# divider_sequencer

Figure 1. Met1 routing (divider_sequencer).
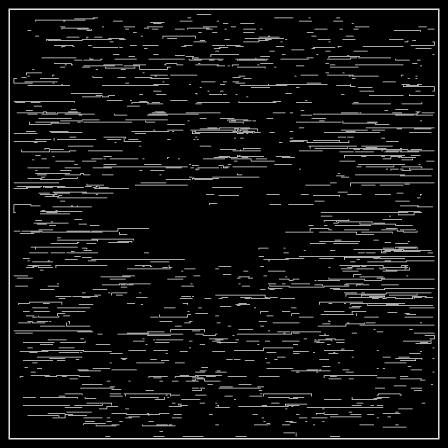
--- src/rtl/div_seq_pkg.sv ---
// Shared types and timing helpers for the divider handshake sequencer.
package div_seq_pkg;

    typedef enum logic [2:0] {
        IDLE,
        CLEAR,
        ISSUE,
        WAIT,
        RESP
    } DivSeqState;

    // Request handshake to outValid when the divider takes its fast path.
    localparam int FAST_LATENCY = 5;

    // Cycles spent in WAIT before the watchdog gives up on divDone.
    function automatic int watchdog_limit(input int n);
        return (n + 1) / 2 + 8;
    endfunction

    // Request handshake to outValid for a full-length divide.
    function automatic int latency(input int n);
        return (n + 1) / 2 + 6;
    endfunction

endpackage

--- src/rtl/div_watchdog.sv ---
// Cycle counter that flags expiry after LIMIT enabled cycles; cleared whenever clear is high.
module div_watchdog #(
    parameter int LIMIT = 24
) (
    input  logic clk,
    input  logic rstN,
    input  logic clear,
    input  logic enable,
    output logic expired
);

    localparam int CNT_W = (LIMIT > 2) ? $clog2(LIMIT) : 1;

    logic [CNT_W-1:0] count_q;
    logic [CNT_W-1:0] count_d;

    // Expiry is reported in the LIMIT-th enabled cycle so the caller leaves on that edge.
    assign expired = enable && (count_q == CNT_W'(LIMIT - 1));

    always_comb begin
        count_d = count_q;
        if (clear) begin
            count_d = '0;
        end else if (enable && !expired) begin
            count_d = count_q + 1'b1;
        end
    end

    always_ff @(posedge clk or negedge rstN) begin
        if (!rstN) begin
            count_q <= '0;
        end else begin
            count_q <= count_d;
        end
    end

endmodule

--- src/rtl/divider_sequencer.sv ---
// Valid/ready front-end for the radix-4 SRT divider: clears, starts and holds the core, then returns its result.
// Optional DIV_SEQ_WATCHDOG_EN adds a WAIT timeout that returns an error result instead of hanging.
module divider_sequencer
    import div_seq_pkg::*;
#(
    parameter int N     = 32,
    parameter int TAG_W = 4
) (
    input  logic             clk,
    input  logic             rstN,
    input  logic             inValid,
    output logic             inReady,
    input  logic             inSigned,
    input  logic [N-1:0]     inX,
    input  logic [N-1:0]     inY,
    input  logic [TAG_W-1:0] inTag,
    output logic             outValid,
    input  logic             outReady,
    output logic [N-1:0]     outQ,
    output logic [N-1:0]     outR,
    output logic [TAG_W-1:0] outTag,
    output logic             outDivByZero,
    output logic             outError,
    output logic             divRst,
    output logic             divStart,
    output logic             divSigned,
    output logic [N-1:0]     divX,
    output logic [N-1:0]     divY,
    input  logic [N-1:0]     divQ,
    input  logic [N-1:0]     divR,
    input  logic             divDone,
    input  logic             divDivByZero
);

    DivSeqState       state_q, state_d;
    logic             sgn_q, sgn_d;
    logic [N-1:0]     x_q, x_d;
    logic [N-1:0]     y_q, y_d;
    logic [TAG_W-1:0] tag_q, tag_d;
    logic [N-1:0]     quot_q, quot_d;
    logic [N-1:0]     rem_q, rem_d;
    logic             dbz_q, dbz_d;
    logic             err_q, err_d;
    logic             wd_expired;

`ifdef DIV_SEQ_WATCHDOG_EN
    div_watchdog #(
        .LIMIT (watchdog_limit(N))
    ) u_watchdog (
        .clk     (clk),
        .rstN    (rstN),
        .clear   (state_q != WAIT),
        .enable  (state_q == WAIT),
        .expired (wd_expired)
    );
`else
    assign wd_expired = 1'b0;
`endif

    always_comb begin
        state_d = state_q;
        sgn_d   = sgn_q;
        x_d     = x_q;
        y_d     = y_q;
        tag_d   = tag_q;
        quot_d  = quot_q;
        rem_d   = rem_q;
        dbz_d   = dbz_q;
        err_d   = err_q;
        case (state_q)
            IDLE: begin
                if (inValid) begin
                    sgn_d   = inSigned;
                    x_d     = inX;
                    y_d     = inY;
                    tag_d   = inTag;
                    state_d = CLEAR;
                end
            end
            CLEAR: state_d = ISSUE;
            ISSUE: state_d = WAIT;
            WAIT: begin
                // A real completion wins over a watchdog expiry in the same cycle.
                if (divDone) begin
                    quot_d  = divQ;
                    rem_d   = divR;
                    dbz_d   = divDivByZero;
                    err_d   = 1'b0;
                    state_d = RESP;
                end else if (wd_expired) begin
                    quot_d  = '0;
                    rem_d   = '0;
                    dbz_d   = 1'b0;
                    err_d   = 1'b1;
                    state_d = RESP;
                end
            end
            RESP: begin
                if (outReady) begin
                    state_d = IDLE;
                end
            end
            default: state_d = IDLE;
        endcase
    end

    always_ff @(posedge clk or negedge rstN) begin
        if (!rstN) begin
            state_q <= IDLE;
            sgn_q   <= 1'b0;
            x_q     <= '0;
            y_q     <= '0;
            tag_q   <= '0;
            quot_q  <= '0;
            rem_q   <= '0;
            dbz_q   <= 1'b0;
            err_q   <= 1'b0;
        end else begin
            state_q <= state_d;
            sgn_q   <= sgn_d;
            x_q     <= x_d;
            y_q     <= y_d;
            tag_q   <= tag_d;
            quot_q  <= quot_d;
            rem_q   <= rem_d;
            dbz_q   <= dbz_d;
            err_q   <= err_d;
        end
    end

    assign inReady      = (state_q == IDLE);
    assign outValid     = (state_q == RESP);
    assign outQ         = quot_q;
    assign outR         = rem_q;
    assign outTag       = tag_q;
    assign outDivByZero = dbz_q;
    assign outError     = err_q;

    // The core parks in DONE after every divide, so it is reset before each new one.
    assign divRst    = !rstN || (state_q == CLEAR);
    assign divStart  = (state_q == ISSUE);
    assign divSigned = sgn_q;
    assign divX      = x_q;
    assign divY      = y_q;

endmodule
--- config.mk ---
export PLATFORM = sky130hd
export DESIGN_NAME = divider_sequencer
export DESIGN_NICKNAME = d
export VERILOG_FILES = /design/src/rtl/div_seq_pkg.sv /design/src/rtl/div_watchdog.sv /design/src/rtl/divider_sequencer.sv
export SDC_FILE = /design/constraint.sdc
export NUM_CORES = 1
export LEC_CHECK = 0
export CAP_MARGIN = 30
export CELL_PAD_IN_SITES_DETAIL_PLACEMENT = 0
export CELL_PAD_IN_SITES_GLOBAL_PLACEMENT = 1
export CORE_UTILIZATION = 33
export DETAILED_ROUTE_END_ITERATION = 6
export PLACE_DENSITY_LB_ADDON = 0.12
export SETUP_SLACK_MARGIN = 0.2
export SKIP_CTS_REPAIR_TIMING = 1
export SLEW_MARGIN = 15
export SYNTH_ARGS = -nofsm -noshare
export SYNTH_HDL_FRONTEND = slang
export SYNTH_SLANG_ARGS = --single-unit
export TNS_END_PERCENT = 50
--- constraint.sdc ---
create_clock -name clk -period 4.9 [get_ports clk]
set_clock_uncertainty 0.05 [all_clocks]
set_input_delay 0.98 -clock clk [delete_from_list [all_inputs] [get_ports clk]]
set_output_delay 0.98 -clock clk [all_outputs]
set_load 0.02 [all_outputs]
==> results.sh <==
# source this file to load flow results
export IMPL_nFillCells=1246
export IMPL_core_area_sq_mm=0.0152
export IMPL_slowest_delay_ns=0.67
export IMPL_antenna_found_initial=0
export IMPL_worstSetupStartpointType="flip-flop"
export IMPL_cts_tree="yes"
export IMPL_nClkBuffers=22
export IMPL_cp_num_buf_inv=1
export IMPL_mux_share_pct=29.3
export IMPL_simple_gate_share_pct=1.22
export IMPL_min_delay_start="divX[14]$_DFFE_PN0P_"
export IMPL_swShare_pct=33.9
export IMPL_seq_share_pct=39.5
export IMPL_die_h_microns=127
export IMPL_largest_class="sequential cells"
export IMPL_drv_cap=0
export IMPL_status="completed"
export IMPL_yosysWarnings=0
export IMPL_most_common_cell="dfrtp_1"
export IMPL_maxSlewHeadroom_pct=41.2
export IMPL_drive_gt1_share_pct=26.5
export IMPL_grt_pass1_wl_microns=20500
About Figure 1:
The layer carries 5,030 microns of wire. 617 nets have wire on it. The longest straight run is 40.0 microns. The layer holds 38% of the routed length.


# uart_tx_fifo_flat

Figure 2. Met1 routing (uart_tx_fifo_flat).
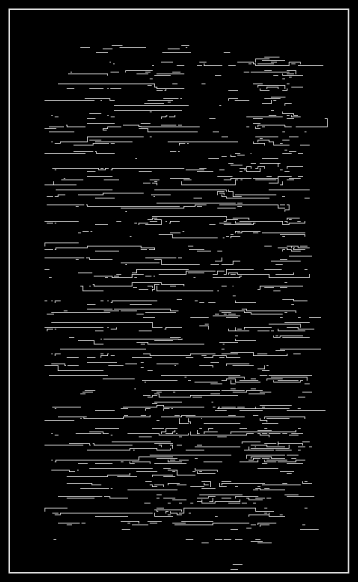
Figure 3. M2 wires (uart_tx_fifo_flat).
Scale bar: 20 microns.
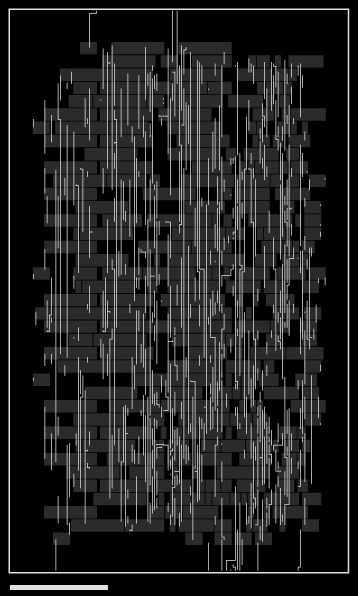
Figure 4. The metal 3 layer (uart_tx_fifo_flat).
Scale bar: 20 microns.
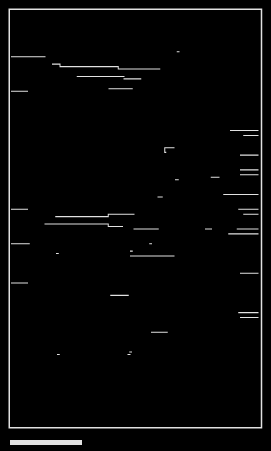
**src/rtl/uart_tx_fifo_if.sv**
```systemverilog
`default_nettype none
// ============================================================================
// Module   : uart_tx_fifo_if
// Brief    : Host-write / transmitter-launch signal bundle for uart_tx_fifo.
// Revision : 1.0 - initial release
// ============================================================================
interface uart_tx_fifo_if #(
  parameter int DEPTH = 8
) ();
  localparam int c_cnt_w = $clog2(DEPTH) + 1;

  logic               wr_en;
  logic [7:0]         wr_data;
  logic               flush;
  logic               full;
  logic               empty;
  logic [c_cnt_w-1:0] count;
  logic               overflow;
  logic               launch_err;
  logic [7:0]         tx_data;
  logic               tx_start;
  logic               tx_busy;

  // master is the environment: host writer plus the transmitter core's busy flag
  modport master (
    output wr_en, wr_data, flush, tx_busy,
    input  full, empty, count, overflow, launch_err, tx_data, tx_start
  );

  modport slave (
    input  wr_en, wr_data, flush, tx_busy,
    output full, empty, count, overflow, launch_err, tx_data, tx_start
  );
endinterface
`default_nettype wire

```
**src/rtl/uart_tx_fifo.sv**
```systemverilog
`default_nettype none
// ============================================================================
// Module   : uart_tx_fifo
// Brief    : Byte FIFO that launches queued bytes into a UART transmitter core.
// Revision : 1.0 - initial release
// ============================================================================
module uart_tx_fifo #(
  parameter int DEPTH   = 8,   // power of two, 2..16
  parameter int TIMEOUT = 16   // >= 2
) (
  input  wire logic     clk,
  input  wire logic     rst,
  uart_tx_fifo_if.slave bus
);
  localparam int c_aw = $clog2(DEPTH);
  localparam int c_cw = c_aw + 1;
  localparam int c_tw = $clog2(TIMEOUT + 1);
  localparam logic [c_cw-1:0] c_depth   = c_cw'(DEPTH);
  localparam logic [c_tw-1:0] c_to_last = c_tw'(TIMEOUT - 1);

  typedef enum logic [1:0] {
    S_IDLE      = 2'd0,
    S_LAUNCH    = 2'd1,
    S_WAIT_BUSY = 2'd2,
    S_WAIT_DONE = 2'd3
  } state_t;

  state_t          r_state;
  state_t          w_state_nxt;
  logic [7:0]      r_mem [DEPTH];
  logic [c_aw-1:0] r_wr_ptr;
  logic [c_aw-1:0] r_rd_ptr;
  logic [c_cw-1:0] r_count;
  logic [c_tw-1:0] r_to_cnt;
  logic [c_tw-1:0] w_to_cnt_nxt;
  logic [7:0]      r_tx_data;
  logic            r_overflow;
  logic            r_launch_err;
  logic            w_full;
  logic            w_empty;
  logic            w_wr_acc;
  logic            w_pop;
  logic            w_timeout;

  assign w_full   = (r_count == c_depth);
  assign w_empty  = (r_count == '0);
  // A same-cycle pop never makes room: acceptance looks only at the registered count
  assign w_wr_acc = bus.wr_en & ~bus.flush & ~w_full;

  always_ff @(posedge clk) begin
    if (rst) begin
      r_state  <= S_IDLE;
      r_to_cnt <= '0;
    end else begin
      r_state  <= w_state_nxt;
      r_to_cnt <= w_to_cnt_nxt;
    end
  end

  // r_to_cnt counts cycles since LAUNCH, so a timeout lands TIMEOUT cycles after it
  always_comb begin
    w_state_nxt  = r_state;
    w_to_cnt_nxt = r_to_cnt;
    w_pop        = 1'b0;
    w_timeout    = 1'b0;
    case (r_state)
      S_IDLE: begin
        w_to_cnt_nxt = '0;
        if (!w_empty) begin
          w_pop       = 1'b1;
          w_state_nxt = S_LAUNCH;
        end
      end
      S_LAUNCH: begin
        w_to_cnt_nxt = c_tw'(1);
        w_state_nxt  = S_WAIT_BUSY;
      end
      S_WAIT_BUSY: begin
        if (bus.tx_busy) begin
          w_state_nxt = S_WAIT_DONE;
        end else if (r_to_cnt == c_to_last) begin
          w_timeout   = 1'b1;
          w_state_nxt = S_IDLE;
        end else begin
          w_to_cnt_nxt = r_to_cnt + 1'b1;
        end
      end
      S_WAIT_DONE: begin
        if (!bus.tx_busy) begin
          w_state_nxt = S_IDLE;
        end
      end
      default: w_state_nxt = S_IDLE;
    endcase
  end

  always_ff @(posedge clk) begin
    if (w_wr_acc) begin
      r_mem[r_wr_ptr] <= bus.wr_data;
    end
  end

  always_ff @(posedge clk) begin
    if (rst) begin
      r_wr_ptr     <= '0;
      r_rd_ptr     <= '0;
      r_count      <= '0;
      r_tx_data    <= 8'h00;
      r_overflow   <= 1'b0;
      r_launch_err <= 1'b0;
    end else begin
      r_overflow   <= bus.wr_en & ~bus.flush & w_full;
      r_launch_err <= w_timeout;
      if (w_pop) begin
        r_tx_data <= r_mem[r_rd_ptr];
      end
      // flush still lets an IDLE pop load tx_data; the queue simply ends empty
      if (bus.flush) begin
        r_wr_ptr <= '0;
        r_rd_ptr <= '0;
        r_count  <= '0;
      end else begin
        if (w_wr_acc) begin
          r_wr_ptr <= r_wr_ptr + 1'b1;
        end
        if (w_pop) begin
          r_rd_ptr <= r_rd_ptr + 1'b1;
        end
        case ({w_wr_acc, w_pop})
          2'b10:   r_count <= r_count + 1'b1;
          2'b01:   r_count <= r_count - 1'b1;
          default: r_count <= r_count;
        endcase
      end
    end
  end

  assign bus.full       = w_full;
  assign bus.empty      = w_empty;
  assign bus.count      = r_count;
  assign bus.overflow   = r_overflow;
  assign bus.launch_err = r_launch_err;
  assign bus.tx_data    = r_tx_data;
  assign bus.tx_start   = (r_state == S_LAUNCH);

endmodule
`default_nettype wire

```
**src/flat_wrapper.sv**
```systemverilog
// flat-port wrapper written by rule: the top's interface ports become plain ports
module uart_tx_fifo_flat 
#(
  parameter int DEPTH   = 8,                         
  parameter int TIMEOUT = 16          
)
  (clk, rst, bus_wr_en, bus_wr_data, bus_flush, bus_tx_busy, bus_full, bus_empty, bus_count, bus_overflow, bus_launch_err, bus_tx_data, bus_tx_start);
  uart_tx_fifo_if #(.DEPTH(DEPTH)) bus_i ();
  input  wire logic clk;
  input  wire logic rst;
  input wire logic [$bits(bus_i.wr_en)-1:0] bus_wr_en;
  input wire logic [$bits(bus_i.wr_data)-1:0] bus_wr_data;
  input wire logic [$bits(bus_i.flush)-1:0] bus_flush;
  input wire logic [$bits(bus_i.tx_busy)-1:0] bus_tx_busy;
  output wire logic [$bits(bus_i.full)-1:0] bus_full;
  output wire logic [$bits(bus_i.empty)-1:0] bus_empty;
  output wire logic [$bits(bus_i.count)-1:0] bus_count;
  output wire logic [$bits(bus_i.overflow)-1:0] bus_overflow;
  output wire logic [$bits(bus_i.launch_err)-1:0] bus_launch_err;
  output wire logic [$bits(bus_i.tx_data)-1:0] bus_tx_data;
  output wire logic [$bits(bus_i.tx_start)-1:0] bus_tx_start;
  assign bus_i.wr_en = bus_wr_en;
  assign bus_i.wr_data = bus_wr_data;
  assign bus_i.flush = bus_flush;
  assign bus_i.tx_busy = bus_tx_busy;
  assign bus_full = bus_i.full;
  assign bus_empty = bus_i.empty;
  assign bus_count = bus_i.count;
  assign bus_overflow = bus_i.overflow;
  assign bus_launch_err = bus_i.launch_err;
  assign bus_tx_data = bus_i.tx_data;
  assign bus_tx_start = bus_i.tx_start;
  uart_tx_fifo #(.DEPTH(DEPTH), .TIMEOUT(TIMEOUT)) u_core (.clk(clk), .rst(rst), .bus(bus_i));
endmodule
```
**config.mk**
```make
export PLATFORM = sky130hd
export DESIGN_NAME = uart_tx_fifo_flat
export DESIGN_NICKNAME = d
export VERILOG_FILES = /design/src/rtl/uart_tx_fifo_if.sv /design/src/rtl/uart_tx_fifo.sv /design/src/flat_wrapper.sv
export SDC_FILE = /design/constraint.sdc
export NUM_CORES = 1
export LEC_CHECK = 0
export CAP_MARGIN = 20
export CORE_ASPECT_RATIO = 1.75
export CORE_MARGIN = 4
export CORE_UTILIZATION = 57
export DETAILED_ROUTE_END_ITERATION = 7
export GPL_TIMING_DRIVEN = 0
export PLACE_DENSITY_LB_ADDON = 0.25
export SLEW_MARGIN = 10
export SYNTH_ARGS = -nofsm -noshare
export SYNTH_HDL_FRONTEND = slang
export SYNTH_SLANG_ARGS = --single-unit
```
**constraint.sdc**
```tcl
create_clock -name clk -period 3 [get_ports clk]
set_clock_uncertainty 0.2 [all_clocks]
set_input_delay 0.3 -clock clk [delete_from_list [all_inputs] [get_ports clk]]
set_output_delay 0.3 -clock clk [all_outputs]
set_load 0.05 [all_outputs]
```
==> results.sh <==
# source this file to load flow results
export IMPL_drtPass1Iterations=4
export IMPL_fmax_mhz=346
export IMPL_utilization_pct=69.7
export IMPL_critPathTopFamily="buffers and inverters"
export IMPL_clk_latency_ns=0.35
export IMPL_drc=0
export IMPL_reg2reg_depth=11
export IMPL_grt_pass1_vias=2194
export IMPL_seq_share_pct=56.3
export IMPL_dp_cells=364
export IMPL_pwr_share_comb_pct=18.8
export IMPL_tightest_slew_ns=0.954
export IMPL_largest_reg_flops=64
export IMPL_buf_share_pct=8.35
export IMPL_nNonClkBuffers=43
export IMPL_status="completed"
export IMPL_cts_setup_buffers=0
export IMPL_worst_path_stages=5
About Figure 2:
287 nets have wire on it. The longest straight run is 20.7 microns.
detailed-route via count: 2,207
Routed WL: 6780 microns
GR Util met1: 19.8%

About Figure 3:
The layer holds 54% of the routed length. The longest straight run is 59.8 microns. The wires run mostly vertical. The layer carries 3,660 microns of wire. 267 nets have wire on it.

About Figure 4:
The wires run mostly horizontal. The layer carries 238 microns of wire. The layer holds 3.5% of the routed length. The longest straight run is 17.5 microns.
met3 usage: 4.02%


# conversor_bcd

Figure 5. M2 wires (conversor_bcd).
Scale bar: 20 microns.
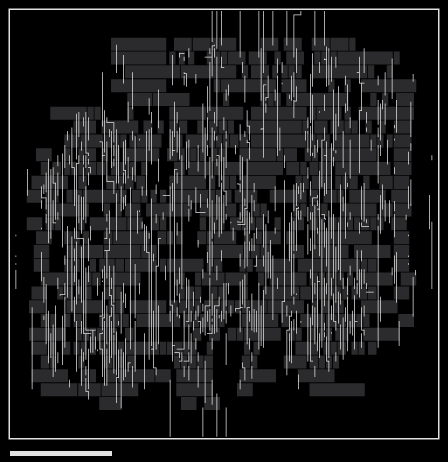
Figure 6. Met1 routing (conversor_bcd).
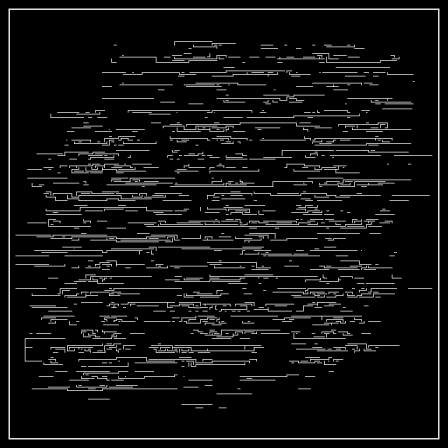
`src/rtl/conversor_bcd.sv`:
```
// conversor_bcd: sequential binary-to-BCD converter (shift-and-add-3, one
// input bit per clock). Produces DIGITS registered BCD digit codes for the
// seven-segment decoders, an overflow flag and a one-cycle done pulse.
// Code 4'hF is the decoders' blank code; on overflow every digit is blanked.
// Optional feature: define CONVERSOR_BCD_BLANK_ZEROS_EN to replace leading
// zero digits (all but digit 0) with the blank code.
module conversor_bcd #(
  parameter int WIDTH  = 16,
  parameter int DIGITS = 5
) (
  input  logic                  clock,
  input  logic                  reset,
  input  logic                  start,
  input  logic [WIDTH-1:0]      valor,
  output logic                  ocupado,
  output logic                  pronto,
  output logic [4*DIGITS-1:0]   bcd,
  output logic                  estouro
);

  localparam int BW = 4 * DIGITS;
  localparam int CW = $clog2(WIDTH + 1);

  typedef enum logic {
    OCIOSO  = 1'b0,
    DESLOCA = 1'b1
  } estado_t;

  // Add 3 to every digit that is 5 or more, so the following left shift
  // carries correctly into the next decimal digit.
  function automatic logic [BW-1:0] soma3(input logic [BW-1:0] v);
    logic [BW-1:0] r;
    r = v;
    for (int i = 0; i < DIGITS; i++) begin
      if (v[4*i +: 4] >= 4'd5) r[4*i +: 4] = v[4*i +: 4] + 4'd3;
    end
    return r;
  endfunction

  // Display formatting of a valid (non-overflowed) result.
  function automatic logic [BW-1:0] formata(input logic [BW-1:0] v);
    logic [BW-1:0] r;
`ifdef CONVERSOR_BCD_BLANK_ZEROS_EN
    logic visto;
    r     = v;
    visto = 1'b0;
    // Walk from the top digit down; digit 0 always stays visible.
    for (int i = DIGITS - 1; i >= 1; i--) begin
      if (v[4*i +: 4] != 4'd0) visto = 1'b1;
      if (!visto) r[4*i +: 4] = 4'hF;
    end
`else
    r = v;
`endif
    return r;
  endfunction

  localparam logic [BW-1:0] BCD_RST   = formata({BW{1'b0}});
  localparam logic [BW-1:0] BCD_BLANK = {DIGITS{4'hF}};

  estado_t          estado, prox_estado;
  logic [WIDTH-1:0] bin;
  logic [BW-1:0]    acc;
  logic [CW-1:0]    cnt;
  logic             sticky;

  logic [BW-1:0]    acc_adj;
  logic [BW-1:0]    acc_prox;
  logic [WIDTH-1:0] bin_prox;
  logic             saida_bit;
  logic             ultimo;
  logic             ovf_final;
  logic [BW-1:0]    resultado;

  // One double-dabble step and the completed result derived from it.
  always_comb begin
    acc_adj                = soma3(acc);
    {saida_bit, acc_prox}  = {acc_adj, bin[WIDTH-1]};
    bin_prox               = bin << 1;
    ultimo                 = (cnt == CW'(1));
    ovf_final              = sticky | saida_bit;
    resultado              = ovf_final ? BCD_BLANK : formata(acc_prox);
  end

  // State register.
  always_ff @(posedge clock) begin
    if (reset) estado <= OCIOSO;
    else       estado <= prox_estado;
  end

  // Next-state logic: start is only looked at while idle.
  always_comb begin
    prox_estado = estado;
    case (estado)
      OCIOSO:  if (start)  prox_estado = DESLOCA;
      DESLOCA: if (ultimo) prox_estado = OCIOSO;
      default: prox_estado = OCIOSO;
    endcase
  end

  // FSM outputs.
  always_comb begin
    ocupado = (estado == DESLOCA);
  end

  // Working registers: capture on accept, shift while converting.
  always_ff @(posedge clock) begin
    if (estado == OCIOSO && start) begin
      bin    <= valor;
      acc    <= '0;
      cnt    <= CW'(WIDTH);
      sticky <= 1'b0;
    end else if (estado == DESLOCA) begin
      bin    <= bin_prox;
      acc    <= acc_prox;
      cnt    <= cnt - CW'(1);
      sticky <= ovf_final;
    end
  end

  // ---- result stage: outputs change only on the completing edge ----
  // Result registers and done pulse.
  always_ff @(posedge clock) begin
    if (reset) begin
      bcd     <= BCD_RST;
      estouro <= 1'b0;
      pronto  <= 1'b0;
    end else begin
      pronto <= (estado == DESLOCA) && ultimo;
      if (estado == DESLOCA && ultimo) begin
        bcd     <= resultado;
        estouro <= ovf_final;
      end
    end
  end

endmodule

```
`config.mk`:
```
export PLATFORM = sky130hd
export DESIGN_NAME = conversor_bcd
export DESIGN_NICKNAME = d
export VERILOG_FILES = /design/src/rtl/conversor_bcd.sv
export SDC_FILE = /design/constraint.sdc
export NUM_CORES = 1
export LEC_CHECK = 0
export ABC_AREA = 1
export CORE_MARGIN = 3
export CORE_UTILIZATION = 50
export DETAILED_ROUTE_END_ITERATION = 7
export PLACE_DENSITY = 0.82
export SLEW_MARGIN = 20
export SYNTH_ARGS = -nofsm -noshare
export SYNTH_HDL_FRONTEND = slang
export SYNTH_SLANG_ARGS = --single-unit
```
`constraint.sdc`:
```
create_clock -name clock -period 1.9 [get_ports clock]
set_clock_uncertainty 0.2 [all_clocks]
set_input_delay 0.57 -clock clock [delete_from_list [all_inputs] [get_ports clock]]
set_output_delay 0.57 -clock clock [all_outputs]
set_load 0.01 [all_outputs]
```
==> results.sh <==
# source this file to load flow results
export IMPL_status="completed"
export IMPL_setup_viol=0
export IMPL_ys_cells=408
export IMPL_slew_violations=0
export IMPL_layout_cells_non_filler=533
export IMPL_top_layer_used="met4"
export IMPL_cts_buffers=9
export IMPL_power_total_w=0.00320
export IMPL_hold_path_class="reg2reg"
export IMPL_utilization_pct=65.8
export IMPL_finalSetupTns_ns=0
export IMPL_grt_pass1_vias=2570
export IMPL_wl_met1_microns=3090
export IMPL_pg_seq_w=0.00158
export IMPL_clk_latency_ns=0.33
export IMPL_io_pins=42
export IMPL_drt_wirelength_per_cell_microns=12.1
export IMPL_regArea_sq_mm=0.00146
## Picture notes: Figure 5
The wires run mostly vertical. The layer carries 2,970 microns of wire.
detailed-route via count: 2,688
grt met2 use: 29.0%
Routed WL: 6430 microns

## Picture notes: Figure 6
The longest straight run is 39.1 microns. The layer carries 3,090 microns of wire. The wires run mostly horizontal. 446 nets have wire on it. The layer holds 48% of the routed length.
GR Util met1: 26.0%


# iic_axil_sequencer_flat

Figure 7. Met1 routing (iic_axil_sequencer_flat).
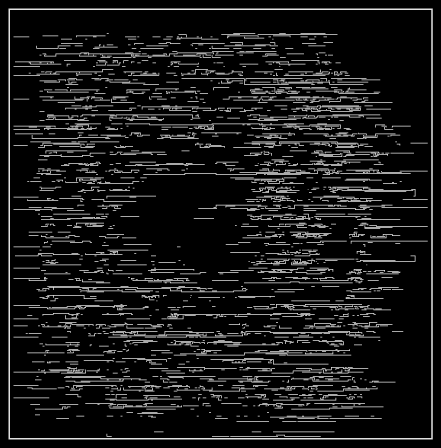
Figure 8. M2 wires (iic_axil_sequencer_flat).
Scale bar: 50 microns.
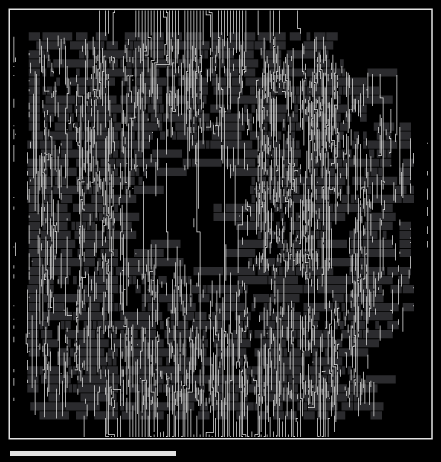
**src/rtl/iic_axil_sequencer_pkg.sv**
```systemverilog
// Shared types and constants for the AXI-Lite IIC register sequencer.
// Command-script authors use the register offsets below to address the IIC core.
package iic_seq_pkg;

   // Command opcodes; encoding 2'd3 is reserved and answered with an error.
   typedef enum logic [1:0] {
      OP_WRITE = 2'd0,
      OP_READ  = 2'd1,
      OP_POLL  = 2'd2
   } op_e;

   // Sequencer states
   typedef enum logic [2:0] {
      ST_IDLE,
      ST_WR_REQ,
      ST_WR_RESP,
      ST_RD_REQ,
      ST_RD_RESP,
      ST_POLL_GAP_WAIT,
      ST_RSP
   } state_e;

   // AXI response codes
   localparam logic [1:0] RESP_OKAY   = 2'b00;
   localparam logic [1:0] RESP_SLVERR = 2'b10;
   localparam logic [1:0] RESP_DECERR = 2'b11;

   // AXI IIC core register byte offsets
   localparam logic [8:0] REG_GIE     = 9'h01C;
   localparam logic [8:0] REG_ISR     = 9'h020;
   localparam logic [8:0] REG_SOFTR   = 9'h040;
   localparam logic [8:0] REG_CR      = 9'h100;
   localparam logic [8:0] REG_SR      = 9'h104;
   localparam logic [8:0] REG_TX_FIFO = 9'h108;
   localparam logic [8:0] REG_RX_FIFO = 9'h10C;

   // True for SLVERR or DECERR; EXOKAY never appears on AXI-Lite.
   function automatic logic resp_is_err(input logic [1:0] resp);
      return (resp == RESP_SLVERR) || (resp == RESP_DECERR);
   endfunction

endpackage

```
**src/rtl/iic_axil_sequencer_if.sv**
```systemverilog
// AXI4-Lite bus between the sequencer (master) and the IIC core (slave).
interface iic_axil_sequencer_if #(
   parameter int ADDR_W = 9,
   parameter int DATA_W = 32
);
   logic [ADDR_W-1:0]   awaddr;
   logic                awvalid;
   logic                awready;
   logic [DATA_W-1:0]   wdata;
   logic [DATA_W/8-1:0] wstrb;
   logic                wvalid;
   logic                wready;
   logic [1:0]          bresp;
   logic                bvalid;
   logic                bready;
   logic [ADDR_W-1:0]   araddr;
   logic                arvalid;
   logic                arready;
   logic [DATA_W-1:0]   rdata;
   logic [1:0]          rresp;
   logic                rvalid;
   logic                rready;

   modport master (
      output awaddr, awvalid, wdata, wstrb, wvalid, bready, araddr, arvalid, rready,
      input  awready, wready, bresp, bvalid, arready, rdata, rresp, rvalid
   );

   modport slave (
      input  awaddr, awvalid, wdata, wstrb, wvalid, bready, araddr, arvalid, rready,
      output awready, wready, bresp, bvalid, arready, rdata, rresp, rvalid
   );
endinterface

```
**src/rtl/iic_axil_sequencer.sv**
```systemverilog
// AXI4-Lite master that runs WRITE / READ / POLL commands against the IIC core,
// one AXI transaction at a time, returning one response per command.
module iic_axil_sequencer
   import iic_seq_pkg::*;
#(
   parameter int ADDR_W   = 9,
   parameter int DATA_W   = 32,
   parameter int POLL_GAP = 64,
   parameter int POLL_MAX = 1024
) (
   input  logic              clk,
   input  logic              aresetn,
   input  logic              cmd_valid,
   output logic              cmd_ready,
   input  logic [1:0]        cmd_op,
   input  logic [ADDR_W-1:0] cmd_addr,
   input  logic [DATA_W-1:0] cmd_data,
   input  logic [DATA_W-1:0] cmd_mask,
   output logic              rsp_valid,
   input  logic              rsp_ready,
   output logic [DATA_W-1:0] rsp_data,
   output logic              rsp_err,
   output logic              rsp_timeout,
   output logic              busy,
   iic_axil_sequencer_if.master m_axi
);

   localparam int CNT_W  = $clog2(POLL_MAX + 1);
   localparam int GAP_W  = (POLL_GAP > 1) ? $clog2(POLL_GAP) : 1;
   localparam int STRB_W = DATA_W / 8;

   logic [1:0]        r_rst_sync;
   logic              w_rst_n;

   state_e            r_state;
   logic [1:0]        r_op;
   logic [ADDR_W-1:0] r_addr;
   logic [DATA_W-1:0] r_data;
   logic [DATA_W-1:0] r_mask;
   logic [CNT_W-1:0]  r_poll_cnt;
   logic [GAP_W-1:0]  r_gap_cnt;

   logic              r_cmd_ready;
   logic              r_awvalid;
   logic              r_wvalid;
   logic              r_bready;
   logic              r_arvalid;
   logic              r_rready;
   logic              r_rsp_valid;
   logic [DATA_W-1:0] r_rsp_data;
   logic              r_rsp_err;
   logic              r_rsp_timeout;

   logic              w_aw_ok;
   logic              w_w_ok;
   logic              w_rerr;
   logic              w_match;
   logic [CNT_W-1:0]  w_poll_cnt_inc;

   // Reset asserts asynchronously but releases only on a clock edge
   always_ff @(posedge clk or negedge aresetn) begin
      if (!aresetn) r_rst_sync <= 2'b00;
      else          r_rst_sync <= {r_rst_sync[0], 1'b1};
   end
   assign w_rst_n = r_rst_sync[1];

   // An address/data channel counts as done once its valid has been dropped
   // or it is handshaking in this cycle.
   assign w_aw_ok        = !r_awvalid || m_axi.awready;
   assign w_w_ok         = !r_wvalid  || m_axi.wready;
   assign w_rerr         = resp_is_err(m_axi.rresp);
   assign w_match        = ((m_axi.rdata & r_mask) == (r_data & r_mask));
   assign w_poll_cnt_inc = r_poll_cnt + CNT_W'(1);

   // Sequencer FSM with all handshake outputs registered
   always_ff @(posedge clk or negedge w_rst_n) begin
      if (!w_rst_n) begin
         r_state       <= ST_IDLE;
         r_op          <= 2'd0;
         r_addr        <= '0;
         r_data        <= '0;
         r_mask        <= '0;
         r_poll_cnt    <= '0;
         r_gap_cnt     <= '0;
         r_cmd_ready   <= 1'b0;
         r_awvalid     <= 1'b0;
         r_wvalid      <= 1'b0;
         r_bready      <= 1'b0;
         r_arvalid     <= 1'b0;
         r_rready      <= 1'b0;
         r_rsp_valid   <= 1'b0;
         r_rsp_data    <= '0;
         r_rsp_err     <= 1'b0;
         r_rsp_timeout <= 1'b0;
      end else begin
         case (r_state)
            ST_IDLE: begin
               if (cmd_valid && r_cmd_ready) begin
                  r_cmd_ready   <= 1'b0;
                  r_op          <= cmd_op;
                  r_addr        <= cmd_addr;
                  r_data        <= cmd_data;
                  r_mask        <= cmd_mask;
                  r_poll_cnt    <= '0;
                  r_rsp_data    <= '0;
                  r_rsp_err     <= 1'b0;
                  r_rsp_timeout <= 1'b0;
                  case (cmd_op)
                     OP_WRITE: begin
                        r_awvalid <= 1'b1;
                        r_wvalid  <= 1'b1;
                        r_state   <= ST_WR_REQ;
                     end
                     OP_READ, OP_POLL: begin
                        r_arvalid <= 1'b1;
                        r_state   <= ST_RD_REQ;
                     end
                     default: begin
                        r_rsp_err   <= 1'b1;
                        r_rsp_valid <= 1'b1;
                        r_state     <= ST_RSP;
                     end
                  endcase
               end else begin
                  r_cmd_ready <= 1'b1;
               end
            end
            ST_WR_REQ: begin
               if (m_axi.awready) r_awvalid <= 1'b0;
               if (m_axi.wready)  r_wvalid  <= 1'b0;
               if (w_aw_ok && w_w_ok) begin
                  r_bready <= 1'b1;
                  r_state  <= ST_WR_RESP;
               end
            end
            ST_WR_RESP: begin
               if (m_axi.bvalid) begin
                  r_bready    <= 1'b0;
                  r_rsp_err   <= resp_is_err(m_axi.bresp);
                  r_rsp_data  <= '0;
                  r_rsp_valid <= 1'b1;
                  r_state     <= ST_RSP;
               end
            end
            ST_RD_REQ: begin
               if (m_axi.arready) begin
                  r_arvalid <= 1'b0;
                  r_rready  <= 1'b1;
                  r_state   <= ST_RD_RESP;
               end
            end
            ST_RD_RESP: begin
               if (m_axi.rvalid) begin
                  r_rready   <= 1'b0;
                  r_rsp_data <= m_axi.rdata;
                  if (r_op != OP_POLL) begin
                     r_rsp_err   <= w_rerr;
                     r_rsp_valid <= 1'b1;
                     r_state     <= ST_RSP;
                  end else begin
                     r_poll_cnt <= w_poll_cnt_inc;
                     if (w_rerr) begin
                        r_rsp_err   <= 1'b1;
                        r_rsp_valid <= 1'b1;
                        r_state     <= ST_RSP;
                     end else if (w_match) begin
                        r_rsp_valid <= 1'b1;
                        r_state     <= ST_RSP;
                     end else if (w_poll_cnt_inc == CNT_W'(POLL_MAX)) begin
                        r_rsp_timeout <= 1'b1;
                        r_rsp_valid   <= 1'b1;
                        r_state       <= ST_RSP;
                     end else begin
                        r_gap_cnt <= '0;
                        r_state   <= ST_POLL_GAP_WAIT;
                     end
                  end
               end
            end
            ST_POLL_GAP_WAIT: begin
               if (r_gap_cnt == GAP_W'(POLL_GAP - 1)) begin
                  r_arvalid <= 1'b1;
                  r_state   <= ST_RD_REQ;
               end else begin
                  r_gap_cnt <= r_gap_cnt + GAP_W'(1);
               end
            end
            ST_RSP: begin
               if (rsp_ready) begin
                  r_rsp_valid <= 1'b0;
                  r_cmd_ready <= 1'b1;
                  r_state     <= ST_IDLE;
               end
            end
            default: r_state <= ST_IDLE;
         endcase
      end
   end

   assign cmd_ready     = r_cmd_ready;
   assign busy          = (r_state != ST_IDLE);
   assign rsp_valid     = r_rsp_valid;
   assign rsp_data      = r_rsp_data;
   assign rsp_err       = r_rsp_err;
   assign rsp_timeout   = r_rsp_timeout;

   assign m_axi.awaddr  = r_addr;
   assign m_axi.awvalid = r_awvalid;
   assign m_axi.wdata   = r_data;
   assign m_axi.wstrb   = r_mask[STRB_W-1:0];
   assign m_axi.wvalid  = r_wvalid;
   assign m_axi.bready  = r_bready;
   assign m_axi.araddr  = r_addr;
   assign m_axi.arvalid = r_arvalid;
   assign m_axi.rready  = r_rready;

endmodule
```
**src/flat_wrapper.sv**
```systemverilog
// flat-port wrapper written by rule: the top's interface ports become plain ports
module iic_axil_sequencer_flat import iic_seq_pkg::*;
#(
   parameter int ADDR_W   = 9,
   parameter int DATA_W   = 32,
   parameter int POLL_GAP = 64,
   parameter int POLL_MAX = 1024
)
  (clk, aresetn, cmd_valid, cmd_ready, cmd_op, cmd_addr, cmd_data, cmd_mask, rsp_valid, rsp_ready, rsp_data, rsp_err, rsp_timeout, busy, m_axi_awaddr, m_axi_awvalid, m_axi_wdata, m_axi_wstrb, m_axi_wvalid, m_axi_bready, m_axi_araddr, m_axi_arvalid, m_axi_rready, m_axi_awready, m_axi_wready, m_axi_bresp, m_axi_bvalid, m_axi_arready, m_axi_rdata, m_axi_rresp, m_axi_rvalid);
  iic_axil_sequencer_if #(.ADDR_W(ADDR_W), .DATA_W(DATA_W)) m_axi_i ();
  input  logic clk;
  input  logic aresetn;
  input  logic cmd_valid;
  output logic cmd_ready;
  input  logic [1:0] cmd_op;
  input  logic [ADDR_W-1:0] cmd_addr;
  input  logic [DATA_W-1:0] cmd_data;
  input  logic [DATA_W-1:0] cmd_mask;
  output logic rsp_valid;
  input  logic rsp_ready;
  output logic [DATA_W-1:0] rsp_data;
  output logic rsp_err;
  output logic rsp_timeout;
  output logic busy;
  output wire logic [$bits(m_axi_i.awaddr)-1:0] m_axi_awaddr;
  output wire logic [$bits(m_axi_i.awvalid)-1:0] m_axi_awvalid;
  output wire logic [$bits(m_axi_i.wdata)-1:0] m_axi_wdata;
  output wire logic [$bits(m_axi_i.wstrb)-1:0] m_axi_wstrb;
  output wire logic [$bits(m_axi_i.wvalid)-1:0] m_axi_wvalid;
  output wire logic [$bits(m_axi_i.bready)-1:0] m_axi_bready;
  output wire logic [$bits(m_axi_i.araddr)-1:0] m_axi_araddr;
  output wire logic [$bits(m_axi_i.arvalid)-1:0] m_axi_arvalid;
  output wire logic [$bits(m_axi_i.rready)-1:0] m_axi_rready;
  input wire logic [$bits(m_axi_i.awready)-1:0] m_axi_awready;
  input wire logic [$bits(m_axi_i.wready)-1:0] m_axi_wready;
  input wire logic [$bits(m_axi_i.bresp)-1:0] m_axi_bresp;
  input wire logic [$bits(m_axi_i.bvalid)-1:0] m_axi_bvalid;
  input wire logic [$bits(m_axi_i.arready)-1:0] m_axi_arready;
  input wire logic [$bits(m_axi_i.rdata)-1:0] m_axi_rdata;
  input wire logic [$bits(m_axi_i.rresp)-1:0] m_axi_rresp;
  input wire logic [$bits(m_axi_i.rvalid)-1:0] m_axi_rvalid;
  assign m_axi_awaddr = m_axi_i.awaddr;
  assign m_axi_awvalid = m_axi_i.awvalid;
  assign m_axi_wdata = m_axi_i.wdata;
  assign m_axi_wstrb = m_axi_i.wstrb;
  assign m_axi_wvalid = m_axi_i.wvalid;
  assign m_axi_bready = m_axi_i.bready;
  assign m_axi_araddr = m_axi_i.araddr;
  assign m_axi_arvalid = m_axi_i.arvalid;
  assign m_axi_rready = m_axi_i.rready;
  assign m_axi_i.awready = m_axi_awready;
  assign m_axi_i.wready = m_axi_wready;
  assign m_axi_i.bresp = m_axi_bresp;
  assign m_axi_i.bvalid = m_axi_bvalid;
  assign m_axi_i.arready = m_axi_arready;
  assign m_axi_i.rdata = m_axi_rdata;
  assign m_axi_i.rresp = m_axi_rresp;
  assign m_axi_i.rvalid = m_axi_rvalid;
  iic_axil_sequencer #(.ADDR_W(ADDR_W), .DATA_W(DATA_W), .POLL_GAP(POLL_GAP), .POLL_MAX(POLL_MAX)) u_core (.clk(clk), .aresetn(aresetn), .cmd_valid(cmd_valid), .cmd_ready(cmd_ready), .cmd_op(cmd_op), .cmd_addr(cmd_addr), .cmd_data(cmd_data), .cmd_mask(cmd_mask), .rsp_valid(rsp_valid), .rsp_ready(rsp_ready), .rsp_data(rsp_data), .rsp_err(rsp_err), .rsp_timeout(rsp_timeout), .busy(busy), .m_axi(m_axi_i));
endmodule
```
**config.mk**
```make
export PLATFORM = sky130hd
export DESIGN_NAME = iic_axil_sequencer_flat
export DESIGN_NICKNAME = d
export VERILOG_FILES = /design/src/rtl/iic_axil_sequencer_pkg.sv /design/src/rtl/iic_axil_sequencer_if.sv /design/src/rtl/iic_axil_sequencer.sv /design/src/flat_wrapper.sv
export SDC_FILE = /design/constraint.sdc
export NUM_CORES = 1
export LEC_CHECK = 0
export ABC_AREA = 1
export CAP_MARGIN = 20
export CORE_AREA = 5 5 122 124
export DETAILED_ROUTE_END_ITERATION = 16
export DIE_AREA = 0 0 127 129
export PLACE_DENSITY = 0.85
export SYNTH_ARGS = -nofsm -noshare
export SYNTH_HDL_FRONTEND = slang
export SYNTH_SLANG_ARGS = --single-unit
```
**constraint.sdc**
```tcl
create_clock -name clk -period 7.1 [get_ports clk]
set_clock_uncertainty 0.2 [all_clocks]
set_input_delay 1.42 -clock clk [delete_from_list [all_inputs] [get_ports clk]]
set_output_delay 1.42 -clock clk [all_outputs]
set_load 0.02 [all_outputs]
```
==> results.sh <==
# source this file to load flow results
export IMPL_grt_pass1_wl_microns=30300
export IMPL_status="completed"
export IMPL_critPathLaunch="cmd_valid"
export IMPL_fp_util_pct=50.2
export IMPL_slowest_delay_ns=0.69
export IMPL_whs_ns=0.147
export IMPL_comb_area_share_pct=29.0
export IMPL_critPathRequiredTime_ns=7.17
export IMPL_clk_latency_ns=0.42
export IMPL_drtIter0Drc=340
export IMPL_grt_busiest_layer="met2"
export IMPL_inv_count=104
export IMPL_nFillCells=1088
export IMPL_dp_cells=1223
export IMPL_criticalPathCategory="in2reg"
export IMPL_drv_cap=0
export IMPL_finalHoldViolCount=0
export IMPL_combinationalPower_w=0.00179
export IMPL_r2r_slack_ns=4.08
export IMPL_slew_violations=0
export IMPL_clkTransAtPathRegs_ns=0.05
export IMPL_area_leaders="dfrtp_1 50%, nand2_1 20%, inv_1 5.4%"
export IMPL_critPathTopFamily="simple AND/OR/NAND/NOR gates"
export IMPL_edf_count=0
export IMPL_worst_path_stages=6
export IMPL_internal_power_w=0.00226
export IMPL_r2r_end="u_core.r_poll_cnt[7]$_DFFE_PN0P_"
export IMPL_powerClk_w=0.000788
export IMPL_most_common_cell="nand2_1"
export IMPL_cp_num_buf_inv=2
About Figure 7:
The longest straight run is 26.7 microns. The layer carries 7,240 microns of wire.

About Figure 8:
The wires run mostly vertical. The layer carries 9,280 microns of wire. The longest straight run is 67.3 microns. 940 nets have wire on it.


# imem_loader_flat

Figure 9. Met1 routing (imem_loader_flat).
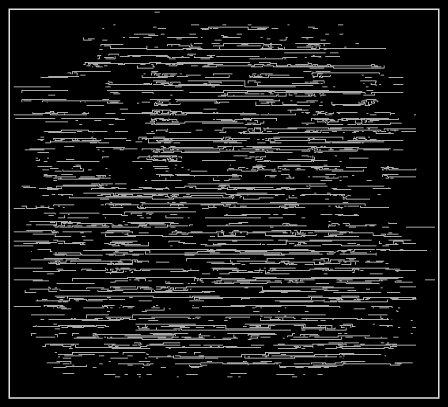
Figure 10. M2 wires (imem_loader_flat).
Scale bar: 20 microns.
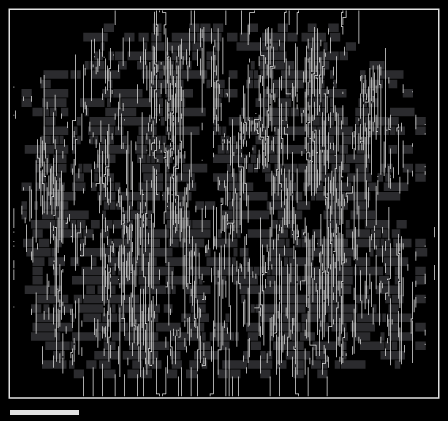
Figure 11. The metal 3 layer (imem_loader_flat).
Scale bar: 20 microns.
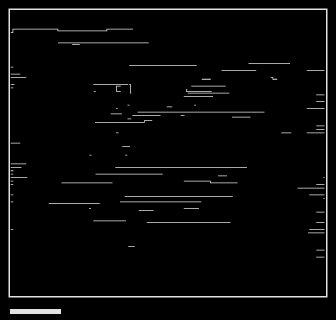
[src/rtl/imem_loader_if.sv]
// rtl/imem_loader_if.sv - byte-stream and instruction-memory write-port bundle for imem_loader
//
// Purpose: groups the boot byte stream (valid/ready handshake) and the
// fetch controller write/enable port into one interface.
// Signals:
//   byte_valid    stream byte available (source -> loader)
//   byte_data     stream byte, 8 bits (source -> loader)
//   byte_ready    loader accepts a byte (loader -> source)
//   cntlr_wr      one-cycle memory write strobe (loader -> fetch)
//   cntlr_waddr   word address of the write, ADDR_WIDTH bits
//   cntlr_wr_data instruction word, DATA_WIDTH bits
//   cntlr_rd      fetch enable, high only once a load has completed
// Modports: master = stream source / fetch side, slave = loader.

interface imem_loader_if #(
  parameter int ADDR_WIDTH = 11,
  parameter int DATA_WIDTH = 32
);
  logic                  byte_valid;
  logic [7:0]            byte_data;
  logic                  byte_ready;
  logic                  cntlr_wr;
  logic [ADDR_WIDTH-1:0] cntlr_waddr;
  logic [DATA_WIDTH-1:0] cntlr_wr_data;
  logic                  cntlr_rd;

  modport master (
    output byte_valid,
    output byte_data,
    input  byte_ready,
    input  cntlr_wr,
    input  cntlr_waddr,
    input  cntlr_wr_data,
    input  cntlr_rd
  );

  modport slave (
    input  byte_valid,
    input  byte_data,
    output byte_ready,
    output cntlr_wr,
    output cntlr_waddr,
    output cntlr_wr_data,
    output cntlr_rd
  );
endinterface

[src/rtl/imem_loader.sv]
// rtl/imem_loader.sv - boot-time byte-stream program loader into instruction memory
//
// Purpose: receives a 16-bit little-endian word count followed by
// little-endian 32-bit instruction words, writes each word into
// instruction memory through the fetch controller write port, then
// releases fetch by raising cntlr_rd.
// Optional feature macro: IMEM_LOADER_CHECKSUM_EN -- when defined, one
// trailing XOR checksum byte is verified before release.
// Ports:
//   i_clk         clock, rising edge
//   i_rst_n       synchronous active-low reset
//   i_start       single-cycle load request (honoured in IDLE/DONE/ERROR)
//   bus           imem_loader_if.slave: byte stream in, memory write port out
//   o_busy        load in progress
//   o_done        load completed successfully
//   o_error       length or checksum failure, sticky until start/reset
//   o_word_count  words written in the current load

module imem_loader #(
  parameter int ADDR_WIDTH = 11,
  parameter int DATA_WIDTH = 32
) (
  input  logic              i_clk,
  input  logic              i_rst_n,
  input  logic              i_start,
  imem_loader_if.slave      bus,
  output logic              o_busy,
  output logic              o_done,
  output logic              o_error,
  output logic [ADDR_WIDTH:0] o_word_count
);

  typedef enum logic [2:0] {
    S_IDLE  = 3'd0,
    S_LEN0  = 3'd1,
    S_LEN1  = 3'd2,
    S_DATA  = 3'd3,
`ifdef IMEM_LOADER_CHECKSUM_EN
    S_CHK   = 3'd4,
`endif
    S_DONE  = 3'd5,
    S_ERROR = 3'd6
  } state_t;

  // State entered after the final word (or after an empty header).
`ifdef IMEM_LOADER_CHECKSUM_EN
  localparam state_t LP_AFTER_DATA = S_CHK;
`else
  localparam state_t LP_AFTER_DATA = S_DONE;
`endif

  // Largest legal word count: the whole memory.
  localparam logic [16:0] LP_MAX_WORDS = 17'(1) << ADDR_WIDTH;

  state_t                r_state;
  state_t                w_next;

  logic [15:0]           r_len;
  logic [1:0]            r_byte_idx;
  logic [DATA_WIDTH-9:0] r_word;
  logic [ADDR_WIDTH:0]   r_word_count;
  logic                  r_wr;
  logic [ADDR_WIDTH-1:0] r_waddr;
  logic [DATA_WIDTH-1:0] r_wr_data;
  logic                  r_rd;
  logic                  r_done;
  logic                  r_error;
`ifdef IMEM_LOADER_CHECKSUM_EN
  logic [7:0]            r_chk;
`endif

  logic                  w_fire;
  logic                  w_ready;
  logic                  w_busy;
  logic                  w_start_ok;
  logic                  w_word_done;
  logic                  w_last_word;
  logic                  w_len_over;
  logic                  w_len_zero;
  logic [15:0]           w_len_hdr;
  logic [ADDR_WIDTH:0]   w_count_inc;

  assign w_fire      = bus.byte_valid && w_ready;
  assign w_count_inc = r_word_count + 1'b1;
  assign w_len_hdr   = {bus.byte_data, r_len[7:0]};
  assign w_len_over  = {1'b0, w_len_hdr} > LP_MAX_WORDS;
  assign w_len_zero  = (w_len_hdr == 16'd0);
  assign w_word_done = w_fire && (r_state == S_DATA) && (r_byte_idx == 2'd3);
  // The word being completed is the last one when the incremented count hits N.
  assign w_last_word = (16'(w_count_inc) == r_len);

  // State register.
  always_ff @(posedge i_clk) begin
    if (!i_rst_n) begin
      r_state <= S_IDLE;
    end else begin
      r_state <= w_next;
    end
  end

  // Next-state and handshake decode.
  always_comb begin
    w_next     = r_state;
    w_start_ok = 1'b0;
    w_ready    = 1'b0;
    w_busy     = 1'b0;
    case (r_state)
      S_IDLE, S_DONE, S_ERROR: begin
        if (i_start) begin
          w_start_ok = 1'b1;
          w_next     = S_LEN0;
        end
      end
      S_LEN0: begin
        w_ready = 1'b1;
        w_busy  = 1'b1;
        if (bus.byte_valid) begin
          w_next = S_LEN1;
        end
      end
      S_LEN1: begin
        w_ready = 1'b1;
        w_busy  = 1'b1;
        if (bus.byte_valid) begin
          if (w_len_over) begin
            w_next = S_ERROR;
          end else if (w_len_zero) begin
            w_next = LP_AFTER_DATA;
          end else begin
            w_next = S_DATA;
          end
        end
      end
      S_DATA: begin
        w_ready = 1'b1;
        w_busy  = 1'b1;
        if (w_word_done && w_last_word) begin
          w_next = LP_AFTER_DATA;
        end
      end
`ifdef IMEM_LOADER_CHECKSUM_EN
      S_CHK: begin
        w_ready = 1'b1;
        w_busy  = 1'b1;
        if (bus.byte_valid) begin
          w_next = (bus.byte_data == r_chk) ? S_DONE : S_ERROR;
        end
      end
`endif
      default: begin
        w_next = S_IDLE;
      end
    endcase
  end

  // Datapath: length capture, word assembly, write port and status flags.
  always_ff @(posedge i_clk) begin
    if (!i_rst_n) begin
      r_len        <= '0;
      r_byte_idx   <= '0;
      r_word       <= '0;
      r_word_count <= '0;
      r_wr         <= 1'b0;
      r_waddr      <= '0;
      r_wr_data    <= '0;
      r_rd         <= 1'b0;
      r_done       <= 1'b0;
      r_error      <= 1'b0;
`ifdef IMEM_LOADER_CHECKSUM_EN
      r_chk        <= '0;
`endif
    end else begin
      r_wr <= w_word_done;
      // Fetch is released only once no write is issued or still in flight.
      r_rd    <= (w_next == S_DONE) && !w_word_done && !r_wr;
      r_done  <= (w_next == S_DONE);
      r_error <= (w_next == S_ERROR);

      if (w_word_done) begin
        r_waddr      <= r_word_count[ADDR_WIDTH-1:0];
        r_wr_data    <= {bus.byte_data, r_word};
        r_word_count <= w_count_inc;
      end

      if (w_start_ok) begin
        r_len        <= '0;
        r_byte_idx   <= '0;
        r_word       <= '0;
        r_word_count <= '0;
`ifdef IMEM_LOADER_CHECKSUM_EN
        r_chk        <= '0;
`endif
      end else if (w_fire) begin
`ifdef IMEM_LOADER_CHECKSUM_EN
        // The checksum byte itself is not folded into the running XOR.
        if (r_state != S_CHK) begin
          r_chk <= r_chk ^ bus.byte_data;
        end
`endif
        case (r_state)
          S_LEN0: r_len[7:0]  <= bus.byte_data;
          S_LEN1: r_len[15:8] <= bus.byte_data;
          S_DATA: begin
            r_byte_idx <= r_byte_idx + 2'd1;
            case (r_byte_idx)
              2'd0:    r_word[7:0]   <= bus.byte_data;
              2'd1:    r_word[15:8]  <= bus.byte_data;
              2'd2:    r_word[23:16] <= bus.byte_data;
              default: ;
            endcase
          end
          default: ;
        endcase
      end
    end
  end

  assign bus.byte_ready    = w_ready;
  assign bus.cntlr_wr      = r_wr;
  assign bus.cntlr_waddr   = r_waddr;
  assign bus.cntlr_wr_data = r_wr_data;
  assign bus.cntlr_rd      = r_rd;
  assign o_busy            = w_busy;
  assign o_done            = r_done;
  assign o_error           = r_error;
  assign o_word_count      = r_word_count;

endmodule

[src/flat_wrapper.sv]
// flat-port wrapper written by rule: the top's interface ports become plain ports
module imem_loader_flat 
#(
  parameter int ADDR_WIDTH = 11,
  parameter int DATA_WIDTH = 32
)
  (i_clk, i_rst_n, i_start, o_busy, o_done, o_error, o_word_count, bus_byte_valid, bus_byte_data, bus_byte_ready, bus_cntlr_wr, bus_cntlr_waddr, bus_cntlr_wr_data, bus_cntlr_rd);
  imem_loader_if #(.ADDR_WIDTH(ADDR_WIDTH), .DATA_WIDTH(DATA_WIDTH)) bus_i ();
  input  logic i_clk;
  input  logic i_rst_n;
  input  logic i_start;
  output logic o_busy;
  output logic o_done;
  output logic o_error;
  output logic [ADDR_WIDTH:0] o_word_count;
  input wire logic [$bits(bus_i.byte_valid)-1:0] bus_byte_valid;
  input wire logic [$bits(bus_i.byte_data)-1:0] bus_byte_data;
  output wire logic [$bits(bus_i.byte_ready)-1:0] bus_byte_ready;
  output wire logic [$bits(bus_i.cntlr_wr)-1:0] bus_cntlr_wr;
  output wire logic [$bits(bus_i.cntlr_waddr)-1:0] bus_cntlr_waddr;
  output wire logic [$bits(bus_i.cntlr_wr_data)-1:0] bus_cntlr_wr_data;
  output wire logic [$bits(bus_i.cntlr_rd)-1:0] bus_cntlr_rd;
  assign bus_i.byte_valid = bus_byte_valid;
  assign bus_i.byte_data = bus_byte_data;
  assign bus_byte_ready = bus_i.byte_ready;
  assign bus_cntlr_wr = bus_i.cntlr_wr;
  assign bus_cntlr_waddr = bus_i.cntlr_waddr;
  assign bus_cntlr_wr_data = bus_i.cntlr_wr_data;
  assign bus_cntlr_rd = bus_i.cntlr_rd;
  imem_loader #(.ADDR_WIDTH(ADDR_WIDTH), .DATA_WIDTH(DATA_WIDTH)) u_core (.i_clk(i_clk), .i_rst_n(i_rst_n), .i_start(i_start), .bus(bus_i), .o_busy(o_busy), .o_done(o_done), .o_error(o_error), .o_word_count(o_word_count));
endmodule
[config.mk]
export PLATFORM = sky130hd
export DESIGN_NAME = imem_loader_flat
export DESIGN_NICKNAME = d
export VERILOG_FILES = /design/src/rtl/imem_loader_if.sv /design/src/rtl/imem_loader.sv /design/src/flat_wrapper.sv
export SDC_FILE = /design/constraint.sdc
export NUM_CORES = 1
export LEC_CHECK = 0
export ABC_AREA = 1
export CAP_MARGIN = 10
export CELL_PAD_IN_SITES_DETAIL_PLACEMENT = 0
export CELL_PAD_IN_SITES_GLOBAL_PLACEMENT = 1
export CORE_ASPECT_RATIO = 0.9
export CORE_MARGIN = 3
export CORE_UTILIZATION = 35
export DETAILED_ROUTE_END_ITERATION = 10
export PLACE_DENSITY_LB_ADDON = 0.1
export SYNTH_ARGS = -nofsm -noshare
export SYNTH_HDL_FRONTEND = slang
export SYNTH_SLANG_ARGS = --single-unit
[constraint.sdc]
create_clock -name i_clk -period 1.5 [get_ports i_clk]
set_input_delay 0.3 -clock i_clk [delete_from_list [all_inputs] [get_ports i_clk]]
set_output_delay 0.3 -clock i_clk [all_outputs]
set_load 0.01 [all_outputs]
==> results.sh <==
# source this file to load flow results
export IMPL_status="finished with violations"
export IMPL_setup_viol=57
export IMPL_rows=38
export IMPL_dp_cells=870
export IMPL_drtPass1Iterations=4
export IMPL_p_clk_share_pct=33.4
export IMPL_hold_depth=2
export IMPL_critPathRequiredTime_ns=1.79
export IMPL_criticalPathCategory="reg2reg"
export IMPL_top_area_share_pct=47.1
export IMPL_violations="setup timing"
export IMPL_place_hpwl_microns=9090
export IMPL_area_leaders="dfxtp_1 47%, nand2_1 9.1%, a21oi_1 7.7%"
export IMPL_cp_end_kind="flip-flop"
export IMPL_top_power_group="registers"
export IMPL_top_layer_used="met4"
export IMPL_grt_busiest_layer="met2"
export IMPL_mux_share_pct=0
export IMPL_worst_slack_ns=-0.220
export IMPL_drv_cap=0
export IMPL_logic_family="simple AND/OR/NAND/NOR gates"
export IMPL_synth_distinct_cells=28
Notes on Figure 9 above:
The layer holds 49% of the routed length. The wires run mostly horizontal. The layer carries 7,390 microns of wire. 717 nets have wire on it.
detailed-route via count: 4,658
GR Util met1: 27.7%

Notes on Figure 10 above:
The layer holds 45% of the routed length. The wires run mostly vertical.
grt met2 use: 29.8%
Routed WL: 15,200 microns

Notes on Figure 11 above:
The longest straight run is 51.5 microns. The layer carries 719 microns of wire. The layer holds 4.7% of the routed length. The wires run mostly horizontal.


# hsi_tx_sched

Figure 12. Met1 routing (hsi_tx_sched).
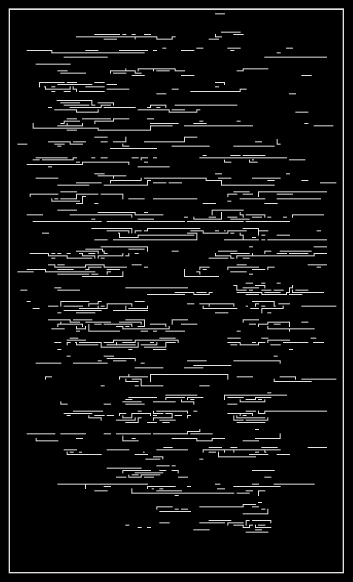
Figure 13. M2 wires (hsi_tx_sched).
Scale bar: 10 microns.
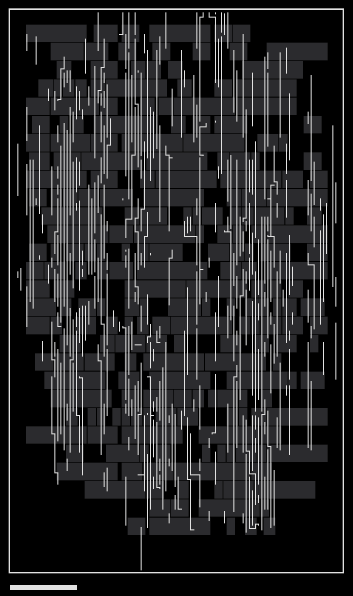
<file path="src/rtl/hsi_tx_sched.sv">
// HSI master command-line transmit scheduler: BTC/SR/TM/CCW arbitration, retry and guard gap.
// Optional WAIT timeout enabled by defining HSI_SCHED_TIMEOUT_EN.
module hsi_tx_sched #(
  parameter int unsigned BTC_PERIOD = 48000,
  parameter int unsigned MAX_RETRY  = 3,
  parameter int unsigned GAP_CYCLES = 16,
  parameter int unsigned TIMEOUT    = 4096
) (
  input  logic       clk,
  input  logic       rst,
  input  logic       en,
  input  logic       btc_en,
  input  logic       sr_req,
  input  logic       tm_req,
  input  logic       ccw_req,
  input  logic       tx_done,
  input  logic       tx_nack,
  output logic [3:0] gnt,
  output logic       tx_start,
  output logic [3:0] ack,
  output logic [3:0] fail,
  output logic       busy,
  output logic [2:0] retry_cnt,
  output logic       btc_miss
);
  localparam int unsigned BW = $clog2(BTC_PERIOD);
  localparam int unsigned GW = $clog2(GAP_CYCLES + 1);

  typedef enum logic [1:0] {S_IDLE, S_START, S_WAIT, S_GAP} state_t;
  typedef enum logic {RR_TM, RR_CCW} rr_t;

  state_t          state_q, state_d;
  rr_t             rr_q, rr_d;
  logic [3:0]      gnt_q, gnt_d, ack_q, ack_d, fail_q, fail_d, win;
  logic            tx_start_q, tx_start_d, busy_q, busy_d;
  logic            btc_miss_q, btc_miss_d, btc_pend_q, btc_pend_d;
  logic            reissue_q, reissue_d;
  logic [2:0]      retry_q, retry_d;
  logic [BW-1:0]   btc_cnt_q, btc_cnt_d;
  logic [GW-1:0]   gap_q, gap_d;
  logic            btc_wrap, btc_done, req_any, done_ev, nack_ev;

`ifdef HSI_SCHED_TIMEOUT_EN
  localparam int unsigned TW = $clog2(TIMEOUT + 1);
  logic [TW-1:0] to_q, to_d;
  logic          to_hit;

  // Counter is zero on WAIT entry because it is held clear in every other state.
  always_comb begin
    to_hit = (state_q == S_WAIT) && (to_q == TW'(TIMEOUT));
    to_d   = (state_q == S_WAIT) ? to_q + 1'b1 : '0;
  end

  always_ff @(posedge clk or posedge rst) begin
    if (rst) to_q <= '0;
    else     to_q <= to_d;
  end

  assign done_ev = tx_done | to_hit;
  assign nack_ev = tx_nack | ~tx_done;
`else
  assign done_ev = tx_done;
  assign nack_ev = tx_nack;
`endif

  always_comb begin
    btc_wrap  = btc_en && (btc_cnt_q == BW'(BTC_PERIOD - 1));
    btc_cnt_d = (!btc_en || btc_wrap) ? '0 : btc_cnt_q + 1'b1;
  end

  // Fixed priority BTC > SR; TM/CCW alternate, rr holds the last one served.
  always_comb begin
    req_any = btc_pend_q | sr_req | tm_req | ccw_req;
    win     = 4'b1000;
    if (btc_pend_q)                                  win = 4'b0001;
    else if (sr_req)                                 win = 4'b0010;
    else if (tm_req && (!ccw_req || rr_q == RR_CCW)) win = 4'b0100;
  end

  always_comb begin
    state_d    = state_q;
    rr_d       = rr_q;
    gnt_d      = gnt_q;
    tx_start_d = 1'b0;
    ack_d      = '0;
    fail_d     = '0;
    retry_d    = retry_q;
    reissue_d  = reissue_q;
    gap_d      = gap_q;
    case (state_q)
      S_IDLE: begin
        if (en && req_any) begin
          state_d    = S_START;
          gnt_d      = win;
          tx_start_d = 1'b1;
          retry_d    = '0;
          if (win[2]) rr_d = RR_TM;
          if (win[3]) rr_d = RR_CCW;
        end
      end
      S_START: state_d = S_WAIT;
      S_WAIT: begin
        if (done_ev) begin
          state_d = S_GAP;
          gap_d   = '0;
          if (nack_ev && retry_q < 3'(MAX_RETRY)) begin
            retry_d   = retry_q + 1'b1;
            reissue_d = 1'b1;
          end else begin
            if (nack_ev) fail_d = gnt_q;
            else         ack_d  = gnt_q;
            gnt_d     = '0;
            reissue_d = 1'b0;
          end
        end
      end
      S_GAP: begin
        if (gap_q == GW'(GAP_CYCLES - 1)) begin
          if (reissue_q) begin
            state_d    = S_START;
            tx_start_d = 1'b1;
            reissue_d  = 1'b0;
          end else begin
            state_d = S_IDLE;
          end
        end else begin
          gap_d = gap_q + 1'b1;
        end
      end
      default: state_d = S_IDLE;
    endcase
    busy_d = (state_d != S_IDLE);
  end

  // A wrap coinciding with BTC completion re-arms the pending flag without a miss.
  always_comb begin
    btc_done   = ack_d[0] | fail_d[0];
    btc_pend_d = (btc_pend_q & ~btc_done) | btc_wrap;
    btc_miss_d = btc_wrap & btc_pend_q & ~btc_done;
  end

  always_ff @(posedge clk or posedge rst) begin
    if (rst) begin
      state_q    <= S_IDLE;
      rr_q       <= RR_TM;
      gnt_q      <= '0;
      tx_start_q <= 1'b0;
      ack_q      <= '0;
      fail_q     <= '0;
      busy_q     <= 1'b0;
      retry_q    <= '0;
      reissue_q  <= 1'b0;
      gap_q      <= '0;
      btc_cnt_q  <= '0;
      btc_pend_q <= 1'b0;
      btc_miss_q <= 1'b0;
    end else begin
      state_q    <= state_d;
      rr_q       <= rr_d;
      gnt_q      <= gnt_d;
      tx_start_q <= tx_start_d;
      ack_q      <= ack_d;
      fail_q     <= fail_d;
      busy_q     <= busy_d;
      retry_q    <= retry_d;
      reissue_q  <= reissue_d;
      gap_q      <= gap_d;
      btc_cnt_q  <= btc_cnt_d;
      btc_pend_q <= btc_pend_d;
      btc_miss_q <= btc_miss_d;
    end
  end

  assign gnt       = gnt_q;
  assign tx_start  = tx_start_q;
  assign ack       = ack_q;
  assign fail      = fail_q;
  assign busy      = busy_q;
  assign retry_cnt = retry_q;
  assign btc_miss  = btc_miss_q;
endmodule

</file>
<file path="config.mk">
export PLATFORM = sky130hd
export DESIGN_NAME = hsi_tx_sched
export DESIGN_NICKNAME = d
export VERILOG_FILES = /design/src/rtl/hsi_tx_sched.sv
export SDC_FILE = /design/constraint.sdc
export NUM_CORES = 1
export LEC_CHECK = 0
export CAP_MARGIN = 20
export CORE_ASPECT_RATIO = 1.75
export CORE_MARGIN = 2
export CORE_UTILIZATION = 59
export DETAILED_ROUTE_END_ITERATION = 12
export PLACE_DENSITY = 0.87
export SYNTH_ARGS = -nofsm -noshare
export SYNTH_HDL_FRONTEND = slang
export SYNTH_SLANG_ARGS = --single-unit
</file>
<file path="constraint.sdc">
create_clock -name clk -period 3.1 [get_ports clk]
set_input_delay 0.62 -clock clk [delete_from_list [all_inputs] [get_ports clk]]
set_output_delay 0.62 -clock clk [all_outputs]
set_load 0.1 [all_outputs]
</file>
==> results.sh <==
# source this file to load flow results
export IMPL_ys_sh_xor_pct=5.32
export IMPL_adder_share_pct=4.09
export IMPL_critPathCapture="gnt[2]$_DFFE_PP0P_"
export IMPL_cts_buffers=5
export IMPL_clkTransAtPathRegs_ns=0.08
export IMPL_cp_max_fo=6
export IMPL_met3_usage_pct=3.76
export IMPL_r2r_end="retry_cnt[0]$_DFFE_PP0P_"
export IMPL_status="completed"
export IMPL_simple_gate_share_pct=23.3
export IMPL_grt_pass1_wl_microns=7110
export IMPL_ant_nets=0
export IMPL_drive_gt1_share_pct=17.5
export IMPL_finalHoldViolCount=0
export IMPL_slowest_delay_ns=0.57
export IMPL_maxSlewHeadroom_pct=59.2
export IMPL_buf_share_pct=8.95
export IMPL_utilization_pct=70.0
export IMPL_yosysWarnings=0
export IMPL_largest_reg_flops=16
export IMPL_finish_net_count=249
export IMPL_powerClk_w=0.000366
About Figure 12:
The layer holds 39% of the routed length. The longest straight run is 15.2 microns. 231 nets have wire on it. The wires run mostly horizontal. The layer carries 1,600 microns of wire.
GR Util met1: 25.1%
detailed-route via count: 1,580
Routed WL: 4130 microns

About Figure 13:
The layer holds 57% of the routed length. The layer carries 2,350 microns of wire. The wires run mostly vertical.



==> layout pictures side by side <==
Congestion heat map.
panel A
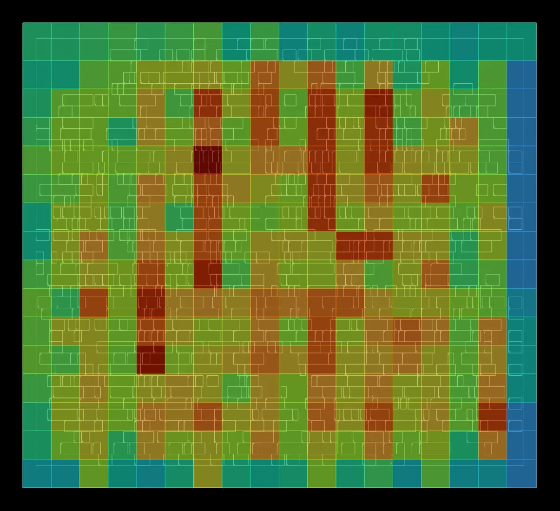
panel B
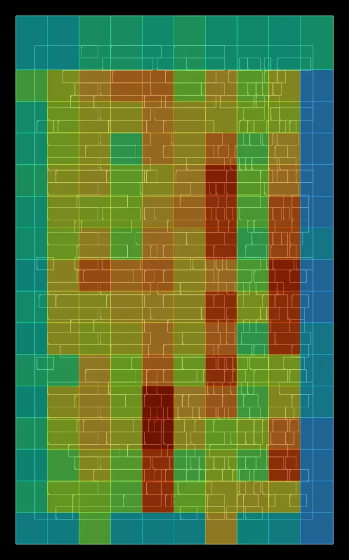
panel C
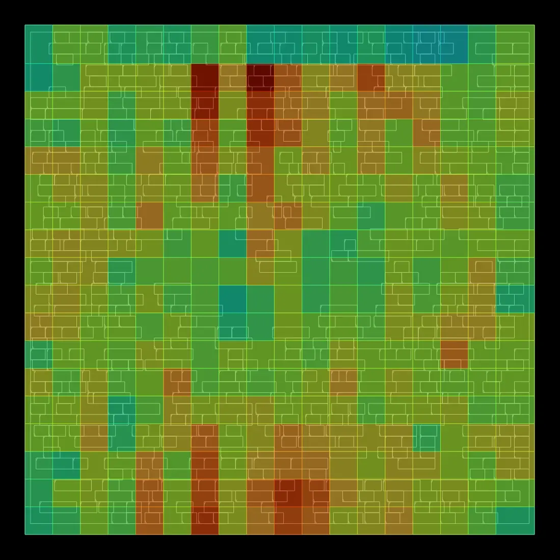
panel D
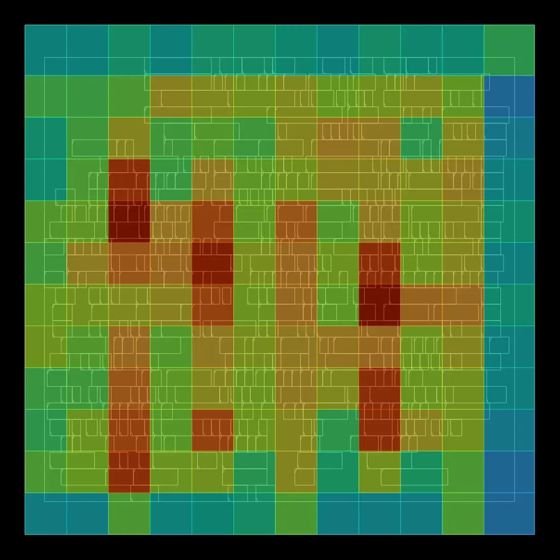
panel E
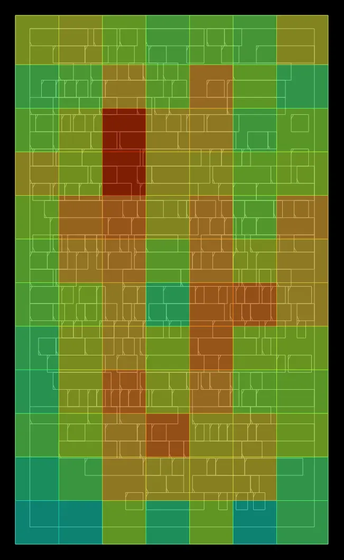
panel F
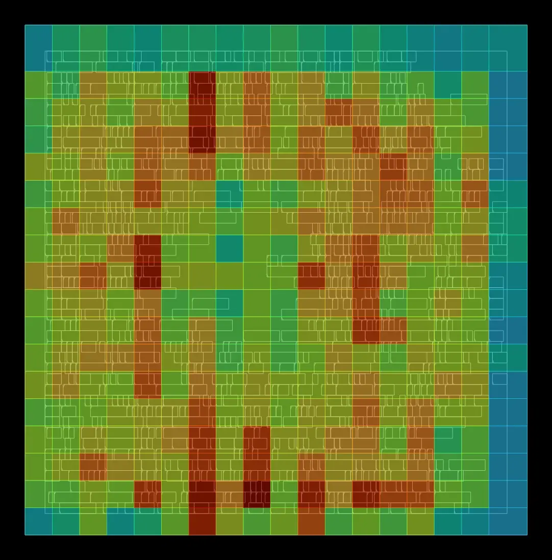
The one with the least wire per cell is panel D.
| picture | from |
|---|---|
| panel C | divider_sequencer |
| panel D | conversor_bcd |
| panel F | iic_axil_sequencer_flat |
| panel E | hsi_tx_sched |
| panel B | uart_tx_fifo_flat |
| panel A | imem_loader_flat |


## Gallery

Metal 4.
Plate I
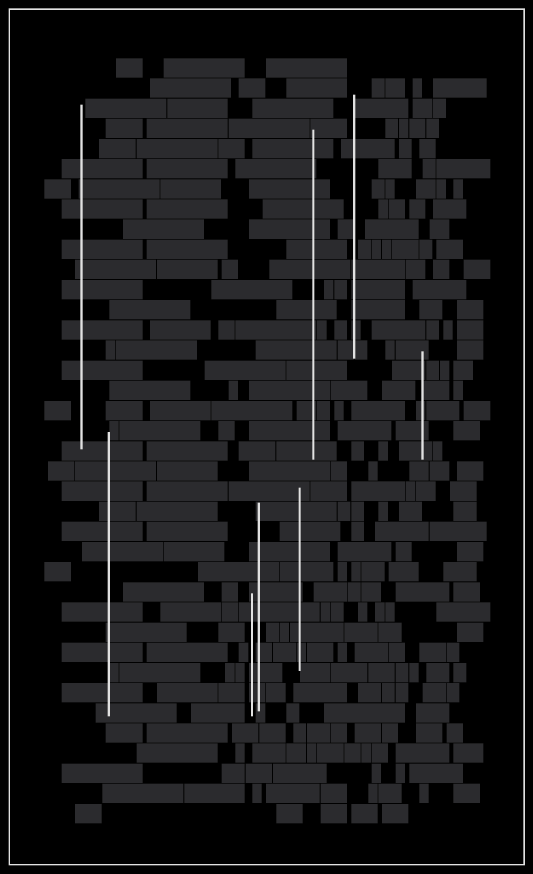
Plate II
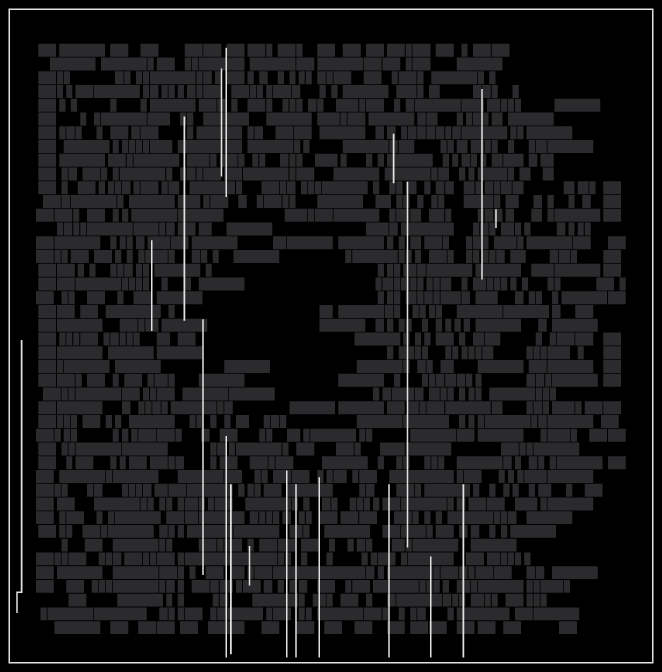
Plate III
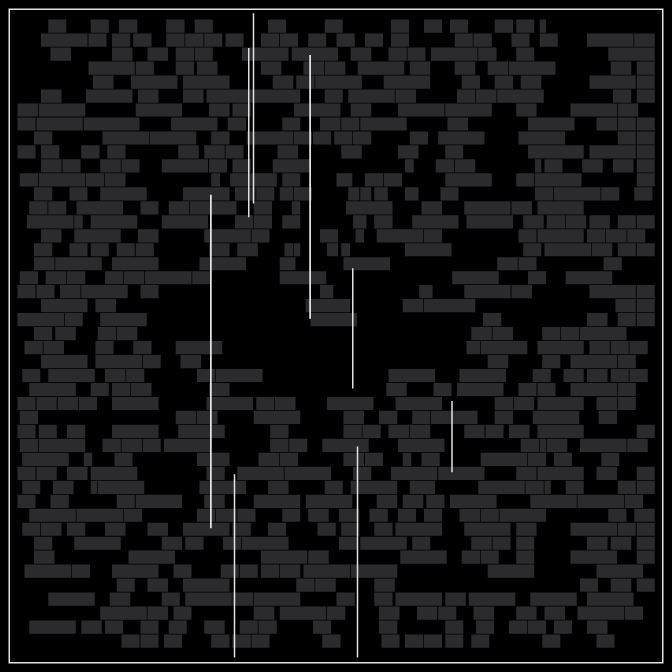
Plate IV
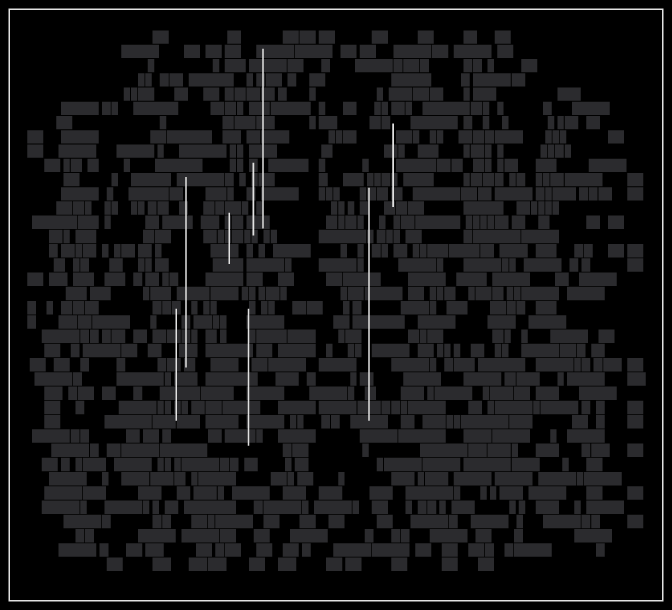
Plate IV -> imem_loader_flat
Plate II -> iic_axil_sequencer_flat
Plate III -> divider_sequencer
Plate I -> uart_tx_fifo_flat

Key to Plate II:
The layer holds 3.3% of the routed length. 16 nets have wire on it. The wires run mostly vertical. The longest straight run is 72.1 microns. The layer carries 614 microns of wire.

